==================== sevenseg_to_binary_flat
sevenseg_to_binary_flat, routing congestion map:
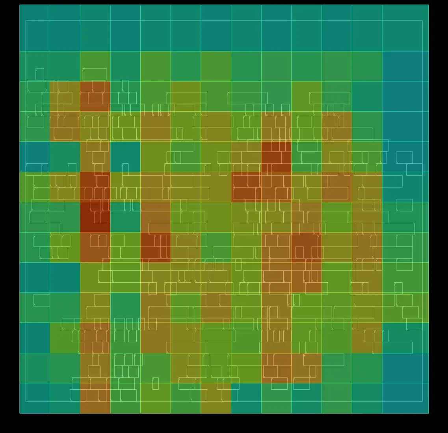

**config.mk**
```make
export PLATFORM = sky130hd
export DESIGN_NAME = sevenseg_to_binary_flat
export DESIGN_NICKNAME = d
export VERILOG_FILES = /design/src/rtl/sevenseg_to_binary_if.sv /design/src/rtl/sevenseg_to_binary.sv /design/src/flat_wrapper.sv
export SDC_FILE = /design/constraint.sdc
export NUM_CORES = 1
export LEC_CHECK = 0
export CAP_MARGIN = 15
export CORE_UTILIZATION = 30
export DETAILED_ROUTE_END_ITERATION = 10
export GPL_TIMING_DRIVEN = 0
export PLACE_DENSITY = 0.53
export SYNTH_ARGS = -nofsm -noshare
export SYNTH_HDL_FRONTEND = slang
export SYNTH_SLANG_ARGS = --single-unit
```
**constraint.sdc**
```tcl
create_clock -name clk -period 2.8 [get_ports clk]
set_input_delay 0.84 -clock clk [delete_from_list [all_inputs] [get_ports clk]]
set_output_delay 0.84 -clock clk [all_outputs]
set_load 0.01 [all_outputs]
```
**src/rtl/sevenseg_to_binary_if.sv**
```systemverilog
// Handshake bundle for the seven-segment to binary converter: a segment
// triple on the input side and the converted value/error on the output side.
interface sevenseg_to_binary_if;
   logic [6:0] hundreds_sevenseg;
   logic [6:0] tens_sevenseg;
   logic [6:0] ones_sevenseg;
   logic       in_valid;
   logic       in_ready;
   logic [7:0] out;
   logic [1:0] err;
   logic       out_valid;
   logic       out_ready;

   modport slave (
      input  hundreds_sevenseg, tens_sevenseg, ones_sevenseg, in_valid, out_ready,
      output in_ready, out, err, out_valid
   );

   modport master (
      output hundreds_sevenseg, tens_sevenseg, ones_sevenseg, in_valid, out_ready,
      input  in_ready, out, err, out_valid
   );
endinterface

```
**src/rtl/sevenseg_to_binary.sv**
```systemverilog
// Converts a three-digit seven-segment image back to an 8-bit value by decoding
// each digit and accumulating acc = acc*10 + digit serially with shift-add.
module sevenseg_to_binary #(
   parameter bit ACTIVE_LOW = 1'b0
) (
   input  logic                        clk,
   input  logic                        rst_n,
   sevenseg_to_binary_if.slave         bus
);

   typedef enum logic [1:0] {IDLE, ACC, DONE} state_t;

   localparam logic [1:0] ERR_OK   = 2'b00;
   localparam logic [1:0] ERR_BAD  = 2'b01;
   localparam logic [1:0] ERR_OVFL = 2'b10;

   state_t     state_q, state_d;
   logic [3:0] hund_q, hund_d;
   logic [3:0] tens_q, tens_d;
   logic [3:0] ones_q, ones_d;
   logic       bad_q, bad_d;
   logic [9:0] acc_q, acc_d;
   logic [1:0] idx_q, idx_d;
   logic [7:0] out_q, out_d;
   logic [1:0] err_q, err_d;

   // Returns {ok, digit}; unknown codes (including blank) report ok=0, digit=0.
   function automatic logic [4:0] seg_decode(input logic [6:0] seg);
      case (seg)
         7'h3F:   return 5'h10;
         7'h06:   return 5'h11;
         7'h5B:   return 5'h12;
         7'h4F:   return 5'h13;
         7'h66:   return 5'h14;
         7'h6D:   return 5'h15;
         7'h7D:   return 5'h16;
         7'h07:   return 5'h17;
         7'h7F:   return 5'h18;
         7'h6F:   return 5'h19;
         default: return 5'h00;
      endcase
   endfunction

   logic [6:0] seg_h, seg_t, seg_o;
   logic [4:0] dec_h, dec_t, dec_o;
   logic       h_blank, t_blank;
   logic       h_ok, t_ok, o_ok;
   logic [3:0] dig_sel;

   assign seg_h = ACTIVE_LOW ? ~bus.hundreds_sevenseg : bus.hundreds_sevenseg;
   assign seg_t = ACTIVE_LOW ? ~bus.tens_sevenseg     : bus.tens_sevenseg;
   assign seg_o = ACTIVE_LOW ? ~bus.ones_sevenseg     : bus.ones_sevenseg;

   assign dec_h = seg_decode(seg_h);
   assign dec_t = seg_decode(seg_t);
   assign dec_o = seg_decode(seg_o);

   // Leading-zero blanking: tens may be blank only behind a blank hundreds;
   // a blank ones digit is never legal.
   assign h_blank = (seg_h == 7'h00);
   assign t_blank = (seg_t == 7'h00);
   assign h_ok    = dec_h[4] | h_blank;
   assign t_ok    = dec_t[4] | (t_blank & h_blank);
   assign o_ok    = dec_o[4];

   always_comb begin
      case (idx_q)
         2'd0:    dig_sel = hund_q;
         2'd1:    dig_sel = tens_q;
         default: dig_sel = ones_q;
      endcase
   end

   // NOTE: every always_comb output gets a default first so no path can infer a latch.
   always_comb begin
      state_d = state_q;
      hund_d  = hund_q;
      tens_d  = tens_q;
      ones_d  = ones_q;
      bad_d   = bad_q;
      acc_d   = acc_q;
      idx_d   = idx_q;
      out_d   = out_q;
      err_d   = err_q;
      case (state_q)
         IDLE: begin
            if (bus.in_valid) begin
               hund_d  = dec_h[3:0];
               tens_d  = dec_t[3:0];
               ones_d  = dec_o[3:0];
               bad_d   = ~(h_ok & t_ok & o_ok);
               acc_d   = 10'd0;
               idx_d   = 2'd0;
               state_d = ACC;
            end
         end
         ACC: begin
            if (idx_q == 2'd3) begin
               if (bad_q) begin
                  out_d = 8'h00;
                  err_d = ERR_BAD;
               end else if (acc_q > 10'd255) begin
                  out_d = 8'hFF;
                  err_d = ERR_OVFL;
               end else begin
                  out_d = acc_q[7:0];
                  err_d = ERR_OK;
               end
               state_d = DONE;
            end else begin
               acc_d = (acc_q << 3) + (acc_q << 1) + {6'd0, dig_sel};
               idx_d = idx_q + 2'd1;
            end
         end
         DONE: begin
            if (bus.out_ready) state_d = IDLE;
         end
         default: state_d = IDLE;
      endcase
   end

   // NOTE: state uses non-blocking assignments so every register samples pre-edge values.
   // NOTE: the digit registers are ordinary flops, so they are reset along with the rest.
   always_ff @(posedge clk or negedge rst_n) begin
      if (!rst_n) begin
         state_q <= IDLE;
         hund_q  <= '0;
         tens_q  <= '0;
         ones_q  <= '0;
         bad_q   <= 1'b0;
         acc_q   <= '0;
         idx_q   <= '0;
         out_q   <= '0;
         err_q   <= ERR_OK;
      end else begin
         state_q <= state_d;
         hund_q  <= hund_d;
         tens_q  <= tens_d;
         ones_q  <= ones_d;
         bad_q   <= bad_d;
         acc_q   <= acc_d;
         idx_q   <= idx_d;
         out_q   <= out_d;
         err_q   <= err_d;
      end
   end

   assign bus.in_ready  = (state_q == IDLE);
   assign bus.out_valid = (state_q == DONE);
   assign bus.out       = out_q;
   assign bus.err       = err_q;

endmodule

```
**src/flat_wrapper.sv**
```systemverilog
// flat-port wrapper written by rule: the top's interface ports become plain ports
module sevenseg_to_binary_flat 
#(
   parameter bit ACTIVE_LOW = 1'b0
)
  (clk, rst_n, bus_hundreds_sevenseg, bus_tens_sevenseg, bus_ones_sevenseg, bus_in_valid, bus_out_ready, bus_in_ready, bus_out, bus_err, bus_out_valid);
  sevenseg_to_binary_if bus_i ();
  input  logic clk;
  input  logic rst_n;
  input wire logic [$bits(bus_i.hundreds_sevenseg)-1:0] bus_hundreds_sevenseg;
  input wire logic [$bits(bus_i.tens_sevenseg)-1:0] bus_tens_sevenseg;
  input wire logic [$bits(bus_i.ones_sevenseg)-1:0] bus_ones_sevenseg;
  input wire logic [$bits(bus_i.in_valid)-1:0] bus_in_valid;
  input wire logic [$bits(bus_i.out_ready)-1:0] bus_out_ready;
  output wire logic [$bits(bus_i.in_ready)-1:0] bus_in_ready;
  output wire logic [$bits(bus_i.out)-1:0] bus_out;
  output wire logic [$bits(bus_i.err)-1:0] bus_err;
  output wire logic [$bits(bus_i.out_valid)-1:0] bus_out_valid;
  assign bus_i.hundreds_sevenseg = bus_hundreds_sevenseg;
  assign bus_i.tens_sevenseg = bus_tens_sevenseg;
  assign bus_i.ones_sevenseg = bus_ones_sevenseg;
  assign bus_i.in_valid = bus_in_valid;
  assign bus_i.out_ready = bus_out_ready;
  assign bus_in_ready = bus_i.in_ready;
  assign bus_out = bus_i.out;
  assign bus_err = bus_i.err;
  assign bus_out_valid = bus_i.out_valid;
  sevenseg_to_binary #(.ACTIVE_LOW(ACTIVE_LOW)) u_core (.clk(clk), .rst_n(rst_n), .bus(bus_i));
endmodule
```
==================== ks_excitation
### src/rtl/ks_excitation.sv
// Karplus-Strong pluck excitation: velocity-scaled LFSR noise burst per trigger.
// Optional KS_EXCITE_TAPER_EN adds a linear fade over the last 16 burst samples.
module ks_excitation #(
    parameter logic [23:0] SEED = 24'h5A5A5A
) (
    input  logic               lrck,
    input  logic               rst_n,
    input  logic               pluck,
    input  logic [11:0]        period,
    input  logic [9:0]         velocity,
    output logic               busy,
    output logic signed [23:0] out
);

    localparam int unsigned LFSR_W = 24;
    localparam int unsigned CNT_W  = 12;
    localparam int unsigned VEL_W  = 10;
    localparam int unsigned PROD_W = LFSR_W + VEL_W;
    localparam int unsigned FRAC_W = 10;

    typedef enum logic {ST_IDLE, ST_BURST} state_t;

    state_t                   state_q;
    logic                     pluck_q;
    logic [CNT_W-1:0]         remaining_q;
    logic [VEL_W-1:0]         vel_q;
    logic [LFSR_W-1:0]        lfsr_q;

    logic                     trig;
    logic                     trig_ok;
    logic [LFSR_W-1:0]        lfsr_d;
    logic [VEL_W-1:0]         eff_vel;
    logic signed [PROD_W-1:0] prod;
    logic signed [LFSR_W-1:0] scaled;

    assign trig    = pluck & ~pluck_q;
    assign trig_ok = trig && (period != '0);
    assign lfsr_d  = {lfsr_q[LFSR_W-2:0], lfsr_q[23] ^ lfsr_q[22] ^ lfsr_q[21] ^ lfsr_q[16]};

`ifdef KS_EXCITE_TAPER_EN
    // Fade amplitude linearly once 16 or fewer samples remain.
    logic [14:0] taper_prod;
    assign taper_prod = 15'(vel_q) * 15'(remaining_q[4:0]);
    assign eff_vel    = (remaining_q <= CNT_W'(16)) ? VEL_W'(taper_prod >> 4) : vel_q;
`else
    assign eff_vel = vel_q;
`endif

    assign prod   = $signed({{VEL_W{lfsr_q[LFSR_W-1]}}, lfsr_q}) * $signed({{LFSR_W{1'b0}}, eff_vel});
    assign scaled = LFSR_W'(prod >>> FRAC_W);

    always_ff @(posedge lrck) begin
        if (!rst_n) begin
            state_q     <= ST_IDLE;
            pluck_q     <= 1'b0;
            remaining_q <= '0;
            vel_q       <= '0;
            lfsr_q      <= SEED;
            busy        <= 1'b0;
            out         <= '0;
        end else begin
            pluck_q <= pluck;
            case (state_q)
                ST_IDLE: begin
                    out <= '0;
                    if (trig_ok) begin
                        remaining_q <= period;
                        vel_q       <= velocity;
                        busy        <= 1'b1;
                        state_q     <= ST_BURST;
                    end
                end
                ST_BURST: begin
                    out    <= scaled;
                    lfsr_q <= lfsr_d;
                    // A retrigger reloads the burst and wins over the final-sample exit.
                    if (trig_ok) begin
                        remaining_q <= period;
                        vel_q       <= velocity;
                    end else begin
                        remaining_q <= remaining_q - CNT_W'(1);
                        if (remaining_q == CNT_W'(1)) begin
                            busy    <= 1'b0;
                            state_q <= ST_IDLE;
                        end
                    end
                end
                default: begin
                    busy    <= 1'b0;
                    state_q <= ST_IDLE;
                end
            endcase
        end
    end

endmodule
### config.mk
export PLATFORM = sky130hd
export DESIGN_NAME = ks_excitation
export DESIGN_NICKNAME = d
export VERILOG_FILES = /design/src/rtl/ks_excitation.sv
export SDC_FILE = /design/constraint.sdc
export NUM_CORES = 1
export LEC_CHECK = 0
export CORE_AREA = 2 2 115 173
export DETAILED_ROUTE_END_ITERATION = 6
export DIE_AREA = 0 0 117 175
export HOLD_SLACK_MARGIN = 0.12
export PLACE_DENSITY = 0.85
export SLEW_MARGIN = 20
export SYNTH_ARGS = -nofsm -noshare
export SYNTH_HDL_FRONTEND = slang
export SYNTH_SLANG_ARGS = --single-unit
### constraint.sdc
create_clock -name lrck -period 6 [get_ports lrck]
set_input_delay 0.6 -clock lrck [delete_from_list [all_inputs] [get_ports lrck]]
set_output_delay 0.6 -clock lrck [all_outputs]
set_load 0.05 [all_outputs]
==================== pc_sequencer_flat
==> src/rtl/pc_pkg.sv <==
`default_nettype none
// ============================================================================
// Module      : pc_pkg
// Description : Shared types and the next-PC priority decode for pc_sequencer.
// Revision    : 1.0 - initial release
// ============================================================================
package pc_pkg;

  typedef enum logic [2:0] {
    SEL_HOLD   = 3'd0,
    SEL_INC    = 3'd1,
    SEL_BRANCH = 3'd2,
    SEL_JUMP   = 3'd3,
    SEL_CALL   = 3'd4,
    SEL_RET    = 3'd5
  } pc_sel_e;

  // Exactly one action per cycle; lower-priority requests are dropped.
  function automatic pc_sel_e pc_decode(input logic stall,
                                        input logic ret_en,
                                        input logic call_en,
                                        input logic jump_en,
                                        input logic branch_en);
    pc_sel_e sel;
    if (stall)          sel = SEL_HOLD;
    else if (ret_en)    sel = SEL_RET;
    else if (call_en)   sel = SEL_CALL;
    else if (jump_en)   sel = SEL_JUMP;
    else if (branch_en) sel = SEL_BRANCH;
    else                sel = SEL_INC;
    return sel;
  endfunction

endpackage
`default_nettype wire

==> src/rtl/pc_sequencer_if.sv <==
`default_nettype none
// ============================================================================
// Module      : pc_sequencer_if
// Description : Request and status bundle between fetch control and pc_sequencer.
// Revision    : 1.0 - initial release
// ============================================================================
interface pc_sequencer_if #(
  parameter int AWIDTH    = 6,
  parameter int RAS_DEPTH = 4
);
  logic                           stall;
  logic                           branch_en;
  logic [AWIDTH-1:0]              branch_off;
  logic                           jump_en;
  logic                           call_en;
  logic                           ret_en;
  logic [AWIDTH-1:0]              jump_addr;
  logic [AWIDTH-1:0]              pc;
  logic [AWIDTH-1:0]              pc_plus;
  logic [$clog2(RAS_DEPTH):0]     ras_count;
  logic                           ras_empty;
  logic                           ras_full;
  logic                           ras_ovf;
  logic                           ret_err;

  modport master (
    output stall, branch_en, branch_off, jump_en, call_en, ret_en, jump_addr,
    input  pc, pc_plus, ras_count, ras_empty, ras_full, ras_ovf, ret_err
  );

  modport slave (
    input  stall, branch_en, branch_off, jump_en, call_en, ret_en, jump_addr,
    output pc, pc_plus, ras_count, ras_empty, ras_full, ras_ovf, ret_err
  );
endinterface
`default_nettype wire

==> src/rtl/pc_ras.sv <==
`default_nettype none
// ============================================================================
// Module      : pc_ras
// Description : Circular return-address stack; a push while full overwrites the oldest entry.
// Revision    : 1.0 - initial release
// ============================================================================
module pc_ras #(
  parameter int AWIDTH    = 6,
  parameter int RAS_DEPTH = 4
) (
  input  logic                          clk,
  input  logic                          rst,
  input  logic                          push,
  input  logic                          pop,
  input  logic [AWIDTH-1:0]             push_data,
  output logic [AWIDTH-1:0]             top,
  output logic [$clog2(RAS_DEPTH):0]    count,
  output logic                          full,
  output logic                          empty,
  output logic                          ovf
);

  localparam int c_ptr_w = $clog2(RAS_DEPTH);
  localparam int c_cnt_w = c_ptr_w + 1;
  localparam logic [c_cnt_w-1:0] c_depth = c_cnt_w'(RAS_DEPTH);

  logic [AWIDTH-1:0]  mem_q [RAS_DEPTH];
  logic [AWIDTH-1:0]  mem_d [RAS_DEPTH];
  logic [c_ptr_w-1:0] wr_ptr_q, wr_ptr_d;
  logic [c_cnt_w-1:0] count_q, count_d;
  logic               ovf_q, ovf_d;

  // The write pointer always sits on the oldest slot once full, so a plain
  // wrapping pointer gives the overwrite-oldest behaviour for free.
  always_comb begin
    mem_d    = mem_q;
    wr_ptr_d = wr_ptr_q;
    count_d  = count_q;
    ovf_d    = ovf_q;
    if (push) begin
      mem_d[wr_ptr_q] = push_data;
      wr_ptr_d        = wr_ptr_q + c_ptr_w'(1);
      if (full) ovf_d   = 1'b1;
      else      count_d = count_q + c_cnt_w'(1);
    end else if (pop && !empty) begin
      wr_ptr_d = wr_ptr_q - c_ptr_w'(1);
      count_d  = count_q - c_cnt_w'(1);
    end
  end

  always_ff @(posedge clk) begin
    if (rst) begin
      wr_ptr_q <= '0;
      count_q  <= '0;
      ovf_q    <= 1'b0;
    end else begin
      wr_ptr_q <= wr_ptr_d;
      count_q  <= count_d;
      ovf_q    <= ovf_d;
    end
  end

  always_ff @(posedge clk) begin
    mem_q <= mem_d;
  end

  assign top   = mem_q[wr_ptr_q - c_ptr_w'(1)];
  assign count = count_q;
  assign full  = (count_q == c_depth);
  assign empty = (count_q == '0);
  assign ovf   = ovf_q;

endmodule
`default_nettype wire

==> src/rtl/pc_sequencer.sv <==
`default_nettype none
// ============================================================================
// Module      : pc_sequencer
// Description : Fetch-stage program counter with branch/jump/call/return and return stack.
// Revision    : 1.0 - initial release
// ============================================================================
module pc_sequencer
  import pc_pkg::*;
#(
  parameter int AWIDTH     = 6,
  parameter int STEP       = 1,
  parameter int RAS_DEPTH  = 4,
  parameter int RESET_ADDR = 0
) (
  input  logic           clk,
  input  logic           rst,
  pc_sequencer_if.slave  bus
);

  localparam logic [AWIDTH-1:0] c_step       = AWIDTH'(STEP);
  localparam logic [AWIDTH-1:0] c_reset_addr = AWIDTH'(RESET_ADDR);

  logic [AWIDTH-1:0] pc_q, pc_d;
  logic              ret_err_q, ret_err_d;
  logic [AWIDTH-1:0] pc_plus;
  logic [AWIDTH-1:0] ras_top;
  logic              ras_empty;
  logic              push, pop;
  pc_sel_e           sel;

  assign pc_plus = pc_q + c_step;
  assign sel     = pc_decode(bus.stall, bus.ret_en, bus.call_en,
                             bus.jump_en, bus.branch_en);

  // Branch offset has the same width as pc, so modular add equals sign-extended add.
  always_comb begin
    pc_d      = pc_q;
    push      = 1'b0;
    pop       = 1'b0;
    ret_err_d = 1'b0;
    case (sel)
      SEL_HOLD:   pc_d = pc_q;
      SEL_INC:    pc_d = pc_plus;
      SEL_BRANCH: pc_d = pc_q + bus.branch_off;
      SEL_JUMP:   pc_d = bus.jump_addr;
      SEL_CALL: begin
        pc_d = bus.jump_addr;
        push = 1'b1;
      end
      SEL_RET: begin
        if (ras_empty) begin
          pc_d      = pc_plus;
          ret_err_d = 1'b1;
        end else begin
          pc_d = ras_top;
          pop  = 1'b1;
        end
      end
      default:    pc_d = pc_plus;
    endcase
  end

  always_ff @(posedge clk) begin
    if (rst) begin
      pc_q      <= c_reset_addr;
      ret_err_q <= 1'b0;
    end else begin
      pc_q      <= pc_d;
      ret_err_q <= ret_err_d;
    end
  end

  pc_ras #(
    .AWIDTH    (AWIDTH),
    .RAS_DEPTH (RAS_DEPTH)
  ) u_ras (
    .clk       (clk),
    .rst       (rst),
    .push      (push),
    .pop       (pop),
    .push_data (pc_plus),
    .top       (ras_top),
    .count     (bus.ras_count),
    .full      (bus.ras_full),
    .empty     (ras_empty),
    .ovf       (bus.ras_ovf)
  );

  assign bus.pc        = pc_q;
  assign bus.pc_plus   = pc_plus;
  assign bus.ras_empty = ras_empty;
  assign bus.ret_err   = ret_err_q;

endmodule
`default_nettype wire

==> src/flat_wrapper.sv <==
// flat-port wrapper written by rule: the top's interface ports become plain ports
module pc_sequencer_flat import pc_pkg::*;
#(
  parameter int AWIDTH     = 6,
  parameter int STEP       = 1,
  parameter int RAS_DEPTH  = 4,
  parameter int RESET_ADDR = 0
)
  (clk, rst, bus_stall, bus_branch_en, bus_branch_off, bus_jump_en, bus_call_en, bus_ret_en, bus_jump_addr, bus_pc, bus_pc_plus, bus_ras_count, bus_ras_empty, bus_ras_full, bus_ras_ovf, bus_ret_err);
  pc_sequencer_if #(.AWIDTH(AWIDTH), .RAS_DEPTH(RAS_DEPTH)) bus_i ();
  input  logic clk;
  input  logic rst;
  input wire logic [$bits(bus_i.stall)-1:0] bus_stall;
  input wire logic [$bits(bus_i.branch_en)-1:0] bus_branch_en;
  input wire logic [$bits(bus_i.branch_off)-1:0] bus_branch_off;
  input wire logic [$bits(bus_i.jump_en)-1:0] bus_jump_en;
  input wire logic [$bits(bus_i.call_en)-1:0] bus_call_en;
  input wire logic [$bits(bus_i.ret_en)-1:0] bus_ret_en;
  input wire logic [$bits(bus_i.jump_addr)-1:0] bus_jump_addr;
  output wire logic [$bits(bus_i.pc)-1:0] bus_pc;
  output wire logic [$bits(bus_i.pc_plus)-1:0] bus_pc_plus;
  output wire logic [$bits(bus_i.ras_count)-1:0] bus_ras_count;
  output wire logic [$bits(bus_i.ras_empty)-1:0] bus_ras_empty;
  output wire logic [$bits(bus_i.ras_full)-1:0] bus_ras_full;
  output wire logic [$bits(bus_i.ras_ovf)-1:0] bus_ras_ovf;
  output wire logic [$bits(bus_i.ret_err)-1:0] bus_ret_err;
  assign bus_i.stall = bus_stall;
  assign bus_i.branch_en = bus_branch_en;
  assign bus_i.branch_off = bus_branch_off;
  assign bus_i.jump_en = bus_jump_en;
  assign bus_i.call_en = bus_call_en;
  assign bus_i.ret_en = bus_ret_en;
  assign bus_i.jump_addr = bus_jump_addr;
  assign bus_pc = bus_i.pc;
  assign bus_pc_plus = bus_i.pc_plus;
  assign bus_ras_count = bus_i.ras_count;
  assign bus_ras_empty = bus_i.ras_empty;
  assign bus_ras_full = bus_i.ras_full;
  assign bus_ras_ovf = bus_i.ras_ovf;
  assign bus_ret_err = bus_i.ret_err;
  pc_sequencer #(.AWIDTH(AWIDTH), .STEP(STEP), .RAS_DEPTH(RAS_DEPTH), .RESET_ADDR(RESET_ADDR)) u_core (.clk(clk), .rst(rst), .bus(bus_i));
endmodule
==> config.mk <==
export PLATFORM = sky130hd
export DESIGN_NAME = pc_sequencer_flat
export DESIGN_NICKNAME = d
export VERILOG_FILES = /design/src/rtl/pc_pkg.sv /design/src/rtl/pc_sequencer_if.sv /design/src/rtl/pc_ras.sv /design/src/rtl/pc_sequencer.sv /design/src/flat_wrapper.sv
export SDC_FILE = /design/constraint.sdc
export NUM_CORES = 1
export LEC_CHECK = 0
export ABC_AREA = 1
export CORE_MARGIN = 1.5
export CORE_UTILIZATION = 40
export CTS_CLUSTER_SIZE = 25
export DETAILED_ROUTE_END_ITERATION = 12
export GPL_TIMING_DRIVEN = 0
export HOLD_SLACK_MARGIN = 0.12
export PLACE_DENSITY = 0.67
export SYNTH_ARGS = -nofsm -noshare
export SYNTH_HDL_FRONTEND = slang
export SYNTH_SLANG_ARGS = --single-unit
==> constraint.sdc <==
create_clock -name clk -period 2.15 [get_ports clk]
set_clock_uncertainty 0.05 [all_clocks]
set_input_delay 0.43 -clock clk [delete_from_list [all_inputs] [get_ports clk]]
set_output_delay 0.43 -clock clk [all_outputs]
set_load 0.005 [all_outputs]
sevenseg_to_binary_flat, local utilization:
Scale bar: 20 um. The die is cut into 9 by 9 equal tiles; black is low, pale yellow is high, 0 to 100% covered.
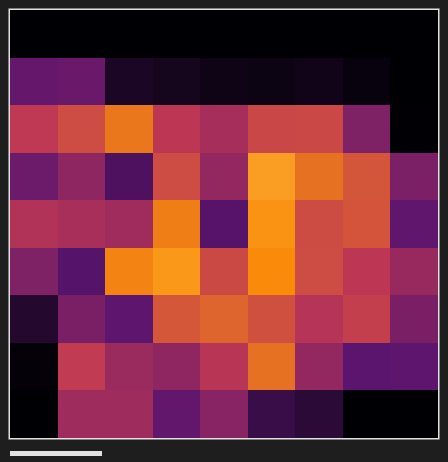
mean over tiles: 34%
emptiest ninth of the die: top right
densest ninth of the die: middle
tiles over 75% full: 3.7%

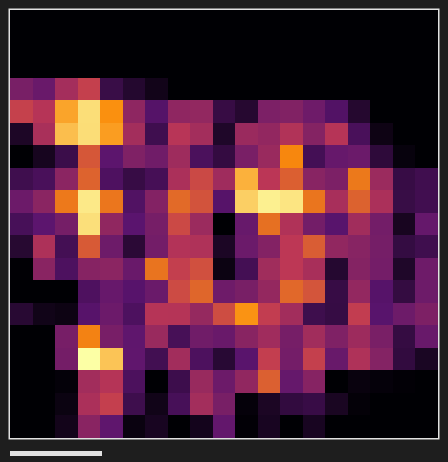
sevenseg_to_binary_flat: signal metal coverage by tile
Scale bar: 20 um. The die is cut into 19 by 19 equal tiles; black is low, pale yellow is high, scaled to the fullest tile. Values are wire area over tile area, all layers added.
tiles over half the peak: 13%
mean over tiles: 0.098
densest ninth of the die: middle
nearly empty tiles: 31%
fullest tile: 0.40

Notes on 'routing congestion map' of sevenseg_to_binary_flat above:
met3 GRT Util: 0.02439
met1 global-route usage: 0.1895
most used routing layer: met2

==> results.txt, sevenseg_to_binary_flat <==
Observations from the implementation run.

Logic synthesis:
- Post-synth the commonest register cell is sky130_fd_sc_hd__dfrtp_1.
- Looking at area per cell type in the netlist, the leader is sky130_fd_sc_hd__dfrtp_1.
- The run puts the yosys cell count at 292.
- The run puts the share of synthesized cell area in full adder, half adder and majority cells at 0.1008.

STA:
- The run puts the number of endpoints with negative hold slack in the final report at 0.
- The run gives the actual transition at the worst max-transition pin as 0.8288 ns.
- The run gives the final hold slack as 0.4726 ns.
- The run gives the worst-case clock skew as 0.003583 ns.
- The run gives the final tally of max-slew violations as 0.

Critical path:
- The run puts the arrival time of the worst setup path at 2.88 ns.
- The run puts the data required time of the critical path at 2.99 ns.
- The critical path is of the flop to flop type.

Route:
- Summed over all nets, wire length on met2 after detailed routing comes to 2516 um.
- The run puts the number of vias after detailed routing at 2,203.
- The run gives the final routed wire length divided by cell count as 12.84 um.

Placed design:
- The run puts the number of I/O port buffers at 29.

GRT:
- The run puts the wire length of the first global-routing pass at 9749 um.
- In the global route stage, overall resource usage came out at 0.1392.

Clock network:
- The run puts the post-cts hold buffer count at 0.

Job:
- The run puts the stage-log warning count at 28.

Run status:
- The flow ran to the end, and the final reports show no timing, DRC or antenna violations.

Floorplan:
- The run gives the floorplan die area as 8724 um2.

Power and ir drop:
- The run gives the portion of total power attributed to combinational logic as 0.474.
- The group that draws the most power in this run is combinational cells.
-- sevenseg_to_binary_flat: flip-flops by register name, indices dropped and copies added, names as in the netlist --
register,cells
u_core.bus.err,2
u_core.ones_q,4
u_core.acc_q,10
u_core.state_q,2
u_core.bus.out,8
u_core.bad_q,1
u_core.hund_q,4
u_core.tens_q,4
u_core.idx_q,2
-- sevenseg_to_binary_flat: path summary, 6_finish.rpt --
kind	from	endpoint	slack (ns)	cells after the start
min in group asynchronous	rst_n	u_core.bus.out[4]	0.65	1
worst min-delay path	u_core.acc_q[9]	u_core.acc_q[9]	0.47	2
max in group asynchronous	rst_n	u_core.idx_q[0]	1.58	1
worst min register to register	u_core.acc_q[9]	u_core.acc_q[9]	0.47	2
worst max register to register	u_core.idx_q[0]	u_core.acc_q[7]	0.12	11
worst max-delay path	u_core.idx_q[0]	u_core.acc_q[7]	0.12	11
-- sevenseg_to_binary_flat: area by class of cell --
cell class / count / area, um2
multi-input combinational: 234 / 1526
clock buffer: 7 / 86.33
sequential: 37 / 927.1
buffer: 15 / 87.58
fill: 821 / 4802
tap: 102 / 127.6
inverter: 6 / 22.52
timing repair buffer: 32 / 307.8
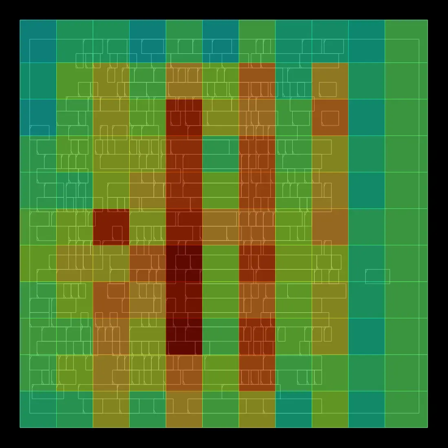
pc_sequencer_flat: routing congestion map
drt wl/cell: 12.75 um
met1 global-route usage: 0.1897
overall track demand over capacity in global routing: 0.1680
met2 Track Usage GR: 0.3071

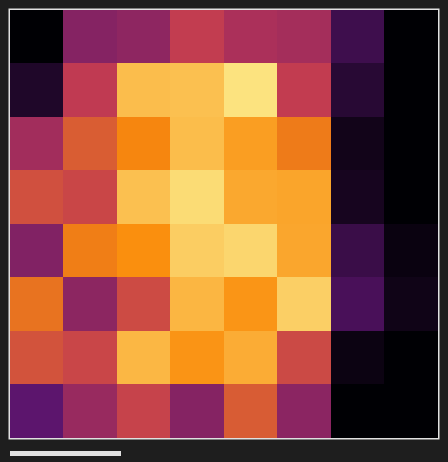
pc_sequencer_flat: local utilization
Scale bar: 20 um. The die is cut into 8 by 8 equal tiles; black is low, pale yellow is high, 0 to 100% covered.
densest ninth of the die: middle
mean over tiles: 48%
tiles over 75% full: 30%
nearly empty tiles: 13%
fullest tile: 94%

==> results.txt, pc_sequencer_flat <==
Observations from the implementation run.

Power and ir drop:
- IR analysis of the VDD net gives a maximum drop of 292.1 uV.
- The run gives the reported sequential group power as 0.814 mW.
- The run puts the share of total power consumed by net switching at 0.2551.
- The power report attributes to the combinational group a share of 0.224.

Finish:
- The run gives the fraction of the core area covered by cells at the end of the flow as 0.5625.
- The run puts the net count reported at finish at 343.
- The run puts the final instance area at 2928 um2.

Logic synthesis:
- At floorplan, the net count of the design was reported as 289.
- Ranked by instance count, the synthesized netlist is headed by sky130_fd_sc_hd__nand2_1 (59), sky130_fd_sc_hd__inv_1 (30), sky130_fd_sc_hd__nor2_1 (28).
- The run puts the total number of yosys warnings at 0.
- The run puts the simple logic cell fraction of the synthesized area at 0.2702.

Clock network:
- CTS placed an instance of sky130_fd_sc_hd__clkbuf_8 at the clock tree root.

Critical path:
- The critical path in this run is classified as flop to primary output.

STA:
- In the final report, the number of pins over their slew limit comes to 0.
- The run gives the final hold slack as 0.4195 ns.

Hold path:
- The min-delay analysis places its worst path in the category flop to flop.

Run status:
- The flow ran to the end, and the final reports show no timing, DRC or antenna violations.
## pc_sequencer_flat: how the worst max path moves through the flow
stage                                 from                     to  slack, ns  depth (start not counted)
after floorplan                  bus_stall  u_core.u_ras.count[2]       0.36                         10
after global placement         bus_call_en  u_core.u_ras.count[2]      -0.15                          9
after detailed placement       bus_call_en  u_core.u_ras.count[2]      -0.17                          9
after CTS                 u_core.bus.pc[0]         bus_pc_plus[2]      -0.02                          3
after global routing      u_core.bus.pc[4]         bus_pc_plus[5]     -0.003                          5
final                     u_core.bus.pc[4]         bus_pc_plus[5]       0.07                          5
## pc_sequencer_flat: final cells by class
cell class                      instances  share of cell area
Buffer                                  5             0.01325
Timing Repair Buffer                   47              0.1517
Clock inverter                          3             0.02222
Tap cell                               70             0.02991
Inverter                               36             0.04829
Clock buffer                            5             0.02350
Multi-Input combinational cell        180              0.3705
Sequential cell                        37              0.3406
## pc_sequencer_flat: what timing repair did
item	CTS	global route
gates resized	15	6
setup endpoints to repair	5	9
setup buffers	7	4
pin swaps	1	2
hold buffers	0	0
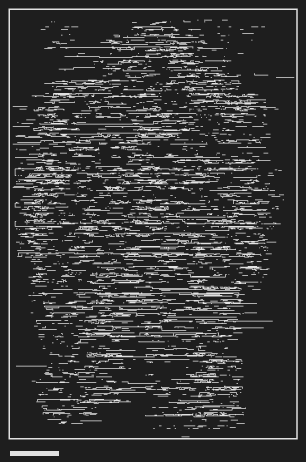
ks_excitation: signal wires on met1
Scale bar: 20 um.
main direction: horizontal
longest straight run: 29.0 um
nets with wire on the layer: 1,408
vias post-DR: 8,374
final wirelength: 26,090 um
met1 global-route usage: 0.2853

==> results.txt, ks_excitation <==
Observations from the implementation run.

Power and ir drop:
- In this run, power in combinational logic comes to 1.46 mW.
- Per report_power, the Sequential row totals 0.615 mW.
- The power report attributes to the combinational group a share of 0.542.
- The run gives the worst vdd rail ir drop as 189.4 uV.
- The run gives the net switching power of the design as 1.195 mW.

Placed design:
- The run gives the total placed instance area as 11,750 um2.

Run status:
- The flow ran to the end, and the final reports show no timing, DRC or antenna violations.

STA:
- Dividing the final minimum period by the clock period gives 0.9629.
- Hold is met by 0.5481 ns.

Logic synthesis:
- The run puts the summed standard-cell area reported by yosys at 11,020 um2.
- Ranked by total cell area, the synthesized netlist is headed by sky130_fd_sc_hd__fa_1 (37%), sky130_fd_sc_hd__dfxtp_1 (13%), sky130_fd_sc_hd__inv_1 (8.3%), sky130_fd_sc_hd__ha_1 (8.3%), sky130_fd_sc_hd__and2_1 (6.6%).
- The run puts the number of nets produced by synthesis at 1,532.
- The run gives the post-synthesis register bit count as 73.
- The commonest register cell is sky130_fd_sc_hd__dfxtp_1.
- The run gives the synthesized-area fraction occupied by xor and xnor cells as 0.02304.

Clock network:
- The cell sitting at the root of the clock tree is a sky130_fd_sc_hd__clkbuf_16.
- The run puts the later-pin clock latency in the skew report at 0.36 ns.

GRT:
- The run puts the number of global-route vias before repair at 9,485.
- Entering global routing, the biggest net connects 52 pins.
- The run gives the global router's overall resource usage as 0.2839.
- The run gives the global routing usage on met3 as 0.05203.

Critical path:
- The run gives the family with the most delay on the worst path as adder cells.
- The worst setup path is of the flop to flop kind.

Finish:
- The run gives the proportion of layout cells with a drive suffix above 1 as 0.03674.

Hold path:
- The run gives the worst hold path depth as 2.

Job:
- The run gives the stage-log warning count as 27.

Floorplan:
- The run gives the placement row count as 62.
- The run puts the floorplan die area at 20,480 um2.

Route:
- The run gives the met2 wirelength from detailed routing as 14,230 um.
- The run gives the DRC violations left as 0.
## ks_excitation: final cells by class
type | count | area share
multi-input cells | 846 | 0.6935
flip-flops and latches | 73 | 0.1211
inverters | 245 | 0.07606
repair buffers | 72 | 0.05484
well taps | 256 | 0.02649
clock buffers | 10 | 0.01976
clock inverters | 6 | 0.008071
diodes | 1 | 0.0002070
## ks_excitation: flip-flops by register name, indices dropped and copies added, names as in the netlist
signal and flops:
pluck_q 1, state_q 1, eff_vel 10, remaining_q 12
lfsr_q 24, out 24, busy 1
## ks_excitation: metrics by stage
stage	utilization	cells	total power [mW]
CTS	0.6360	1508	2.714
detailed placement	0.6183	1492	2.074
global route	0.6362	1509	2.924
floorplan	-	1229	1.684
global placement	0.6183	1492	2.032
finish	0.6362	1509	2.703
## ks_excitation: logic make-up (layout without fill, tap and decap cells)
| family | after synthesis | in the layout |
|---|---|---|
| buf+inv | 310 | 333 |
| mux | 41 | 41 |
| flops | 73 | 73 |
| xor+xnor | 29 | 29 |
| simple gates | 391 | 391 |
| other cells | 0 | 1 |
| fa+ha+maj | 278 | 278 |
| compound gates | 107 | 107 |

## Gallery

Signal wires on met2.
shot_01.png
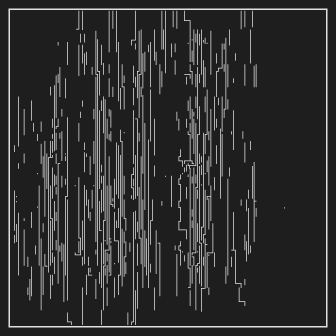
shot_02.png
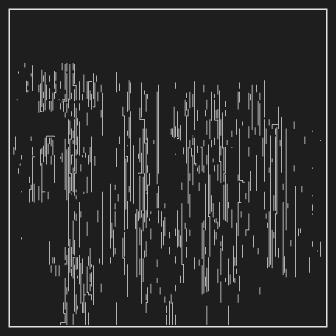
shot_03.png
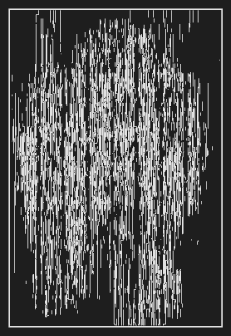
shot_02.png is sevenseg_to_binary_flat.
shot_03.png is ks_excitation.
shot_01.png is pc_sequencer_flat.


==================== sal_ref_ctrl
sal_ref_ctrl, signal wires on met2:
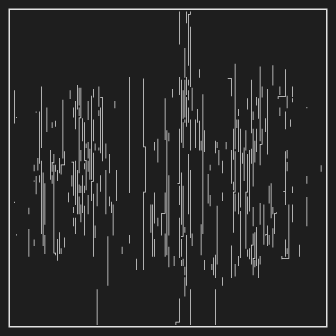

<file path="config.mk">
export PLATFORM = sky130hd
export DESIGN_NAME = sal_ref_ctrl
export DESIGN_NICKNAME = d
export VERILOG_FILES = /design/src/rtl/sal_ref_pkg.sv /design/src/rtl/sal_ref_interval_cntr.sv /design/src/rtl/sal_ref_ctrl.sv
export SDC_FILE = /design/constraint.sdc
export NUM_CORES = 1
export LEC_CHECK = 0
export CORE_UTILIZATION = 25
export CTS_CLUSTER_DIAMETER = 80
export DETAILED_ROUTE_END_ITERATION = 8
export GPL_TIMING_DRIVEN = 0
export PLACE_DENSITY = 0.49
export SETUP_SLACK_MARGIN = 0.05
export SYNTH_ARGS = -nofsm -noshare
export SYNTH_HDL_FRONTEND = slang
export SYNTH_HIERARCHICAL = 1
export SYNTH_SLANG_ARGS = --single-unit
</file>
<file path="constraint.sdc">
create_clock -name clk -period 3.1 [get_ports clk]
set_input_delay 0.31 -clock clk [delete_from_list [all_inputs] [get_ports clk]]
set_output_delay 0.31 -clock clk [all_outputs]
set_load 0.03 [all_outputs]
</file>
<file path="src/rtl/sal_ref_pkg.sv">
// -----------------------------------------------------------------------------
// sal_ref_pkg
// Shared constants and helpers for the single-bank auto-refresh scheduler.
//   T_REFI_WIDTH   : width of the tREFI reload value
//   REF_MAX_PEND   : maximum outstanding refreshes (8 postponed + 1 current)
//   REF_URGENT_TH  : outstanding count at/above which refresh is forced
//   REF_MAX_PULLIN : deepest negative credit reachable via pull-in
//   REF_PEND_WIDTH : signed width of the pending counter
// Optional feature macro used by the scheduler: SAL_REF_PULL_IN_EN
// -----------------------------------------------------------------------------
package sal_ref_pkg;

  localparam int T_REFI_WIDTH   = 16;
  localparam int REF_MAX_PEND   = 9;
  localparam int REF_URGENT_TH  = 8;
  localparam int REF_MAX_PULLIN = 8;
  localparam int REF_PEND_WIDTH = 5;

  // Scheduler state is not stored; it is derived from the pending count.
  typedef enum logic [1:0] {
    REF_ST_IDLE   = 2'd0,  // pending <= 0
    REF_ST_LAZY   = 2'd1,  // 0 < pending < urgent threshold
    REF_ST_URGENT = 2'd2   // pending >= urgent threshold
  } ref_state_e;

  function automatic ref_state_e ref_state_of(input int pending, input int urgent_th);
    if (pending >= urgent_th) begin
      return REF_ST_URGENT;
    end else if (pending > 0) begin
      return REF_ST_LAZY;
    end else begin
      return REF_ST_IDLE;
    end
  endfunction

endpackage

</file>
<file path="src/rtl/sal_ref_interval_cntr.sv">
// -----------------------------------------------------------------------------
// sal_ref_interval_cntr
// Reloading down counter producing a one-cycle tick every (i_load_val + 1)
// enabled cycles. Usable for tREFI as well as tZQ / periodic calibration.
// Ports:
//   clk, rst    : clock, synchronous active-high reset (reset loads i_load_val)
//   i_load      : force reload this cycle (tick suppressed on a load cycle)
//   i_en        : count enable; counter holds while low
//   i_load_val  : reload value (period - 1)
//   o_tick      : counter at zero while enabled; counter reloads next edge
// -----------------------------------------------------------------------------
module sal_ref_interval_cntr #(
  parameter int WIDTH = 16
) (
  input  logic             clk,
  input  logic             rst,
  input  logic             i_load,
  input  logic             i_en,
  input  logic [WIDTH-1:0] i_load_val,
  output logic             o_tick
);

  logic [WIDTH-1:0] r_count;

  // A load cycle restarts the interval, so whatever value was held while
  // disabled must not produce a tick.
  assign o_tick = i_en & ~i_load & (r_count == '0);

  always_ff @(posedge clk) begin
    if (rst || i_load || o_tick) begin
      r_count <= i_load_val;
    end else if (i_en) begin
      r_count <= r_count - WIDTH'(1);
    end
  end

endmodule

</file>
<file path="src/rtl/sal_ref_ctrl.sv">
// -----------------------------------------------------------------------------
// sal_ref_ctrl
// Single-bank auto-refresh scheduler. Generates one refresh obligation per
// tREFI, tracks outstanding obligations, issues refresh lazily while the bank
// request path is idle and forces it once the postponement limit is reached.
// Ports:
//   clk, rst     : clock, synchronous active-high reset
//   enable_i     : refresh enable (after DRAM init)
//   t_refi_m1_i  : tREFI-1 in clk cycles, static while enabled
//   idle_i       : bank request path empty (refresh opportunity)
//   ref_req_o    : combinational refresh request to bank controller
//   ref_gnt_i    : refresh issued, same-cycle handshake (ignored without req)
//   urgent_o     : pending >= URGENT_TH
//   pending_o    : signed outstanding refresh count
//   overflow_o   : sticky, a tick was lost with pending at MAX_PEND
// Optional feature: define SAL_REF_PULL_IN_EN to allow early refreshes while
// idle, driving pending negative down to -REF_MAX_PULLIN.
// -----------------------------------------------------------------------------
module sal_ref_ctrl #(
  parameter int T_REFI_WIDTH = sal_ref_pkg::T_REFI_WIDTH,
  parameter int MAX_PEND     = sal_ref_pkg::REF_MAX_PEND,
  parameter int URGENT_TH    = sal_ref_pkg::REF_URGENT_TH,
  parameter int PEND_WIDTH   = sal_ref_pkg::REF_PEND_WIDTH
) (
  input  logic                         clk,
  input  logic                         rst,
  input  logic                         enable_i,
  input  logic [T_REFI_WIDTH-1:0]      t_refi_m1_i,
  input  logic                         idle_i,
  output logic                         ref_req_o,
  input  logic                         ref_gnt_i,
  output logic                         urgent_o,
  output logic signed [PEND_WIDTH-1:0] pending_o,
  output logic                         overflow_o
);

  import sal_ref_pkg::*;

  localparam logic signed [PEND_WIDTH-1:0] P_MAX = PEND_WIDTH'(MAX_PEND);
  localparam logic signed [PEND_WIDTH-1:0] P_ONE = PEND_WIDTH'(1);
`ifdef SAL_REF_PULL_IN_EN
  localparam logic signed [PEND_WIDTH-1:0] P_FLOOR = PEND_WIDTH'(-REF_MAX_PULLIN);
`endif

  logic                         r_en_d;
  logic signed [PEND_WIDTH-1:0] r_pending;
  logic signed [PEND_WIDTH-1:0] r_pending_next;
  logic                         r_overflow;
  logic                         r_overflow_next;

  logic       w_load;
  logic       w_tick;
  logic       w_gnt;
  logic       w_lazy_ok;
  ref_state_e w_state;

  // Interval counter restarts on each rising edge of enable_i. r_en_d takes
  // the reset-time enable so that an enable held through reset does not cause
  // a second reload right after reset (reset already loads the counter).
  assign w_load = enable_i & ~r_en_d;

  always_ff @(posedge clk) begin
    if (rst) begin
      r_en_d <= enable_i;
    end else begin
      r_en_d <= enable_i;
    end
  end

  sal_ref_interval_cntr #(
    .WIDTH (T_REFI_WIDTH)
  ) u_interval (
    .clk        (clk),
    .rst        (rst),
    .i_load     (w_load),
    .i_en       (enable_i),
    .i_load_val (t_refi_m1_i),
    .o_tick     (w_tick)
  );

  assign w_state  = ref_state_of(int'(r_pending), URGENT_TH);
  assign urgent_o = (w_state == REF_ST_URGENT);

  // Condition under which an idle bank is used for a refresh.
`ifdef SAL_REF_PULL_IN_EN
  assign w_lazy_ok = (r_pending > P_FLOOR);
`else
  assign w_lazy_ok = (w_state == REF_ST_LAZY);
`endif

  assign ref_req_o = enable_i & (urgent_o | (w_lazy_ok & idle_i));
  assign w_gnt     = ref_gnt_i & ref_req_o;

  always_comb begin
    r_pending_next  = r_pending;
    r_overflow_next = r_overflow;
    case ({w_tick, w_gnt})
      2'b10: begin
        if (r_pending == P_MAX) begin
          r_overflow_next = 1'b1;  // obligation lost, count saturates
        end else begin
          r_pending_next = r_pending + P_ONE;
        end
      end
      2'b01:   r_pending_next = r_pending - P_ONE;
      default: r_pending_next = r_pending;  // idle, or tick and grant cancel
    endcase
  end

  always_ff @(posedge clk) begin
    if (rst) begin
      r_pending  <= '0;
      r_overflow <= 1'b0;
    end else begin
      r_pending  <= r_pending_next;
      r_overflow <= r_overflow_next;
    end
  end

  assign pending_o  = r_pending;
  assign overflow_o = r_overflow;

endmodule
</file>
==================== fifo_write_arbiter
## config.mk

```make
export PLATFORM = sky130hd
export DESIGN_NAME = fifo_write_arbiter
export DESIGN_NICKNAME = d
export VERILOG_FILES = /design/src/rtl/fifo_write_arbiter_pkg.sv /design/src/rtl/fifo_write_arbiter_rr_picker.sv /design/src/rtl/fifo_write_arbiter.sv
export SDC_FILE = /design/constraint.sdc
export NUM_CORES = 1
export LEC_CHECK = 0
export ABC_AREA = 1
export CAP_MARGIN = 25
export CORE_AREA = 2 2 131 133
export CTS_CLUSTER_DIAMETER = 80
export CTS_CLUSTER_SIZE = 40
export DETAILED_ROUTE_END_ITERATION = 7
export DIE_AREA = 0 0 133 135
export PLACE_DENSITY_LB_ADDON = 0.05
export SLEW_MARGIN = 20
export SYNTH_ARGS = -nofsm -noshare
export SYNTH_HDL_FRONTEND = slang
export SYNTH_HIERARCHICAL = 1
export SYNTH_SLANG_ARGS = --single-unit
```

## constraint.sdc

```tcl
create_clock -name Clk -period 4.84 [get_ports Clk]
set_clock_uncertainty 0.2 [all_clocks]
set_input_delay 1.452 -clock Clk [delete_from_list [all_inputs] [get_ports Clk]]
set_output_delay 1.452 -clock Clk [all_outputs]
set_load 0.02 [all_outputs]
```

## src/rtl/fifo_write_arbiter_pkg.sv

```systemverilog
// Shared definitions for the FIFO write arbiter: FSM state encodings,
// statistics counter width and the grant-id width helper.
package fifo_write_arbiter_pkg;

    // Arbitration FSM states (legacy single-bit encoding)
    localparam logic ARB  = 1'b0;
    localparam logic HOLD = 1'b1;

    // Width of each per-requester accepted-beat counter
    localparam int StatWidth = 16;

    // Grant id width; a single requester still needs one bit
    function automatic int grant_id_width(input int n);
        return (n > 1) ? $clog2(n) : 1;
    endfunction

endpackage

```

## src/rtl/fifo_write_arbiter_rr_picker.sv

```systemverilog
// Round-robin picker: finds the first valid requester after LastGrant,
// wrapping modulo NumReq. Purely combinational so other arbiters can reuse it.
module rr_picker #(
    parameter int NumReq  = 4,
    parameter int IdWidth = 2
) (
    input  logic [NumReq-1:0]  ReqValid,
    input  logic [IdWidth-1:0] LastGrant,
    output logic [IdWidth-1:0] PickId,
    output logic               PickValid
);

    // Scan from the farthest position back to the nearest so the nearest wins
    always_comb begin
        logic [IdWidth-1:0] idx;
        PickId    = '0;
        PickValid = 1'b0;
        idx       = '0;
        for (int k = NumReq; k >= 1; k--) begin
            idx = IdWidth'((int'(LastGrant) + k) % NumReq);
            if (ReqValid[idx]) begin
                PickId    = idx;
                PickValid = 1'b1;
            end
        end
    end

endmodule

```

## src/rtl/fifo_write_arbiter.sv

```systemverilog
// Round-robin arbiter sharing one SyncFIFO write port among NumReq
// requesters. Multi-beat packets (terminated by ReqLast) lock the grant so
// the packet lands in the FIFO contiguously. One registered output stage
// drives FifoWInc/FifoWData; WInc is gated by WFull because the FIFO RAM
// writes on WInc regardless of full.
// Optional build macro: FIFO_ARB_STATS_EN adds StatBeats, a saturating
// per-requester count of accepted beats.
module fifo_write_arbiter
    import fifo_write_arbiter_pkg::*;
#(
    parameter int  NumReq       = 4,
    parameter int  DataWidth    = 64,
    localparam int GrantIdWidth = grant_id_width(NumReq)
) (
    input  logic                        Clk,
    input  logic                        Rst,
    input  logic [NumReq-1:0]           ReqValid,
    input  logic [NumReq-1:0]           ReqLast,
    input  logic [NumReq*DataWidth-1:0] ReqData,
    output logic [NumReq-1:0]           ReqReady,
    output logic                        FifoWInc,
    output logic [DataWidth-1:0]        FifoWData,
    input  logic                        FifoWFull,
    output logic [GrantIdWidth-1:0]     GrantId,
`ifdef FIFO_ARB_STATS_EN
    output logic [NumReq*StatWidth-1:0] StatBeats,
`endif
    output logic                        Locked
);

    logic                    state_q;
    logic [GrantIdWidth-1:0] last_grant_q;
    logic [GrantIdWidth-1:0] grant_q;
    logic [GrantIdWidth-1:0] pick_id;
    logic                    pick_valid;
    logic                    stage_free;
    logic                    accept;
    logic                    acc_last;
    logic [DataWidth-1:0]    acc_data;
    logic                    out_vld_p1;
    logic [DataWidth-1:0]    out_data_p1;

    rr_picker #(
        .NumReq  (NumReq),
        .IdWidth (GrantIdWidth)
    ) u_picker (
        .ReqValid  (ReqValid),
        .LastGrant (last_grant_q),
        .PickId    (pick_id),
        .PickValid (pick_valid)
    );

    // Output stage can take a beat when empty or when it drains this cycle
    assign FifoWInc   = out_vld_p1 & ~FifoWFull;
    assign stage_free = ~out_vld_p1 | FifoWInc;
    assign FifoWData  = out_data_p1;
    assign Locked     = (state_q == HOLD);

    // Current grant: locked id in HOLD, fresh pick in ARB, else keep the old id
    always_comb begin
        if (state_q == HOLD) begin
            GrantId = grant_q;
        end else if (pick_valid) begin
            GrantId = pick_id;
        end else begin
            GrantId = grant_q;
        end
    end

    // Ready to the granted requester only; in HOLD it is offered even without valid
    always_comb begin
        for (int i = 0; i < NumReq; i++) begin
            ReqReady[i] = (GrantIdWidth'(i) == GrantId) & stage_free &
                          ((state_q == HOLD) | ReqValid[i]);
        end
    end

    // Steer the accepted beat; ReqReady is one-hot so the OR-mux is exact
    always_comb begin
        accept   = 1'b0;
        acc_last = 1'b0;
        acc_data = '0;
        for (int i = 0; i < NumReq; i++) begin
            if (ReqReady[i] & ReqValid[i]) begin
                accept   = 1'b1;
                acc_last = ReqLast[i];
                acc_data = ReqData[i*DataWidth +: DataWidth];
            end
        end
    end

    // Stage p1: registered write port, holds its beat while the FIFO is full
    always_ff @(posedge Clk) begin
        if (Rst) begin
            out_vld_p1  <= 1'b0;
            out_data_p1 <= '0;
        end else if (accept) begin
            out_vld_p1  <= 1'b1;
            out_data_p1 <= acc_data;
        end else if (FifoWInc) begin
            out_vld_p1  <= 1'b0;
        end
    end

    // Arbitration FSM: lock on a non-last beat, release and rotate on the last one
    always_ff @(posedge Clk) begin
        if (Rst) begin
            state_q      <= ARB;
            last_grant_q <= GrantIdWidth'(NumReq - 1);
            grant_q      <= '0;
        end else begin
            grant_q <= GrantId;
            if (accept) begin
                if (acc_last) begin
                    state_q      <= ARB;
                    last_grant_q <= GrantId;
                end else begin
                    state_q      <= HOLD;
                end
            end
        end
    end

`ifdef FIFO_ARB_STATS_EN
    logic [StatWidth-1:0] stat_cnt [NumReq];

    function automatic logic [StatWidth-1:0] stat_sat_inc(input logic [StatWidth-1:0] v);
        return (v == '1) ? v : v + StatWidth'(1);
    endfunction

    // Per-requester accepted-beat counters, sticking at all-ones
    always_ff @(posedge Clk) begin
        if (Rst) begin
            for (int i = 0; i < NumReq; i++) begin
                stat_cnt[i] <= '0;
            end
        end else begin
            for (int i = 0; i < NumReq; i++) begin
                if (ReqValid[i] & ReqReady[i]) begin
                    stat_cnt[i] <= stat_sat_inc(stat_cnt[i]);
                end
            end
        end
    end

    // Flatten the counters onto the statistics port
    always_comb begin
        for (int i = 0; i < NumReq; i++) begin
            StatBeats[i*StatWidth +: StatWidth] = stat_cnt[i];
        end
    end
`endif

endmodule

```

==================== data_memory_arbiter_flat
## config.mk

```make
export PLATFORM = sky130hd
export DESIGN_NAME = data_memory_arbiter_flat
export DESIGN_NICKNAME = d
export VERILOG_FILES = /design/src/rtl/data_memory_arbiter_if.sv /design/src/rtl/data_memory_arbiter.sv /design/src/flat_wrapper.sv
export SDC_FILE = /design/constraint.sdc
export NUM_CORES = 1
export LEC_CHECK = 0
export CELL_PAD_IN_SITES_DETAIL_PLACEMENT = 1
export CELL_PAD_IN_SITES_GLOBAL_PLACEMENT = 1
export CORE_MARGIN = 3
export CORE_UTILIZATION = 16
export CTS_BUF_LIST = sky130_fd_sc_hd__clkbuf_16
export DETAILED_ROUTE_END_ITERATION = 10
export PLACE_DENSITY = 0.87
export SYNTH_ARGS = -nofsm -noshare
export SYNTH_HDL_FRONTEND = slang
export SYNTH_SLANG_ARGS = --single-unit
```

## constraint.sdc

```tcl
create_clock -name clock -period 1.88 [get_ports clock]
set_input_delay 0.188 -clock clock [delete_from_list [all_inputs] [get_ports clock]]
set_output_delay 0.188 -clock clock [all_outputs]
set_load 0.005 [all_outputs]
```

## src/rtl/data_memory_arbiter_if.sv

```systemverilog
// Shared types and the bundled bus between MEM stage, DMA loader and
// the single-port data memory, as seen by the data memory arbiter.
package data_memory_arbiter_pkg;

    typedef enum logic [2:0] {
        ORIGIN_BYTE  = 3'd0,
        ORIGIN_HALF  = 3'd1,
        ORIGIN_WORD  = 3'd2,
        ORIGIN_UBYTE = 3'd3,
        ORIGIN_UHALF = 3'd4
    } read_type_t;

    typedef enum logic [1:0] {
        WRITE_NONE = 2'd0,
        WRITE_BYTE = 2'd1,
        WRITE_HALF = 2'd2,
        WRITE_WORD = 2'd3
    } write_type_t;

endpackage

interface data_memory_arbiter_if;
    import data_memory_arbiter_pkg::*;

    logic        cpuReq;
    logic [31:0] cpuAddress;
    read_type_t  cpuReadType;
    logic        cpuWriteEnable;
    logic [31:0] cpuWriteValue;
    write_type_t cpuWriteType;
    logic        cpuStall;
    logic [31:0] cpuReadResult;

    logic        dmaReq;
    logic [31:0] dmaAddress;
    logic        dmaWriteEnable;
    logic [31:0] dmaWriteValue;
    logic        dmaGrant;
    logic        dmaReadValid;
    logic [31:0] dmaReadData;

    logic [31:0] memAddress;
    read_type_t  memReadType;
    logic        memWriteEnable;
    logic [31:0] memWriteValue;
    write_type_t memWriteType;
    logic [31:0] memReadResult;

    // Arbiter side: consumes requests, drives the memory.
    modport slave (
        input  cpuReq, cpuAddress, cpuReadType,
        input  cpuWriteEnable, cpuWriteValue, cpuWriteType,
        input  dmaReq, dmaAddress, dmaWriteEnable, dmaWriteValue,
        input  memReadResult,
        output cpuStall, cpuReadResult,
        output dmaGrant, dmaReadValid, dmaReadData,
        output memAddress, memReadType, memWriteEnable,
        output memWriteValue, memWriteType
    );

    // Requester/memory side: the environment around the arbiter.
    modport master (
        output cpuReq, cpuAddress, cpuReadType,
        output cpuWriteEnable, cpuWriteValue, cpuWriteType,
        output dmaReq, dmaAddress, dmaWriteEnable, dmaWriteValue,
        output memReadResult,
        input  cpuStall, cpuReadResult,
        input  dmaGrant, dmaReadValid, dmaReadData,
        input  memAddress, memReadType, memWriteEnable,
        input  memWriteValue, memWriteType
    );

endinterface

```

## src/rtl/data_memory_arbiter.sv

```systemverilog
// Data memory arbiter: CPU has fixed priority, a starvation counter
// forces a one-cycle DMA grant (stalling the CPU) after STARVE_LIMIT waits.
module data_memory_arbiter
    import data_memory_arbiter_pkg::*;
#(
    parameter int STARVE_LIMIT = 4,
    parameter int WAIT_WIDTH   = 8
) (
    input logic                   clock,
    input logic                   reset,
    data_memory_arbiter_if.slave  bus
);

    localparam logic [WAIT_WIDTH-1:0] LIMIT =
        WAIT_WIDTH'(STARVE_LIMIT);

    logic [WAIT_WIDTH-1:0] wait_count_q;
    logic [WAIT_WIDTH-1:0] wait_count_d;
    logic                  dma_read_valid_q;
    logic                  dma_read_valid_d;
    logic [31:0]           dma_read_data_q;
    logic [31:0]           dma_read_data_d;
    logic                  force_dma;
    logic                  dma_grant;

    // Grant decision: DMA wins when CPU is idle or DMA has starved.
    always_comb begin
        force_dma = bus.dmaReq && (wait_count_q == LIMIT);
        dma_grant = !reset && bus.dmaReq
                    && (!bus.cpuReq || force_dma);
        bus.dmaGrant      = dma_grant;
        bus.cpuStall      = !reset && bus.cpuReq && dma_grant;
        bus.cpuReadResult = bus.memReadResult;
    end

    // Starvation counter: cleared on grant or idle DMA, else saturates.
    always_comb begin
        wait_count_d = wait_count_q;
        if (reset || dma_grant || !bus.dmaReq) begin
            wait_count_d = '0;
        end else if (wait_count_q < LIMIT) begin
            wait_count_d = wait_count_q + WAIT_WIDTH'(1);
        end else begin
            wait_count_d = LIMIT;
        end
    end

    // Memory request mux: a granted DMA access is always a word access.
    always_comb begin
        bus.memAddress     = bus.cpuAddress;
        bus.memReadType    = bus.cpuReadType;
        bus.memWriteValue  = bus.cpuWriteValue;
        bus.memWriteType   = bus.cpuWriteType;
        bus.memWriteEnable = bus.cpuReq && bus.cpuWriteEnable
                             && !reset;
        if (dma_grant) begin
            bus.memAddress     = bus.dmaAddress & ~32'h3;
            bus.memReadType    = ORIGIN_WORD;
            bus.memWriteEnable = bus.dmaWriteEnable;
            bus.memWriteValue  = bus.dmaWriteValue;
            bus.memWriteType   = bus.dmaWriteEnable ? WRITE_WORD
                                                    : WRITE_NONE;
        end else if (!bus.cpuReq) begin
            bus.memWriteEnable = 1'b0;
            bus.memWriteType   = WRITE_NONE;
        end
    end

    // DMA read return: capture the word and pulse valid next cycle.
    always_comb begin
        dma_read_valid_d = dma_grant && !bus.dmaWriteEnable;
        dma_read_data_d  = dma_read_data_q;
        if (dma_read_valid_d) begin
            dma_read_data_d = bus.memReadResult;
        end
        bus.dmaReadValid = dma_read_valid_q;
        bus.dmaReadData  = dma_read_data_q;
    end

    // State registers with synchronous reset.
    always_ff @(posedge clock) begin
        if (reset) begin
            wait_count_q     <= '0;
            dma_read_valid_q <= 1'b0;
            dma_read_data_q  <= '0;
        end else begin
            wait_count_q     <= wait_count_d;
            dma_read_valid_q <= dma_read_valid_d;
            dma_read_data_q  <= dma_read_data_d;
        end
    end

endmodule

```

## src/flat_wrapper.sv

```systemverilog
// flat-port wrapper written by rule: the top's interface ports become plain ports
module data_memory_arbiter_flat import data_memory_arbiter_pkg::*;
#(
    parameter int STARVE_LIMIT = 4,
    parameter int WAIT_WIDTH   = 8
)
  (clock, reset, bus_cpuReq, bus_cpuAddress, bus_cpuReadType, bus_cpuWriteEnable, bus_cpuWriteValue, bus_cpuWriteType, bus_dmaReq, bus_dmaAddress, bus_dmaWriteEnable, bus_dmaWriteValue, bus_memReadResult, bus_cpuStall, bus_cpuReadResult, bus_dmaGrant, bus_dmaReadValid, bus_dmaReadData, bus_memAddress, bus_memReadType, bus_memWriteEnable, bus_memWriteValue, bus_memWriteType);
  data_memory_arbiter_if bus_i ();
  input logic clock;
  input logic reset;
  input wire logic [$bits(bus_i.cpuReq)-1:0] bus_cpuReq;
  input wire logic [$bits(bus_i.cpuAddress)-1:0] bus_cpuAddress;
  input wire logic [$bits(bus_i.cpuReadType)-1:0] bus_cpuReadType;
  input wire logic [$bits(bus_i.cpuWriteEnable)-1:0] bus_cpuWriteEnable;
  input wire logic [$bits(bus_i.cpuWriteValue)-1:0] bus_cpuWriteValue;
  input wire logic [$bits(bus_i.cpuWriteType)-1:0] bus_cpuWriteType;
  input wire logic [$bits(bus_i.dmaReq)-1:0] bus_dmaReq;
  input wire logic [$bits(bus_i.dmaAddress)-1:0] bus_dmaAddress;
  input wire logic [$bits(bus_i.dmaWriteEnable)-1:0] bus_dmaWriteEnable;
  input wire logic [$bits(bus_i.dmaWriteValue)-1:0] bus_dmaWriteValue;
  input wire logic [$bits(bus_i.memReadResult)-1:0] bus_memReadResult;
  output wire logic [$bits(bus_i.cpuStall)-1:0] bus_cpuStall;
  output wire logic [$bits(bus_i.cpuReadResult)-1:0] bus_cpuReadResult;
  output wire logic [$bits(bus_i.dmaGrant)-1:0] bus_dmaGrant;
  output wire logic [$bits(bus_i.dmaReadValid)-1:0] bus_dmaReadValid;
  output wire logic [$bits(bus_i.dmaReadData)-1:0] bus_dmaReadData;
  output wire logic [$bits(bus_i.memAddress)-1:0] bus_memAddress;
  output wire logic [$bits(bus_i.memReadType)-1:0] bus_memReadType;
  output wire logic [$bits(bus_i.memWriteEnable)-1:0] bus_memWriteEnable;
  output wire logic [$bits(bus_i.memWriteValue)-1:0] bus_memWriteValue;
  output wire logic [$bits(bus_i.memWriteType)-1:0] bus_memWriteType;
  assign bus_i.cpuReq = bus_cpuReq;
  assign bus_i.cpuAddress = bus_cpuAddress;
  assign bus_i.cpuReadType = bus_cpuReadType;
  assign bus_i.cpuWriteEnable = bus_cpuWriteEnable;
  assign bus_i.cpuWriteValue = bus_cpuWriteValue;
  assign bus_i.cpuWriteType = bus_cpuWriteType;
  assign bus_i.dmaReq = bus_dmaReq;
  assign bus_i.dmaAddress = bus_dmaAddress;
  assign bus_i.dmaWriteEnable = bus_dmaWriteEnable;
  assign bus_i.dmaWriteValue = bus_dmaWriteValue;
  assign bus_i.memReadResult = bus_memReadResult;
  assign bus_cpuStall = bus_i.cpuStall;
  assign bus_cpuReadResult = bus_i.cpuReadResult;
  assign bus_dmaGrant = bus_i.dmaGrant;
  assign bus_dmaReadValid = bus_i.dmaReadValid;
  assign bus_dmaReadData = bus_i.dmaReadData;
  assign bus_memAddress = bus_i.memAddress;
  assign bus_memReadType = bus_i.memReadType;
  assign bus_memWriteEnable = bus_i.memWriteEnable;
  assign bus_memWriteValue = bus_i.memWriteValue;
  assign bus_memWriteType = bus_i.memWriteType;
  data_memory_arbiter #(.STARVE_LIMIT(STARVE_LIMIT), .WAIT_WIDTH(WAIT_WIDTH)) u_core (.clock(clock), .reset(reset), .bus(bus_i));
endmodule
```


==> gallery <==
Local utilization.
Plate I
Scale bar: 50 um. The die is cut into 13 by 14 equal tiles; black is low, pale yellow is high, 0 to 100% covered.
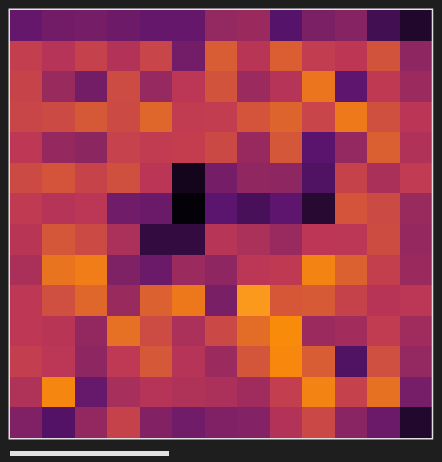
Plate II
Scale bar: 50 um. The die is cut into 13 by 13 equal tiles; black is low, pale yellow is high, 0 to 100% covered.
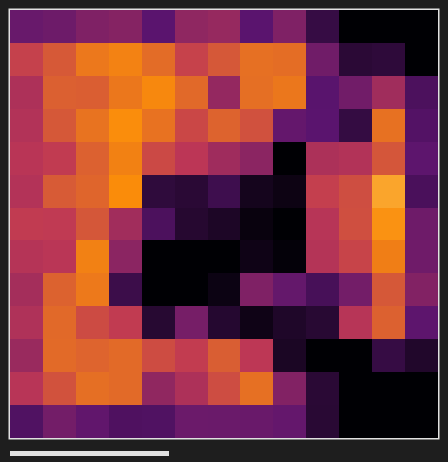
Plate III
Scale bar: 20 um. The die is cut into 8 by 8 equal tiles; black is low, pale yellow is high, 0 to 100% covered.
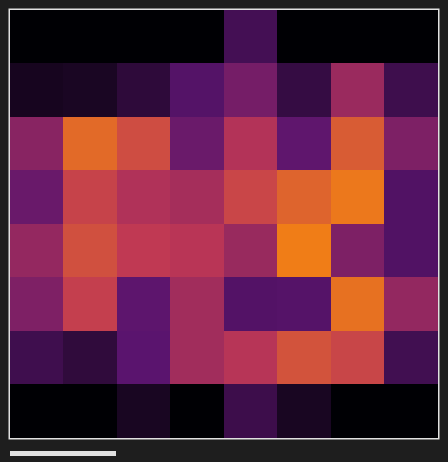
data_memory_arbiter_flat is Plate II.
fifo_write_arbiter is Plate I.
sal_ref_ctrl is Plate III.
Of these, lowest utilization: Plate III
Of these, highest utilization: Plate I

data_memory_arbiter_flat, signal metal coverage by tile:
Scale bar: 50 um. The die is cut into 27 by 27 equal tiles; black is low, pale yellow is high, scaled to the fullest tile. Values are wire area over tile area, all layers added.
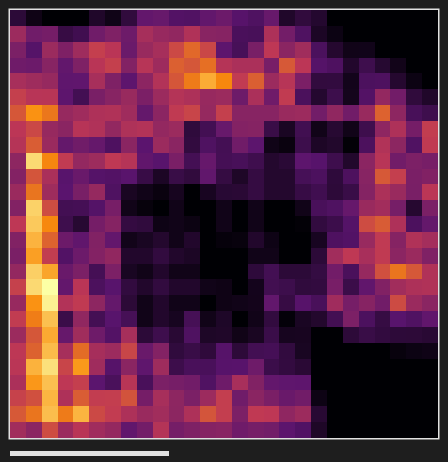
tiles over half the peak: 13%
emptiest ninth of the die: middle
mean over tiles: 0.17

==> results.txt, data_memory_arbiter_flat <==
Observations from the implementation run.

Logic synthesis:
- The area fraction of the largest cell type after synthesis is 0.3087.
- The run gives the simple logic cell fraction of the synthesized area as 0.1515.
- The run gives the synthesized area as 2659 um2.
- Sorting the synthesized cells by how often they occur yields sky130_fd_sc_hd__mux2_2 (59), sky130_fd_sc_hd__dfxtp_1 (41), sky130_fd_sc_hd__nand2_1 (37).
- Per the synthesis report, the number of distinct cell types is 25.

Floorplan:
- The run gives the core region area as 16,060 um2.
- The run gives the well tap count as 216.

Job:
- The run gives the max-capacitance violation count as 0.

Clock network:
- The run gives the CTS tree as built.
- The run gives the number of sinks on the clock net as 41.
- The run puts the maximum clock path buffer count at 2.
- Looking at the post-CTS report, the setup buffer insertion count equals 16.
- The run puts the number of clock buffers inserted by TritonCTS at 5.

Power and ir drop:
- The run gives the portion of total power attributed to combinational logic as 0.404.

Route:
- Routed signal wires occupy layers up through met4.
- Once detail routing completed, the nets flagged for antenna violations numbered 0.

Finish:
- The multi-input combinational cells in the finished layout cover a total of 2128 um2.
- Per the layout area report, the combinational fraction of cell area is 0.3025.
- The register with the most flip-flops in the layout has 32 of them.
- The run gives the proportion of layout cells with a drive suffix above 1 as 0.3909.

STA:
- Setup repair after global routing could not meet its margin everywhere.
- The run puts the post-route worst setup slack at -0.5833 ns.
- The run gives the final setup violation count as 104.
- Counting pins that exceed their max-slew limit in the final report gives 0.

Run status:
- The final reports fail on setup timing.
- The run finished, with violations left.

Critical path:
- Data on the critical path is required at its endpoint by 1.69 ns.

GRT:
- The number of global-route vias before repair came to 4,050.
- The run gives the met2 track utilization from global routing as 0.3630.
data_memory_arbiter_flat: path summary, 6_finish.rpt:
kind	startpoint	to	slack (ns)	cells past startpoint
worst max register to register	u_core.wait_count_q[7]	u_core.bus.dmaReadData[23]	-0.47	9
worst min register to register	u_core.bus.dmaReadData[8]	u_core.bus.dmaReadData[8]	0.47	2
worst min-delay path	u_core.bus.dmaReadData[8]	u_core.bus.dmaReadData[8]	0.47	2
worst max-delay path	u_core.wait_count_q[7]	bus_memAddress[13]	-0.58	8
data_memory_arbiter_flat: kinds of logic after synthesis:
group | count (synthesis)
other | 1
adders and majority gates | 2
muxes | 62
DFF | 41
and+or+nand+nor | 86
AOI/OAI and AO/OA | 39
buffers and inverters | 63
data_memory_arbiter_flat: critical path, cell delays in order, from the launching register on:
cell and delay [ns]:
sky130_fd_sc_hd__dfxtp_1 0.30, sky130_fd_sc_hd__or3_4 0.40, sky130_fd_sc_hd__o41ai_4 0.31, sky130_fd_sc_hd__nand2_4 0.14, sky130_fd_sc_hd__buf_12 0.16, sky130_fd_sc_hd__buf_12 0.13, sky130_fd_sc_hd__buf_8 0.12, sky130_fd_sc_hd__mux2_4 0.30
sky130_fd_sc_hd__buf_6 0.13
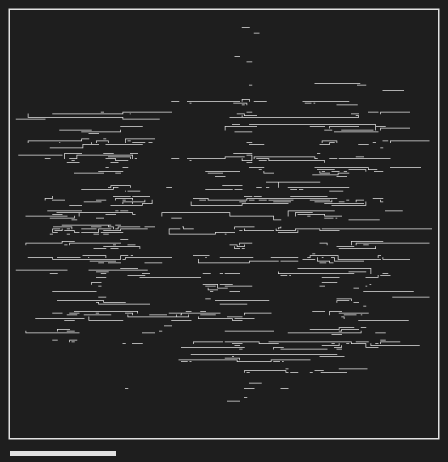
sal_ref_ctrl: signal wires on met1
Scale bar: 20 um.
wire length on this layer: 1,650 um
nets with wire on the layer: 188
share of all routed wire: 48%
main direction: horizontal
longest straight run: 27.6 um
vias post-DR: 1,206
met1 global-route usage: 0.1403
final wirelength: 3452 um

Notes on 'signal wires on met2' of sal_ref_ctrl above:
longest straight run: 35.7 um
share of all routed wire: 48%
nets with wire on the layer: 180

==> results.txt, sal_ref_ctrl <==
Observations from the implementation run.

STA:
- The final report lists the setup-violating endpoint count as 0.
- The run gives the number of endpoints with negative hold slack in the final report as 0.

Clock network:
- In this run the post-CTS setup repair buffer count came out at 1.
- In this run the clock root is driven by a sky130_fd_sc_hd__clkbuf_8.
- Counting every sink on the clock net gives 23.

Placed design:
- The run gives the final weighted congestion in routability-driven placement as 0.8245.
- The run puts the number of I/O port buffers at 28.

Critical path:
- In this run the worst path has a maximum fanout of 5.
- The run gives the number of cells on the critical path as 10.
- The worst register-to-register path begins at u_interval/r_count[1].

GRT:
- For this run, the total global-route usage over all layers was measured as 0.1123.
- The run puts the number of global-route vias before repair at 1,241.

Route:
- The run puts the DRC violations left at 0.
- The run gives the number of nets with antenna violations after detailed routing as 0.

Hold path:
- For hold timing, the worst endpoint is overflow_o.

Logic synthesis:
- The synthesis run shows the most used standard cells to be sky130_fd_sc_hd__nand2_1 (18), sky130_fd_sc_hd__edfxtp_1 (16), sky130_fd_sc_hd__o21ai_2 (14).
- The run puts the average cell area after synthesis at 10.55 um2.
- The run gives the number of nets produced by synthesis as 174.

Run status:
- The flow ran to the end, and the final reports show no timing, DRC or antenna violations.

Floorplan:
- From left edge to right edge, the die measures 81.03 um.
[sal_ref_ctrl: routing by layer]
metal  part of all wire  track usage  wire (um)
met3              0.041      0.02697        143
met4             0.0029      0.01607         10
met1               0.48       0.1403       1645
met5                  0            0          0
met2               0.48       0.1983       1653
[sal_ref_ctrl: metrics by stage]
| step | power, mW | utilization |
|---|---|---|
| after floorplan | 0.4940 | - |
| after global placement | 0.5420 | 0.3250 |
| after detailed placement | 0.5456 | 0.3250 |
| after CTS | 0.7507 | 0.3370 |
| after global routing | 0.7843 | 0.3414 |
| final | 0.7393 | 0.3414 |
[sal_ref_ctrl: cell type report]
| cell class | count | area (um2) |
|---|---|---|
| timing repair buffer | 32 | 310.3 |
| clock buffer | 3 | 41.29 |
| clock inverter | 1 | 5.005 |
| inverter | 4 | 15.01 |
| sequential | 23 | 620.6 |
| tap | 75 | 93.84 |
| fill | 621 | 3923 |
| buffer | 4 | 37.54 |
| multi-input combinational | 117 | 909.6 |
[sal_ref_ctrl: power by group]
group / switching (mW) / leakage, nW / internal [mW]
Sequential: 0.0315 / 0.225 / 0.363
Combinational: 0.0755 / 0.514 / 0.0768
Clock: 0.103 / 0.0255 / 0.0898
Total: 0.210 / 0.764 / 0.530
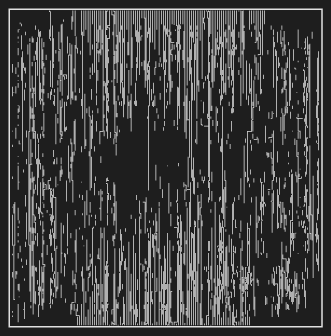
fifo_write_arbiter: signal wires on met2
wire length on this layer: 9,720 um
share of all routed wire: 49%
main direction: vertical
longest straight run: 55.6 um
nets with wire on the layer: 1,006

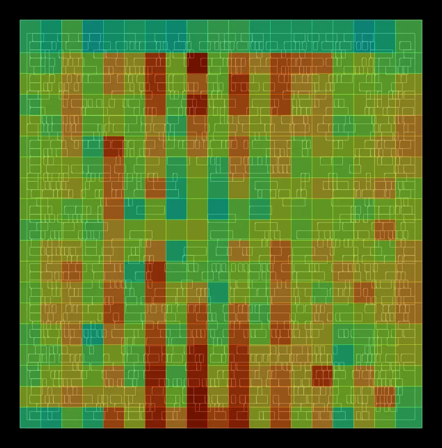
fifo_write_arbiter: routing congestion map
fraction of the core area covered by cells at the end of the flow: 0.5212
met3 GRT Util: 0.06982

==> results.txt, fifo_write_arbiter <==
Observations from the implementation run.

Logic synthesis:
- The run puts the distinct cell type count after synthesis at 24.
- The run gives the synthesized area as 4608 um2.

Route:
- The run gives the wire length after detailed routing as 19,910 um.
- The run puts the DRC violations left at 0.
- For this block, the initial DRC count from the detailed router was 282.

Floorplan:
- The run puts the floorplan die height at 135 um.
- 339 I/O pins were placed.

Power and ir drop:
- The run puts the worst vdd rail ir drop at 597.3 uV.

GRT:
- For this run the aggregate overflow at the end of global routing stands at 0.
- The run puts the initial antenna violation count at 1.

Clock network:
- TritonCTS built the clock tree.

STA:
- The run puts the minimum period implied by the final worst setup slack at 4.655 ns.
- The run puts the final hold slack at 0.2937 ns.
- The run puts the post-route worst setup slack at 0.1852 ns.
- Looking at the max-slew report, the worst-margin pin has a slew of 0.5270 ns.
- For this run, the final setup violation count is recorded as 0.
- The run puts the post-route clock period utilization at 0.9617.

Run status:
- The flow ran to the end, and the final reports show no timing, DRC or antenna violations.

Hold path:
- The worst hold path terminates at FifoWData[54].

Placed design:
- The number of placed instances, taps included, is 1,344.
- The run puts the final weighted congestion in routability-driven placement at 0.8092.

Finish:
- The run gives the antenna diode count as 1.

Critical path:
- Looking at the critical path, the single cell with the biggest stage delay is sky130_fd_sc_hd__dlygate4sd2_1.
fifo_write_arbiter: per-layer routing:
layer | wire length, um | track usage | vias up
li1 | - | - | 3182
met1 | 8045 | 0.2528 | 2594
met2 | 9718 | 0.3782 | 229
met3 | 1661 | 0.06982 | 27
met4 | 486 | 0.08244 | 0
met5 | 0 | 0 | -
fifo_write_arbiter: cells by family (layout without fill, tap and decap cells):
family / after synthesis / in the layout / synth area share
AND/OR/NAND/NOR: 599 / 599 / 0.5284
flip-flops: 70 / 70 / 0.3041
buffers and inverters: 70 / 402 / 0.09177
AND-OR/OR-AND: 69 / 69 / 0.07575
other: 0 / 1 / 0
fifo_write_arbiter: registers in the layout, indices dropped and copies added, names as in the netlist:
name / count
FifoWData: 64
grant_q: 2
last_grant_q: 2
Locked: 1
out_vld_p1: 1
fifo_write_arbiter: report_power, final:
| group | leakage, nW | switching (mW) | total (mW) | internal, mW |
|---|---|---|---|---|
| sequential | 0.577 | 0.0990 | 0.875 | 0.776 |
| clock | 0.146 | 0.254 | 0.680 | 0.427 |
| combinational | 2.96 | 2.06 | 3.44 | 1.38 |

==================== pong_game_ctrl
pong_game_ctrl, signal wires on met2:
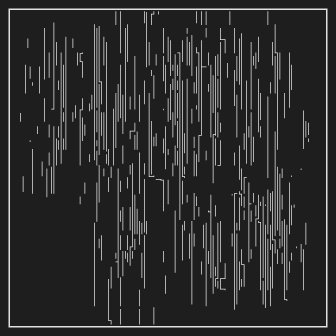

**src/rtl/pong_pkg.sv**
```systemverilog
// Shared Pong definitions: FSM state encodings, direction constants and score width.
// Used by the game controller, the ball mover and the score display.
package pong_pkg;

    localparam int SCORE_W = 4;

    localparam logic DIR_RIGHT = 1'b0;
    localparam logic DIR_LEFT  = 1'b1;
    localparam logic DIR_DOWN  = 1'b0;
    localparam logic DIR_UP    = 1'b1;

    typedef enum logic [2:0] {
        ST_IDLE  = 3'd0,
        ST_SERVE = 3'd1,
        ST_PLAY  = 3'd2,
        ST_POINT = 3'd3,
        ST_OVER  = 3'd4
    } state_t;

    // Increment that sticks at the limit instead of wrapping.
    function automatic logic [SCORE_W-1:0] sat_inc(input logic [SCORE_W-1:0] score,
                                                   input logic [SCORE_W-1:0] limit);
        return (score >= limit) ? score : score + SCORE_W'(1);
    endfunction

endpackage

```
**src/rtl/pong_serve_timer.sv**
```systemverilog
// Counts frame pulses while a serve is pending; done fires combinationally on the
// SERVE_FRAMES-th pulse so the caller can leave SERVE on that same clock edge.
module pong_serve_timer #(
    parameter int SERVE_FRAMES = 60
) (
    input  logic clk,
    input  logic rst_l,
    input  logic clear,
    input  logic frame,
    output logic done
);

    localparam logic [7:0] LAST = 8'(SERVE_FRAMES - 1);

    logic [7:0] count;

    always_ff @(posedge clk) begin
        if (!rst_l || clear) begin
            count <= 8'd0;
        end else if (frame) begin
            count <= count + 8'd1;
        end
    end

    assign done = frame && !clear && (count == LAST);

endmodule

```
**src/rtl/pong_game_ctrl.sv**
```systemverilog
// Pong game sequencer: serve timing, ball direction, scoring and win detection.
// Define PONG_DIR_OVERRIDE_EN to let debug switches override direction during play.
module pong_game_ctrl
    import pong_pkg::*;
#(
    parameter int SERVE_FRAMES = 60,
    parameter int WIN_SCORE    = 9
) (
    input  logic               i_Clk,
    input  logic               i_Rst_L,
    input  logic               i_Frame,
    input  logic               i_Start,
    input  logic               i_Top_Hit,
    input  logic               i_Bottom_Hit,
    input  logic               i_Paddle1_Hit,
    input  logic               i_Paddle2_Hit,
    input  logic               i_Left_Miss,
    input  logic               i_Right_Miss,
    input  logic               i_Switch_1,
    input  logic               i_Switch_2,
    input  logic               i_Switch_3,
    input  logic               i_Switch_4,
    output logic               o_HDir,
    output logic               o_VDir,
    output logic               o_Ball_En,
    output logic               o_Ball_Center,
    output logic [SCORE_W-1:0] o_Score1,
    output logic [SCORE_W-1:0] o_Score2,
    output logic               o_Game_Over,
    output logic [2:0]         o_State
);

    localparam logic [SCORE_W-1:0] WIN = SCORE_W'(WIN_SCORE);

    state_t state;
    logic   start_r, start_q;
    logic   serve_dir;
    logic   serve_done;
    logic   start_edge;
    logic   win;
    logic   enter_serve;
    logic   play_h, play_v;

    assign o_State    = state;
    assign start_edge = start_r && !start_q;
    assign win        = (o_Score1 == WIN) || (o_Score2 == WIN);

    // A new game starts from IDLE/OVER; a finished point re-serves unless someone won.
    assign enter_serve = (((state == ST_IDLE) || (state == ST_OVER)) && start_edge)
                      || ((state == ST_POINT) && !win);

    pong_serve_timer #(.SERVE_FRAMES(SERVE_FRAMES)) u_serve_timer (
        .clk   (i_Clk),
        .rst_l (i_Rst_L),
        .clear (state != ST_SERVE),
        .frame (i_Frame),
        .done  (serve_done)
    );

    always_comb begin
        play_h = o_HDir;
        play_v = o_VDir;
        if (i_Paddle1_Hit) begin
            play_h = DIR_RIGHT;
        end else if (i_Paddle2_Hit) begin
            play_h = DIR_LEFT;
        end
        if (i_Top_Hit && !i_Bottom_Hit) begin
            play_v = DIR_DOWN;
        end else if (i_Bottom_Hit && !i_Top_Hit) begin
            play_v = DIR_UP;
        end
`ifdef PONG_DIR_OVERRIDE_EN
        if (i_Switch_4) begin
            play_h = DIR_RIGHT;
            play_v = DIR_DOWN;
        end else if (i_Switch_3) begin
            play_h = DIR_RIGHT;
            play_v = DIR_UP;
        end else if (i_Switch_2) begin
            play_h = DIR_LEFT;
            play_v = DIR_DOWN;
        end else if (i_Switch_1) begin
            play_h = DIR_LEFT;
            play_v = DIR_UP;
        end
`endif
    end

`ifndef PONG_DIR_OVERRIDE_EN
    logic unused_switches;
    assign unused_switches = ^{i_Switch_1, i_Switch_2, i_Switch_3, i_Switch_4};
`endif

    always_ff @(posedge i_Clk) begin
        if (!i_Rst_L) begin
            state         <= ST_IDLE;
            start_r       <= 1'b0;
            start_q       <= 1'b0;
            serve_dir     <= DIR_RIGHT;
            o_HDir        <= DIR_RIGHT;
            o_VDir        <= DIR_UP;
            o_Ball_En     <= 1'b0;
            o_Ball_Center <= 1'b1;
            o_Score1      <= '0;
            o_Score2      <= '0;
            o_Game_Over   <= 1'b0;
        end else begin
            start_r <= i_Start;
            start_q <= start_r;

            case (state)
                ST_SERVE: begin
                    if (serve_done) begin
                        state         <= ST_PLAY;
                        o_Ball_En     <= 1'b1;
                        o_Ball_Center <= 1'b0;
                    end
                end
                ST_PLAY: begin
                    if (i_Left_Miss) begin
                        o_Score2      <= sat_inc(o_Score2, WIN);
                        serve_dir     <= DIR_LEFT;
                        state         <= ST_POINT;
                        o_Ball_En     <= 1'b0;
                        o_Ball_Center <= 1'b1;
                    end else if (i_Right_Miss) begin
                        o_Score1      <= sat_inc(o_Score1, WIN);
                        serve_dir     <= DIR_RIGHT;
                        state         <= ST_POINT;
                        o_Ball_En     <= 1'b0;
                        o_Ball_Center <= 1'b1;
                    end else begin
                        o_HDir <= play_h;
                        o_VDir <= play_v;
                    end
                end
                ST_POINT: begin
                    if (win) begin
                        state       <= ST_OVER;
                        o_Game_Over <= 1'b1;
                    end
                end
                default: ;
            endcase

            if (enter_serve) begin
                state         <= ST_SERVE;
                o_HDir        <= (state == ST_POINT) ? serve_dir : DIR_RIGHT;
                o_VDir        <= ~o_VDir;
                o_Ball_En     <= 1'b0;
                o_Ball_Center <= 1'b1;
                o_Game_Over   <= 1'b0;
                if (state != ST_POINT) begin
                    o_Score1 <= '0;
                    o_Score2 <= '0;
                end
            end
        end
    end

endmodule

```
**config.mk**
```make
export PLATFORM = sky130hd
export DESIGN_NAME = pong_game_ctrl
export DESIGN_NICKNAME = d
export VERILOG_FILES = /design/src/rtl/pong_pkg.sv /design/src/rtl/pong_serve_timer.sv /design/src/rtl/pong_game_ctrl.sv
export SDC_FILE = /design/constraint.sdc
export NUM_CORES = 1
export LEC_CHECK = 0
export ABC_AREA = 1
export CORE_UTILIZATION = 40
export CTS_CLUSTER_DIAMETER = 50
export DETAILED_ROUTE_END_ITERATION = 7
export HOLD_SLACK_MARGIN = 0.08
export PLACE_DENSITY = 0.7
export SLEW_MARGIN = 40
export SYNTH_ARGS = -nofsm -noshare
export SYNTH_HDL_FRONTEND = slang
export SYNTH_SLANG_ARGS = --single-unit
```
**constraint.sdc**
```tcl
create_clock -name i_Clk -period 1.1 [get_ports i_Clk]
set_input_delay 0.22 -clock i_Clk [delete_from_list [all_inputs] [get_ports i_Clk]]
set_output_delay 0.22 -clock i_Clk [all_outputs]
set_load 0.02 [all_outputs]
```
==================== alu_param
**src/rtl/alu_param.sv**
```systemverilog
// Handshaked ALU with IDLE/BUSY/DONE control and registered result, result_hi and flags.
// Define ALU_PARAM_MUL_EN to build the WIDTH-cycle shift-add multiplier for op 111.
module alu_param #(
  parameter int WIDTH = 4
) (
  input  logic             clk,
  input  logic             rst,
  input  logic             in_valid,
  output logic             in_ready,
  input  logic [WIDTH-1:0] a,
  input  logic [WIDTH-1:0] b,
  input  logic [2:0]       op_select,
  output logic             out_valid,
  input  logic             out_ready,
  output logic [WIDTH-1:0] result,
  output logic [WIDTH-1:0] result_hi,
  output logic             carry_out,
  output logic             overflow,
  output logic             zero,
  output logic             illegal
);

  typedef enum logic [1:0] {
    S_IDLE = 2'd0,
    S_BUSY = 2'd1,
    S_DONE = 2'd2
  } state_t;

  typedef enum logic [2:0] {
    OP_ADD = 3'b000,
    OP_SUB = 3'b001,
    OP_AND = 3'b010,
    OP_OR  = 3'b011,
    OP_XOR = 3'b100,
    OP_SHL = 3'b101,
    OP_SHR = 3'b110,
    OP_MUL = 3'b111
  } op_t;

  localparam logic [WIDTH:0] SHIFT_LIMIT = WIDTH[WIDTH:0];

  state_t state_q, state_d;
  logic   accept;
  logic   is_mul;
  logic   mul_last;

  assign in_ready  = (state_q == S_IDLE);
  assign out_valid = (state_q == S_DONE);
  assign accept    = in_valid & in_ready;

  // ---------------------------------------------------------------------------
  // Single-cycle operations
  // ---------------------------------------------------------------------------
  logic [WIDTH:0]   add_sum;
  logic [WIDTH:0]   sub_sum;
  logic [WIDTH-1:0] alu_res;
  logic             alu_carry;
  logic             alu_ovf;
  logic             alu_ill;

  // NOTE: every always_comb output gets a default first so no path can infer a latch.
  always_comb begin
    add_sum   = {1'b0, a} + {1'b0, b};
    sub_sum   = {1'b0, a} + {1'b0, ~b} + {{WIDTH{1'b0}}, 1'b1};
    alu_res   = '0;
    alu_carry = 1'b0;
    alu_ovf   = 1'b0;
    alu_ill   = 1'b0;
    case (op_t'(op_select))
      OP_ADD: begin
        alu_res   = add_sum[WIDTH-1:0];
        alu_carry = add_sum[WIDTH];
        alu_ovf   = (a[WIDTH-1] == b[WIDTH-1]) && (add_sum[WIDTH-1] != a[WIDTH-1]);
      end
      OP_SUB: begin
        // carry_out = 1 means no borrow
        alu_res   = sub_sum[WIDTH-1:0];
        alu_carry = sub_sum[WIDTH];
        alu_ovf   = (a[WIDTH-1] != b[WIDTH-1]) && (sub_sum[WIDTH-1] != a[WIDTH-1]);
      end
      OP_AND: alu_res = a & b;
      OP_OR:  alu_res = a | b;
      OP_XOR: alu_res = a ^ b;
      OP_SHL: alu_res = ({1'b0, b} >= SHIFT_LIMIT) ? '0 : (a << b);
      OP_SHR: alu_res = ({1'b0, b} >= SHIFT_LIMIT) ? '0 : (a >> b);
      default: begin
`ifdef ALU_PARAM_MUL_EN
        alu_res = '0;
`else
        alu_ill = 1'b1;
`endif
      end
    endcase
  end

  // ---------------------------------------------------------------------------
  // Multiplier datapath: one multiplier bit consumed per BUSY cycle
  // ---------------------------------------------------------------------------
`ifdef ALU_PARAM_MUL_EN
  localparam int                CNT_W    = (WIDTH > 1) ? $clog2(WIDTH) : 1;
  localparam logic [CNT_W-1:0]  CNT_LAST = CNT_W'(WIDTH - 1);

  logic [2*WIDTH-1:0] acc_q;
  logic [2*WIDTH-1:0] mcand_q;
  logic [2*WIDTH-1:0] acc_next;
  logic [WIDTH-1:0]   mplier_q;
  logic [CNT_W-1:0]   cnt_q;

  assign is_mul   = (op_select == OP_MUL);
  assign mul_last = (cnt_q == CNT_LAST);
  assign acc_next = acc_q + (mplier_q[0] ? mcand_q : '0);

  // NOTE: these working registers are reloaded on every accepted MUL, so they carry no reset.
  always_ff @(posedge clk) begin
    if (accept && is_mul) begin
      acc_q    <= '0;
      mcand_q  <= {{WIDTH{1'b0}}, a};
      mplier_q <= b;
      cnt_q    <= '0;
    end else if (state_q == S_BUSY) begin
      acc_q    <= acc_next;
      mcand_q  <= mcand_q << 1;
      mplier_q <= mplier_q >> 1;
      cnt_q    <= cnt_q + 1'b1;
    end
  end
`else
  assign is_mul   = 1'b0;
  assign mul_last = 1'b1;
`endif

  // ---------------------------------------------------------------------------
  // Control FSM
  // ---------------------------------------------------------------------------
  always_comb begin
    state_d = state_q;
    case (state_q)
      S_IDLE:  if (in_valid) state_d = is_mul ? S_BUSY : S_DONE;
      S_BUSY:  if (mul_last) state_d = S_DONE;
      S_DONE:  if (out_ready) state_d = S_IDLE;
      default: state_d = S_IDLE;
    endcase
  end

  // NOTE: sequential state uses non-blocking assignments so all registers update from pre-edge values.
  always_ff @(posedge clk) begin
    if (rst) state_q <= S_IDLE;
    else     state_q <= state_d;
  end

  // ---------------------------------------------------------------------------
  // Result and flag registers; rst clears them so an aborted result never shows
  // ---------------------------------------------------------------------------
  always_ff @(posedge clk) begin
    if (rst) begin
      result    <= '0;
      result_hi <= '0;
      carry_out <= 1'b0;
      overflow  <= 1'b0;
      zero      <= 1'b0;
      illegal   <= 1'b0;
    end else if (accept && !is_mul) begin
      result    <= alu_res;
      result_hi <= '0;
      carry_out <= alu_carry;
      overflow  <= alu_ovf;
      zero      <= (alu_res == '0);
      illegal   <= alu_ill;
    end
`ifdef ALU_PARAM_MUL_EN
    else if ((state_q == S_BUSY) && mul_last) begin
      result    <= acc_next[WIDTH-1:0];
      result_hi <= acc_next[2*WIDTH-1:WIDTH];
      carry_out <= 1'b0;
      overflow  <= (acc_next[2*WIDTH-1:WIDTH] != '0);
      zero      <= (acc_next == '0);
      illegal   <= 1'b0;
    end
`endif
  end

endmodule

```
**config.mk**
```make
export PLATFORM = sky130hd
export DESIGN_NAME = alu_param
export DESIGN_NICKNAME = d
export VERILOG_FILES = /design/src/rtl/alu_param.sv
export SDC_FILE = /design/constraint.sdc
export NUM_CORES = 1
export LEC_CHECK = 0
export CAP_MARGIN = 20
export CORE_UTILIZATION = 49
export DETAILED_ROUTE_END_ITERATION = 6
export GPL_TIMING_DRIVEN = 0
export PLACE_DENSITY = 0.85
export SLEW_MARGIN = 10
export SYNTH_ARGS = -nofsm -noshare
export SYNTH_HDL_FRONTEND = slang
export SYNTH_SLANG_ARGS = --single-unit
```
**constraint.sdc**
```tcl
create_clock -name clk -period 2.49 [get_ports clk]
set_input_delay 0.498 -clock clk [delete_from_list [all_inputs] [get_ports clk]]
set_output_delay 0.498 -clock clk [all_outputs]
set_load 0.01 [all_outputs]
```
==================== param_bank
--- src/rtl/param_bank.sv ---
// param_bank: trigger-loaded runtime parameter register bank.
// Each channel holds an active value (driven onto params_out) and a shadow
// value. Loads go to both in immediate mode, or to the shadow only in staged
// mode; staged values move to active together on a sim_clk rising edge or on
// a flush pulse, so a simulation step never sees a partly updated set.
module param_bank #(
    parameter int unsigned      NCH      = 16,
    parameter int unsigned      W        = 32,
    parameter logic [NCH*W-1:0] DEFAULTS = '0,
    parameter int unsigned      SEL_W    = 4
) (
    input  logic             clk,
    input  logic             reset_global,
    input  logic [NCH-1:0]   trig,
    input  logic [15:0]      data_lo,
    input  logic [15:0]      data_hi,
    input  logic             staged,
    input  logic             sim_clk,
    input  logic             flush,
    input  logic [SEL_W-1:0] rd_sel,
    input  logic             rd_shadow,
    output logic [NCH*W-1:0] params_out,
    output logic [W-1:0]     rd_data,
    output logic [NCH-1:0]   pending,
    output logic [NCH-1:0]   update_strobe,
    output logic [15:0]      commit_cnt
);

    logic [31:0]           ld_full;
    logic [W-1:0]          ld;

    logic                  s1_q, s2_q, s3_q;
    logic                  tick;
    logic                  commit_ev;

    logic [NCH-1:0][W-1:0] active_q, active_d;
    logic [NCH-1:0][W-1:0] shadow_q, shadow_d;
    logic [NCH-1:0]        pending_q, pending_d;
    logic [NCH-1:0]        strobe_q, strobe_d;
    logic [15:0]           cnt_q, cnt_d;
    logic [W-1:0]          rd_q, rd_d;

    // Load word assembly and commit-event decode.
    always_comb begin
        ld_full   = {data_hi, data_lo};
        ld        = ld_full[W-1:0];
        tick      = s2_q & ~s3_q;
        commit_ev = tick | flush;
    end

    // Synchronise sim_clk into the clk domain; s2/s3 form the rising-edge detector.
    always_ff @(posedge clk or posedge reset_global) begin
        if (reset_global) begin
            s1_q <= 1'b0;
            s2_q <= 1'b0;
            s3_q <= 1'b0;
        end else begin
            s1_q <= sim_clk;
            s2_q <= s1_q;
            s3_q <= s2_q;
        end
    end

    // Per-channel next state. An immediate load overrides everything on its
    // channel; otherwise a pending commit moves the old shadow to active while
    // a coincident staged load refills the shadow and keeps pending set.
    always_comb begin
        active_d  = active_q;
        shadow_d  = shadow_q;
        pending_d = pending_q;
        strobe_d  = '0;
        for (int unsigned i = 0; i < NCH; i++) begin
            if (trig[i] && !staged) begin
                active_d[i]  = ld;
                shadow_d[i]  = ld;
                pending_d[i] = 1'b0;
                strobe_d[i]  = 1'b1;
            end else begin
                if (commit_ev && pending_q[i]) begin
                    active_d[i]  = shadow_q[i];
                    pending_d[i] = 1'b0;
                    strobe_d[i]  = 1'b1;
                end
                if (trig[i]) begin
                    shadow_d[i]  = ld;
                    pending_d[i] = 1'b1;
                end
            end
        end
    end

    // Commit counter: only events that actually moved at least one channel count.
    always_comb begin
        cnt_d = cnt_q;
        if (commit_ev && (|pending_q)) begin
            cnt_d = cnt_q + 16'd1;
        end
    end

    // Readback mux; selects outside the channel range read as zero.
    always_comb begin
        rd_d = '0;
        for (int unsigned i = 0; i < NCH; i++) begin
            if (rd_sel == SEL_W'(i)) begin
                rd_d = rd_shadow ? shadow_q[i] : active_q[i];
            end
        end
    end

    // Bank state, strobes, counter and readback registers.
    always_ff @(posedge clk or posedge reset_global) begin
        if (reset_global) begin
            active_q  <= DEFAULTS;
            shadow_q  <= DEFAULTS;
            pending_q <= '0;
            strobe_q  <= '0;
            cnt_q     <= '0;
            rd_q      <= '0;
        end else begin
            active_q  <= active_d;
            shadow_q  <= shadow_d;
            pending_q <= pending_d;
            strobe_q  <= strobe_d;
            cnt_q     <= cnt_d;
            rd_q      <= rd_d;
        end
    end

    assign params_out    = active_q;
    assign rd_data       = rd_q;
    assign pending       = pending_q;
    assign update_strobe = strobe_q;
    assign commit_cnt    = cnt_q;

endmodule

--- config.mk ---
export PLATFORM = sky130hd
export DESIGN_NAME = param_bank
export DESIGN_NICKNAME = d
export VERILOG_FILES = /design/src/rtl/param_bank.sv
export SDC_FILE = /design/constraint.sdc
export NUM_CORES = 2
export LEC_CHECK = 0
export ABC_CLOCK_PERIOD_IN_PS = 69600
export CORE_MARGIN = 1
export CORE_UTILIZATION = 50
export CTS_CLUSTER_DIAMETER = 50
export DETAILED_ROUTE_END_ITERATION = 7
export GPL_ROUTABILITY_DRIVEN = 1
export PLACE_DENSITY_LB_ADDON = 0.2
export SLEW_MARGIN = 20
export SYNTH_ARGS = -nofsm -noshare
export SYNTH_HDL_FRONTEND = slang
export SYNTH_SLANG_ARGS = --single-unit
--- constraint.sdc ---
create_clock -name clk -period 69.6 [get_ports clk]
set_input_delay 20.88 -clock clk [delete_from_list [all_inputs] [get_ports clk]]
set_output_delay 20.88 -clock clk [all_outputs]
set_load 0.02 [all_outputs]
==================== spi_ctrl_fsm
[config.mk]
export PLATFORM = sky130hd
export DESIGN_NAME = spi_ctrl_fsm
export DESIGN_NICKNAME = d
export VERILOG_FILES = /design/src/rtl/spi_ctrl_fsm.sv
export SDC_FILE = /design/constraint.sdc
export NUM_CORES = 1
export LEC_CHECK = 0
export CAP_MARGIN = 15
export CORE_MARGIN = 2
export CORE_UTILIZATION = 50
export DETAILED_ROUTE_END_ITERATION = 16
export DONT_BUFFER_PORTS = 1
export SLEW_MARGIN = 20
export SYNTH_ARGS = -nofsm -noshare
export SYNTH_HDL_FRONTEND = slang
export SYNTH_SLANG_ARGS = --single-unit
[constraint.sdc]
create_clock -name clk_i -period 2.4 [get_ports clk_i]
set_input_delay 0.48 -clock clk_i [delete_from_list [all_inputs] [get_ports clk_i]]
set_output_delay 0.48 -clock clk_i [all_outputs]
set_load 0.1 [all_outputs]
[src/rtl/spi_ctrl_fsm.sv]
// spi_ctrl_fsm: SPI mode-0 transfer engine between the SPI control register and the SPI data memory.
// Build option SPI_LOOPBACK_EN: received bits are taken from the transmit path and miso_i is ignored.
module spi_ctrl_fsm #(
  parameter int CLK_DIV = 5,
  parameter int ADDR_W  = 9
) (
  input  logic              clk_i,
  input  logic              rst,
  input  logic [31:0]       ctrl_i,
  output logic [31:0]       ctrl_o,
  output logic              ctrl_we_o,
  output logic [ADDR_W-1:0] addr_o,
  input  logic [7:0]        dat_i,
  output logic [7:0]        dat_o,
  output logic              we_o,
  output logic              sclk_o,
  output logic              mosi_o,
  input  logic              miso_i,
  output logic              cs_o,
  output logic              busy_o
);

  localparam int               DIV_W     = (CLK_DIV > 1) ? $clog2(CLK_DIV) : 1;
  localparam logic [DIV_W-1:0] DIV_LAST  = DIV_W'(CLK_DIV - 1);
  localparam logic [31:0]      KEEP_MASK = 32'hFC00_FFFE;

  typedef enum logic [2:0] {IDLE, LOAD, SHIFT, STORE, DONE} state_e;

  state_e           state_q, state_d;
  logic [31:0]      ctrl_q, ctrl_d;
  logic [9:0]       cnt_q, cnt_d;
  logic             load_q, load_d;
  logic [DIV_W-1:0] div_q, div_d;
  logic [3:0]       half_q, half_d;
  logic             sclk_q, sclk_d;
  logic [7:0]       tx_q, tx_d;
  logic [7:0]       rx_q, rx_d;
  logic             cs_q, cs_d;
  logic             miso_s;

`ifdef SPI_LOOPBACK_EN
  // In SHIFT mosi_o is exactly tx_q[7], so loop the shift register MSB back directly.
  assign miso_s = tx_q[7];
`else
  logic miso_meta_q, miso_meta_d;
  logic miso_sync_q, miso_sync_d;

  assign miso_meta_d = miso_i;
  assign miso_sync_d = miso_meta_q;
  assign miso_s      = miso_sync_q;

  always_ff @(posedge clk_i) begin
    if (!rst) begin
      miso_meta_q <= 1'b0;
      miso_sync_q <= 1'b0;
    end else begin
      miso_meta_q <= miso_meta_d;
      miso_sync_q <= miso_sync_d;
    end
  end
`endif

  assign cs_d   = ~ctrl_i[1];
  assign cs_o   = cs_q;
  assign sclk_o = sclk_q;
  assign busy_o = (state_q != IDLE);

  always_ff @(posedge clk_i) begin
    if (!rst) begin
      state_q <= IDLE;
      ctrl_q  <= '0;
      cnt_q   <= '0;
      load_q  <= 1'b0;
      div_q   <= '0;
      half_q  <= '0;
      sclk_q  <= 1'b0;
      tx_q    <= '0;
      rx_q    <= '0;
      cs_q    <= 1'b1;
    end else begin
      state_q <= state_d;
      ctrl_q  <= ctrl_d;
      cnt_q   <= cnt_d;
      load_q  <= load_d;
      div_q   <= div_d;
      half_q  <= half_d;
      sclk_q  <= sclk_d;
      tx_q    <= tx_d;
      rx_q    <= rx_d;
      cs_q    <= cs_d;
    end
  end

  always_comb begin
    state_d   = state_q;
    ctrl_d    = ctrl_q;
    cnt_d     = cnt_q;
    load_d    = load_q;
    div_d     = div_q;
    half_d    = half_q;
    sclk_d    = sclk_q;
    tx_d      = tx_q;
    rx_d      = rx_q;
    ctrl_o    = '0;
    ctrl_we_o = 1'b0;
    addr_o    = '0;
    dat_o     = '0;
    we_o      = 1'b0;
    mosi_o    = 1'b0;

    case (state_q)
      IDLE: begin
        if (ctrl_i[0]) begin
          ctrl_d  = ctrl_i;
          cnt_d   = '0;
          load_d  = 1'b0;
          state_d = LOAD;
        end
      end

      LOAD: begin
        addr_o = ADDR_W'(cnt_q);
        if (!load_q) begin
          load_d = 1'b1;
        end else begin
          // The memory read issued in the first LOAD cycle returns now.
          if (ctrl_q[2])      tx_d = 8'hFF;
          else if (ctrl_q[3]) tx_d = 8'h00;
          else                tx_d = dat_i;
          load_d  = 1'b0;
          div_d   = '0;
          half_d  = '0;
          sclk_d  = 1'b0;
          state_d = SHIFT;
        end
      end

      SHIFT: begin
        mosi_o = tx_q[7];
        if (div_q == DIV_LAST) begin
          div_d  = '0;
          sclk_d = ~sclk_q;
          half_d = half_q + 4'd1;
          // Low half ending means a rising edge: sample. High half ending: falling edge, shift.
          if (!sclk_q) rx_d = {rx_q[6:0], miso_s};
          else         tx_d = {tx_q[6:0], 1'b0};
          if (half_q == 4'd15) state_d = STORE;
        end else begin
          div_d = div_q + 1'b1;
        end
      end

      STORE: begin
        we_o      = 1'b1;
        addr_o    = ADDR_W'(cnt_q);
        dat_o     = rx_q;
        ctrl_we_o = 1'b1;
        ctrl_o    = (ctrl_q & KEEP_MASK) | {6'd0, cnt_q + 10'd1, 16'h0001};
        cnt_d     = cnt_q + 10'd1;
        state_d   = (cnt_q == {1'b0, ctrl_q[12:4]}) ? DONE : LOAD;
      end

      DONE: begin
        ctrl_we_o = 1'b1;
        ctrl_o    = (ctrl_q & KEEP_MASK) | {6'd0, {1'b0, ctrl_q[12:4]} + 10'd1, 16'h0000};
        state_d   = IDLE;
      end

      default: state_d = IDLE;
    endcase
  end

endmodule

spi_ctrl_fsm, local utilization:
Scale bar: 20 um. The die is cut into 9 by 9 equal tiles; black is low, pale yellow is high, 0 to 100% covered.
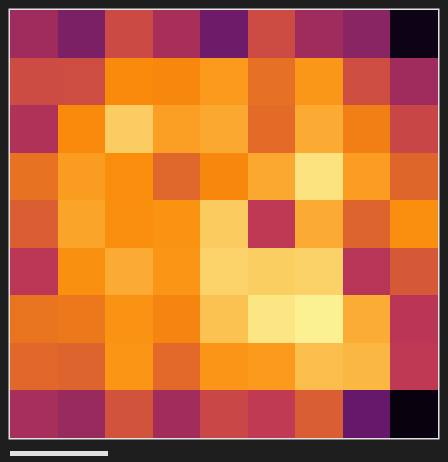
tiles over 75% full: 41%
emptiest ninth of the die: top right
fullest tile: 97%
mean over tiles: 65%

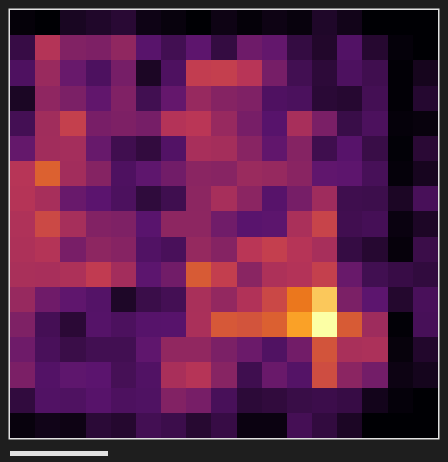
spi_ctrl_fsm: signal metal coverage by tile
Scale bar: 20 um. The die is cut into 17 by 17 equal tiles; black is low, pale yellow is high, scaled to the fullest tile. Values are wire area over tile area, all layers added.
tiles over half the peak: 7.6%
mean over tiles: 0.18
emptiest ninth of the die: top right

==> results.txt, spi_ctrl_fsm <==
Observations from the implementation run.

Run status:
- The flow ran to the end, and the final reports show no timing, DRC or antenna violations.

Clock network:
- Looking at the clock tree report, the root buffer type is sky130_fd_sc_hd__clkbuf_8.
- The run gives the maximum clock path buffer count as 2.
- The run puts the total number of H-tree levels at 3.

GRT:
- The run gives the initial antenna violation count as 0.
- The run puts the total congestion overflow after global routing at 0.

Power and ir drop:
- The power report attributes to the combinational group a share of 0.124.
- The sequential power reported by the tool is 1.11 mW.
- The run puts the power per standard cell area at 454.2 nW/um2.

Logic synthesis:
- The run puts the synthesized-area fraction occupied by xor and xnor cells at 0.06791.
- Per the synthesis report, the simple-gate share of the synthesized area is 0.2950.
- The run gives the post-synthesis mux area share as 0.02587.
- The run puts the synthesized netlist cell count at 442.
- The synth_stat.txt file lists the number of cells as 442.

Floorplan:
- The run gives the I/O pin count as 98.
- According to the floorplan log, the row count is 30.
- The run gives the core region area as 6756 um2.
- The run gives the initial cell density of the core as 0.5154.

Route:
- The run gives the wire length after detailed routing as 8529 um.
- Per the detail_route report, routed wire per instance is 14.71 um.
- The run gives the first-pass iteration count of the detailed router as 4.

Placed design:
- The buffer_ports step reported a buffer count of 0.

STA:
- Summed over all failing endpoints, the final setup total negative slack is 0 ns.
- The run puts the minimum period implied by the final worst setup slack at 2.314 ns.
- The run gives the number of endpoints with negative hold slack in the final report as 0.

Finish:
- The run puts the net count reported at finish at 543.
- Leaving out fill and tap cells, the most frequent cells in the layout are sky130_fd_sc_hd__nand2_1 (67), sky130_fd_sc_hd__dfxtp_1 (58), sky130_fd_sc_hd__buf_12 (49).

Job:
- The run puts the max-capacitance violation count at 0.
[spi_ctrl_fsm: area by class of cell]
class                      instances  area (um2)  share of cell area
timing repair buffer              79        1210              0.2378
clock buffer                       9       123.9             0.02434
sequential                        62        1249              0.2454
inverter                          13       48.80            0.009589
tap                               80       100.1             0.01967
multi-input combinational        330        2285              0.4490
clock inverter                     7       72.57             0.01426
[spi_ctrl_fsm: worst max-delay path, stage by stage (launching register included)]
cell and delay (ns):
sky130_fd_sc_hd__dfxtp_1 0.47, sky130_fd_sc_hd__inv_1 0.13, sky130_fd_sc_hd__nor4_4 0.29, sky130_fd_sc_hd__mux2i_1 0.31, sky130_fd_sc_hd__o21ai_2 0.12, sky130_fd_sc_hd__buf_12 0.18
[spi_ctrl_fsm: worst paths after layout]
path	cells past startpoint	endpoint	startpoint	slack, ns
setup / recovery	5	ctrl_o[25]	cnt_q[8]	0.09
hold / removal	1	cs_o	ctrl_i[1]	0.21
setup reg to reg	5	rx_q[5]	state_q[1]	0.39
hold reg to reg	1	miso_s	miso_meta_q	0.44
[spi_ctrl_fsm: per-layer routing]
metal  GRT usage  routed length [um]
met3     0.08436                 683
met1      0.2952                3570
met2      0.3657                4190
met5           0                   0
met4     0.08112                  85
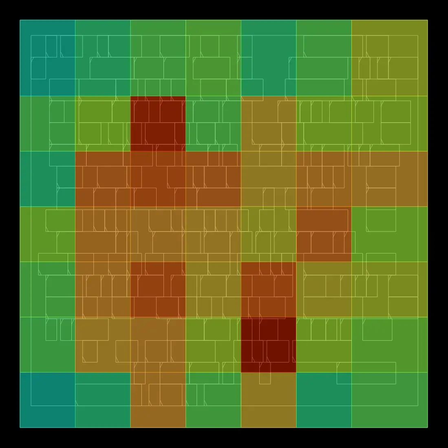
alu_param: routing congestion map
most used routing layer: met2
met1 global-route usage: 0.2899
drt wl/cell: 13.50 um
overall track demand over capacity in global routing: 0.2487
met2 Track Usage GR: 0.4600

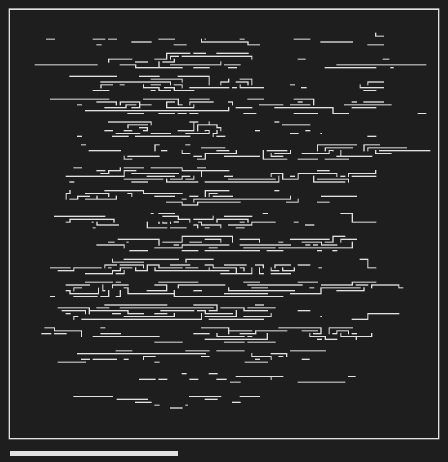
alu_param: signal wires on met1
Scale bar: 20 um.
wire length on this layer: 1,130 um
nets with wire on the layer: 179
share of all routed wire: 39%
final wirelength: 2915 um
vias post-DR: 1,221

==> results.txt, alu_param <==
Observations from the implementation run.

Logic synthesis:
- The run gives the post-synthesis cell type with the largest instance count as sky130_fd_sc_hd__nor2_1.
- Of the post-synthesis cell area, the dominant cell type holds 0.1538.
- Post-synthesis, Yosys gives the total cell area as 1171 um2.
- The synthesis report lists the most area-consuming cells as sky130_fd_sc_hd__dfxtp_1 (15%), sky130_fd_sc_hd__ha_1 (13%), sky130_fd_sc_hd__a21oi_1 (5.1%), sky130_fd_sc_hd__nor2_1 (4.5%), sky130_fd_sc_hd__mux2i_1 (4.3%).
- The run puts the distinct cell type count after synthesis at 44.

Critical path:
- The signal on the critical path passes through clkdlybuf4s50_1 -> ha_2 -> nand2_1 -> o32ai_1 -> a2111oi_4 -> nand2_1 -> or4b_1 -> o21ai_1.
- The run puts the arrival time of the worst setup path at 2.57 ns.

Floorplan:
- The run gives the die extent in x as 50.89 um.

Finish:
- The run gives the storage element area as 180.2 um2.
- The run gives the final instance area as 1514 um2.
- The run puts the inverter count at 13.

STA:
- The run puts the setup TNS at 0 ns.

Run status:
- The run finished with clean final reports.

GRT:
- The run gives the initial antenna violation count as 0.
- The run puts the total congestion overflow after global routing at 0.

Power and ir drop:
- The run puts the worst vdd rail ir drop at 218.7 uV.

Hold path:
- According to the hold report, the worst path is of the flop to flop type.
-- alu_param: flip-flops by register name, summed over array words and instances, names as in the netlist --
signal / cells
overflow: 1
carry_out: 1
state_q: 1
illegal: 1
result: 4
zero: 1
-- alu_param: power groups by stage --
stage	logic (mW)	clock network (mW)	registers (mW)
detailed placement	0.222	0	0.162
floorplan	0.140	0	0.166
finish	0.240	0.105	0.159
global route	0.263	0.123	0.160
global placement	0.215	0	0.161
CTS	0.234	0.109	0.159
-- alu_param: kinds of logic after synthesis --
kind of cell,Yosys count
AOI/OAI and AO/OA,39
muxes,5
DFF,9
xor gates and xnor gates,6
buffers and inverters,26
other,1
and+or+nand+nor,54
adders and majority gates,14
-- alu_param: layer usage --
layer | vias to the layer above | wire (um)
met5 | - | 0
met4 | 0 | 29
met3 | 6 | 195
met2 | 62 | 1560
met1 | 552 | 1129
li1 | 601 | -
-- alu_param: worst min-delay path: stages (launching register included) --
cell and delay (ns):
sky130_fd_sc_hd__dfxtp_1 0.30, sky130_fd_sc_hd__nand2_1 0.05, sky130_fd_sc_hd__a21oi_1 0.05
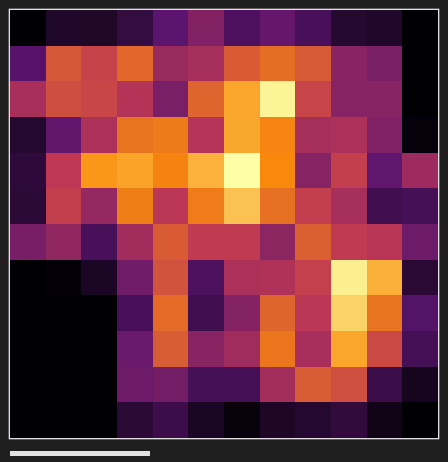
pong_game_ctrl: signal metal coverage by tile
Scale bar: 20 um. The die is cut into 12 by 12 equal tiles; black is low, pale yellow is high, scaled to the fullest tile. Values are wire area over tile area, all layers added.
fullest tile: 0.38
tiles over half the peak: 34%
nearly empty tiles: 14%

Notes on 'signal wires on met2' of pong_game_ctrl above:
nets with wire on the layer: 240
main direction: vertical
wire length on this layer: 1,800 um
longest straight run: 32.3 um
share of all routed wire: 52%

==> results.txt, pong_game_ctrl <==
Observations from the implementation run.

STA:
- The run puts the post-route worst setup slack at -0.1875 ns.
- In the final report, the number of endpoints failing setup comes to 26.
- The run puts the actual transition at the worst max-transition pin at 0.3104 ns.

Power and ir drop:
- The run puts the portion of total power attributed to combinational logic at 0.137.
- The run gives the worst vdd rail ir drop as 361.5 uV.

Logic synthesis:
- In this run, the synthesized area fraction spent on AND-OR/OR-AND gates is recorded as 0.09562.
- The run puts the share of async-settable or async-resettable flops after synthesis at 0.
- In the post-synthesis netlist, the biggest area contributors are sky130_fd_sc_hd__dfxtp_1 (39%), sky130_fd_sc_hd__nand2_1 (10%), sky130_fd_sc_hd__inv_1 (7.0%), sky130_fd_sc_hd__ha_1 (6.3%), sky130_fd_sc_hd__nor2_1 (5.6%).

Run status:
- The final reports fail on setup timing.
- The flow ran to the end, but the final reports show violations.

Placed design:
- The run gives the total half-perimeter wirelength after legalization and detailed placement as 2329 um.
- Setup slack on the worst path after placement came out at -0.3967 ns.

Floorplan:
- The run puts the placement row count at 21.
- Per the OpenROAD floorplan log, the area of the core is 3337 um2.

GRT:
- The run puts the maximum number of pins on one net before global-route repair at 15.
- The run puts the global router's overall resource usage at 0.1761.

Clock network:
- TritonCTS built the clock tree.
- The run puts the maximum clock path buffer count at 2.
- The run gives the total number of H-tree levels as 1.

Route:
- The run gives the iteration-0 DRC count of the detailed router as 52.
- The routed design shows a via density per instance of 4.701.
- The run puts the met2 wirelength from detailed routing at 1799 um.

Finish:
- The run puts the tally of clock buffers in the finished layout at 4.

Critical path:
- The worst setup path is of the flop to flop kind.
[pong_game_ctrl: critical path: stages (launching register included)]
cell                      delay [ns]
sky130_fd_sc_hd__dfxtp_4        0.39
sky130_fd_sc_hd__buf_12         0.12
sky130_fd_sc_hd__ha_4           0.16
sky130_fd_sc_hd__nand3_4        0.07
sky130_fd_sc_hd__nand3_4        0.12
sky130_fd_sc_hd__nand2_4        0.12
sky130_fd_sc_hd__nand2_1        0.06
sky130_fd_sc_hd__o21ai_1        0.09
sky130_fd_sc_hd__nor2_1         0.07
[pong_game_ctrl: sequential cells by signal (all words and copies together), names as in the netlist]
| name | flops |
|---|---|
| o_Ball_En | 1 |
| o_Score1 | 4 |
| start_q | 1 |
| o_VDir | 1 |
| o_State | 3 |
| u_serve_timer.count | 8 |
| o_Ball_Center | 1 |
| start_r | 1 |
| o_HDir | 1 |
| serve_dir | 1 |
| o_Score2 | 4 |
| o_Game_Over | 1 |
[pong_game_ctrl: repair_timing]
action                                  in CTS  in global routing
endpoints found under the setup margin      37                 38
gates resized                               90                 50
pin swaps                                    8                 24
buffers inserted                             3                 11
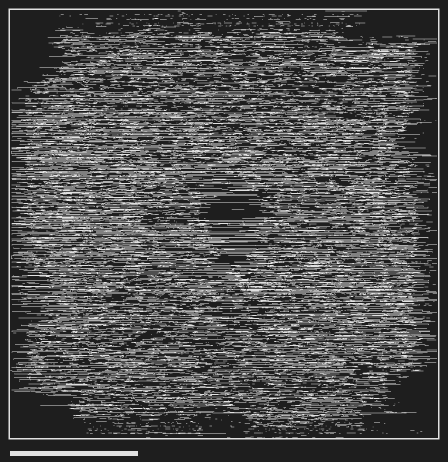
param_bank: signal wires on met1
Scale bar: 100 um.
wire length on this layer: 80.5 mm
longest straight run: 116 um
nets with wire on the layer: 4,866

==> results.txt, param_bank <==
Observations from the implementation run.

Run status:
- The flow ran to the end, and the final reports show no timing, DRC or antenna violations.

Clock network:
- The run gives the number of resized instances in the post-cts repair step as 0.
- The run puts the number of post-CTS setup repair buffers at 0.
- Clock tree synthesis selected as its root buffer the cell sky130_fd_sc_hd__clkbuf_16.

Route:
- The run puts the met1 layer wirelength in the final routing at 80,530 um.

Power and ir drop:
- The leakage power in the latest report is 30.55 nW.

Logic synthesis:
- During synthesis, Yosys emitted a total of 0 warnings.
- The run puts the area share of the largest cell type after synthesis at 0.4994.
- The run puts the number of enable flip-flop cells at 0.
- A synthesized cell averages 11.27 um2.

Placed design:
- Buffers placed on the I/O ports in this run total 649.

Critical path:
- For the worst setup path, the data arrival time is 25.58 ns.

GRT:
- The run gives the fraction of met1 tracks used by global routing as 0.4755.

STA:
- Hold is met by 0.3444 ns.

Floorplan:
- The floorplan has 121 rows.

Job:
- The run gives the max-capacitance violation count as 0.
[param_bank: cell families after synthesis]
group / count (synthesis) / synth area share
mux: 1509 / 0.2957
flops: 1107 / 0.4994
compound gates: 1021 / 0.1043
simple gates: 755 / 0.05770
buf+inv: 514 / 0.04033
xor+xnor: 15 / 0.002368
fa+ha+maj: 1 / 0.0002255
[param_bank: worst paths after layout]
kind,startpoint,to
max reg2reg,s2_q,params_out[118]
min in group asynchronous,reset_global,update_strobe[4]
max,reset_global,params_out[438]
min reg2reg,s1_q,s2_q
min,s1_q,s2_q
max in group clk,rd_shadow,rd_data[17]
[param_bank: power by group]
| group | internal, mW | switching [mW] | total (mW) |
|---|---|---|---|
| Sequential | 0.737 | 0.109 | 0.846 |
| Clock | 0.447 | 0.286 | 0.733 |
| Combinational | 0.220 | 0.284 | 0.504 |
| Total | 1.40 | 0.679 | 2.08 |
[param_bank: cell type report]
class	count	area, um2
Timing Repair Buffer	774	7431
Multi-Input combinational cell	3301	25810
Inverter	22	90.09
Tap cell	1476	1847
Clock inverter	44	579.3
Fill cell	8898	41920
Sequential cell	1107	27700
Antenna cell	3	7.507
Clock buffer	200	4073

## Gallery

Signal wires on met2.
image #1
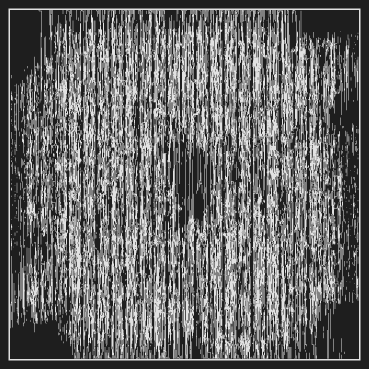
image #2
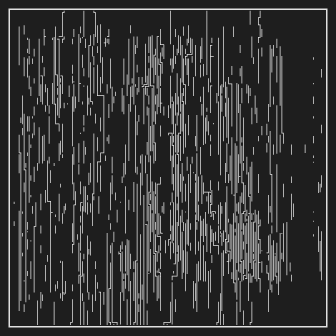
image #3
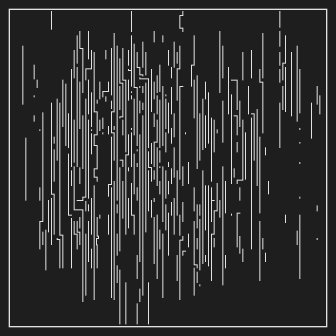
Image #3 is alu_param.
Image #1 is param_bank.
Image #2 is spi_ctrl_fsm.

Key to image #1:
main direction: vertical
wire length on this layer: 96.3 mm
nets with wire on the layer: 4,669
share of all routed wire: 47%
longest straight run: 97.9 um



==> gallery <==
Local utilization.
(a)
Scale bar: 20 um. The die is cut into 6 by 6 equal tiles; black is low, pale yellow is high, 0 to 100% covered.
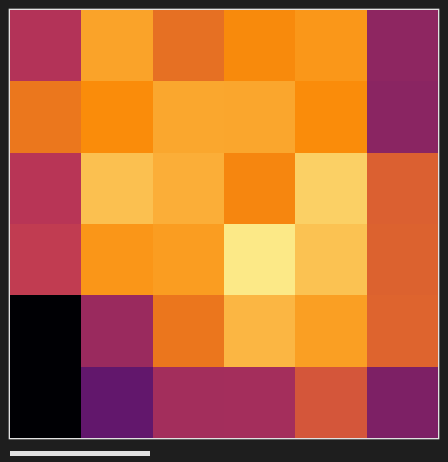
(b)
Scale bar: 100 um. The die is cut into 34 by 34 equal tiles; black is low, pale yellow is high, 0 to 100% covered.
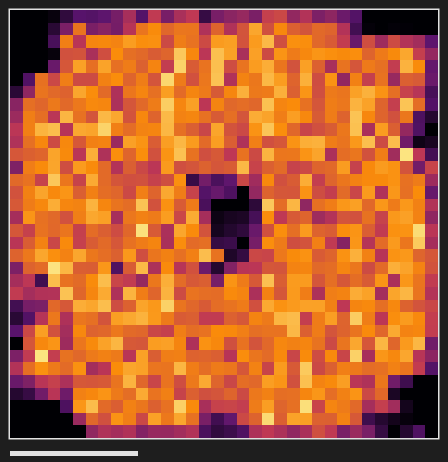
(c)
Scale bar: 20 um. The die is cut into 12 by 18 equal tiles; black is low, pale yellow is high, 0 to 100% covered.
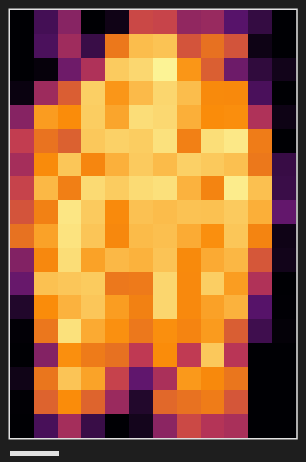
(d)
Scale bar: 20 um. The die is cut into 10 by 10 equal tiles; black is low, pale yellow is high, 0 to 100% covered.
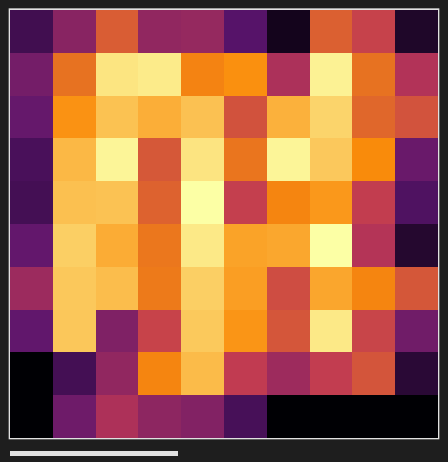
(c) is ks_excitation.
(b) is param_bank.
(a) is pong_game_ctrl.
(d) is alu_param.
The one with the largest die is (b).
The one with the smallest die is (d).

Key to (a):
mean over tiles: 62%
emptiest ninth of the die: bottom left
fullest tile: 95%


==> screenshots <==
Signal metal coverage by tile.
panel A
Scale bar: 20 um. The die is cut into 23 by 35 equal tiles; black is low, pale yellow is high, scaled to the fullest tile. Values are wire area over tile area, all layers added.
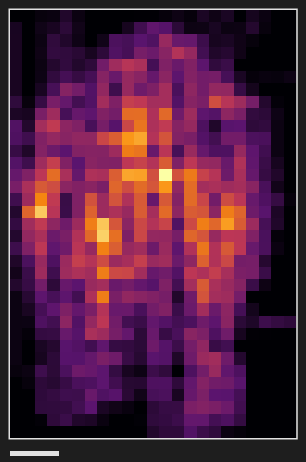
panel B
Scale bar: 20 um. The die is cut into 16 by 16 equal tiles; black is low, pale yellow is high, scaled to the fullest tile. Values are wire area over tile area, all layers added.
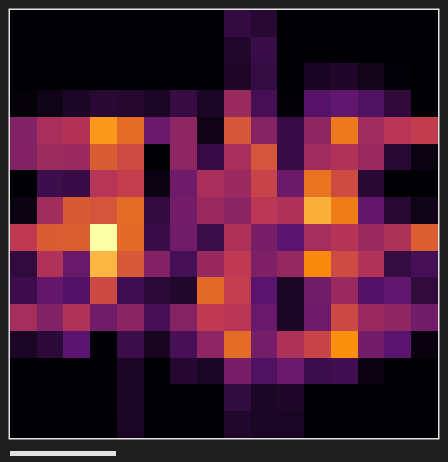
panel C
Scale bar: 20 um. The die is cut into 10 by 10 equal tiles; black is low, pale yellow is high, scaled to the fullest tile. Values are wire area over tile area, all layers added.
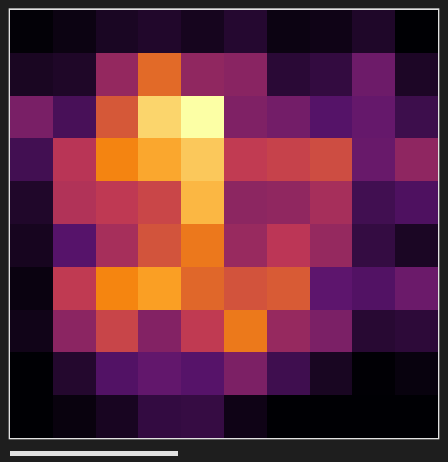
panel D
Scale bar: 20 um. The die is cut into 15 by 15 equal tiles; black is low, pale yellow is high, scaled to the fullest tile. Values are wire area over tile area, all layers added.
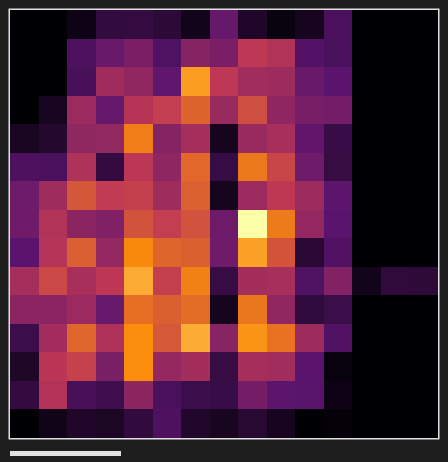
panel E
Scale bar: 100 um. The die is cut into 34 by 34 equal tiles; black is low, pale yellow is high, scaled to the fullest tile. Values are wire area over tile area, all layers added.
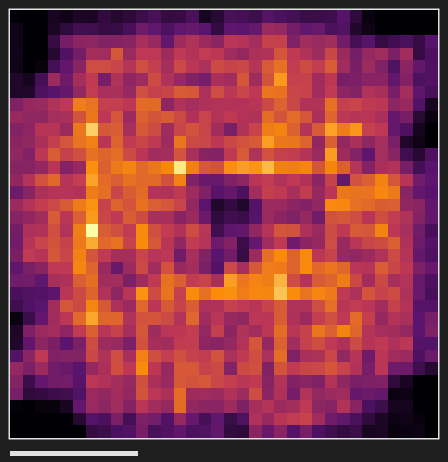
panel F
Scale bar: 50 um. The die is cut into 27 by 27 equal tiles; black is low, pale yellow is high, scaled to the fullest tile. Values are wire area over tile area, all layers added.
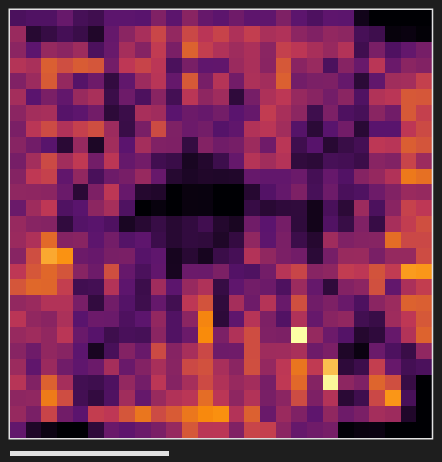
panel D -> pc_sequencer_flat
panel B -> sal_ref_ctrl
panel C -> alu_param
panel F -> fifo_write_arbiter
panel A -> ks_excitation
panel E -> param_bank
- largest die: panel E
- smallest die: panel C

Power figures rest on the tool's default switching activity, not on a simulated workload.
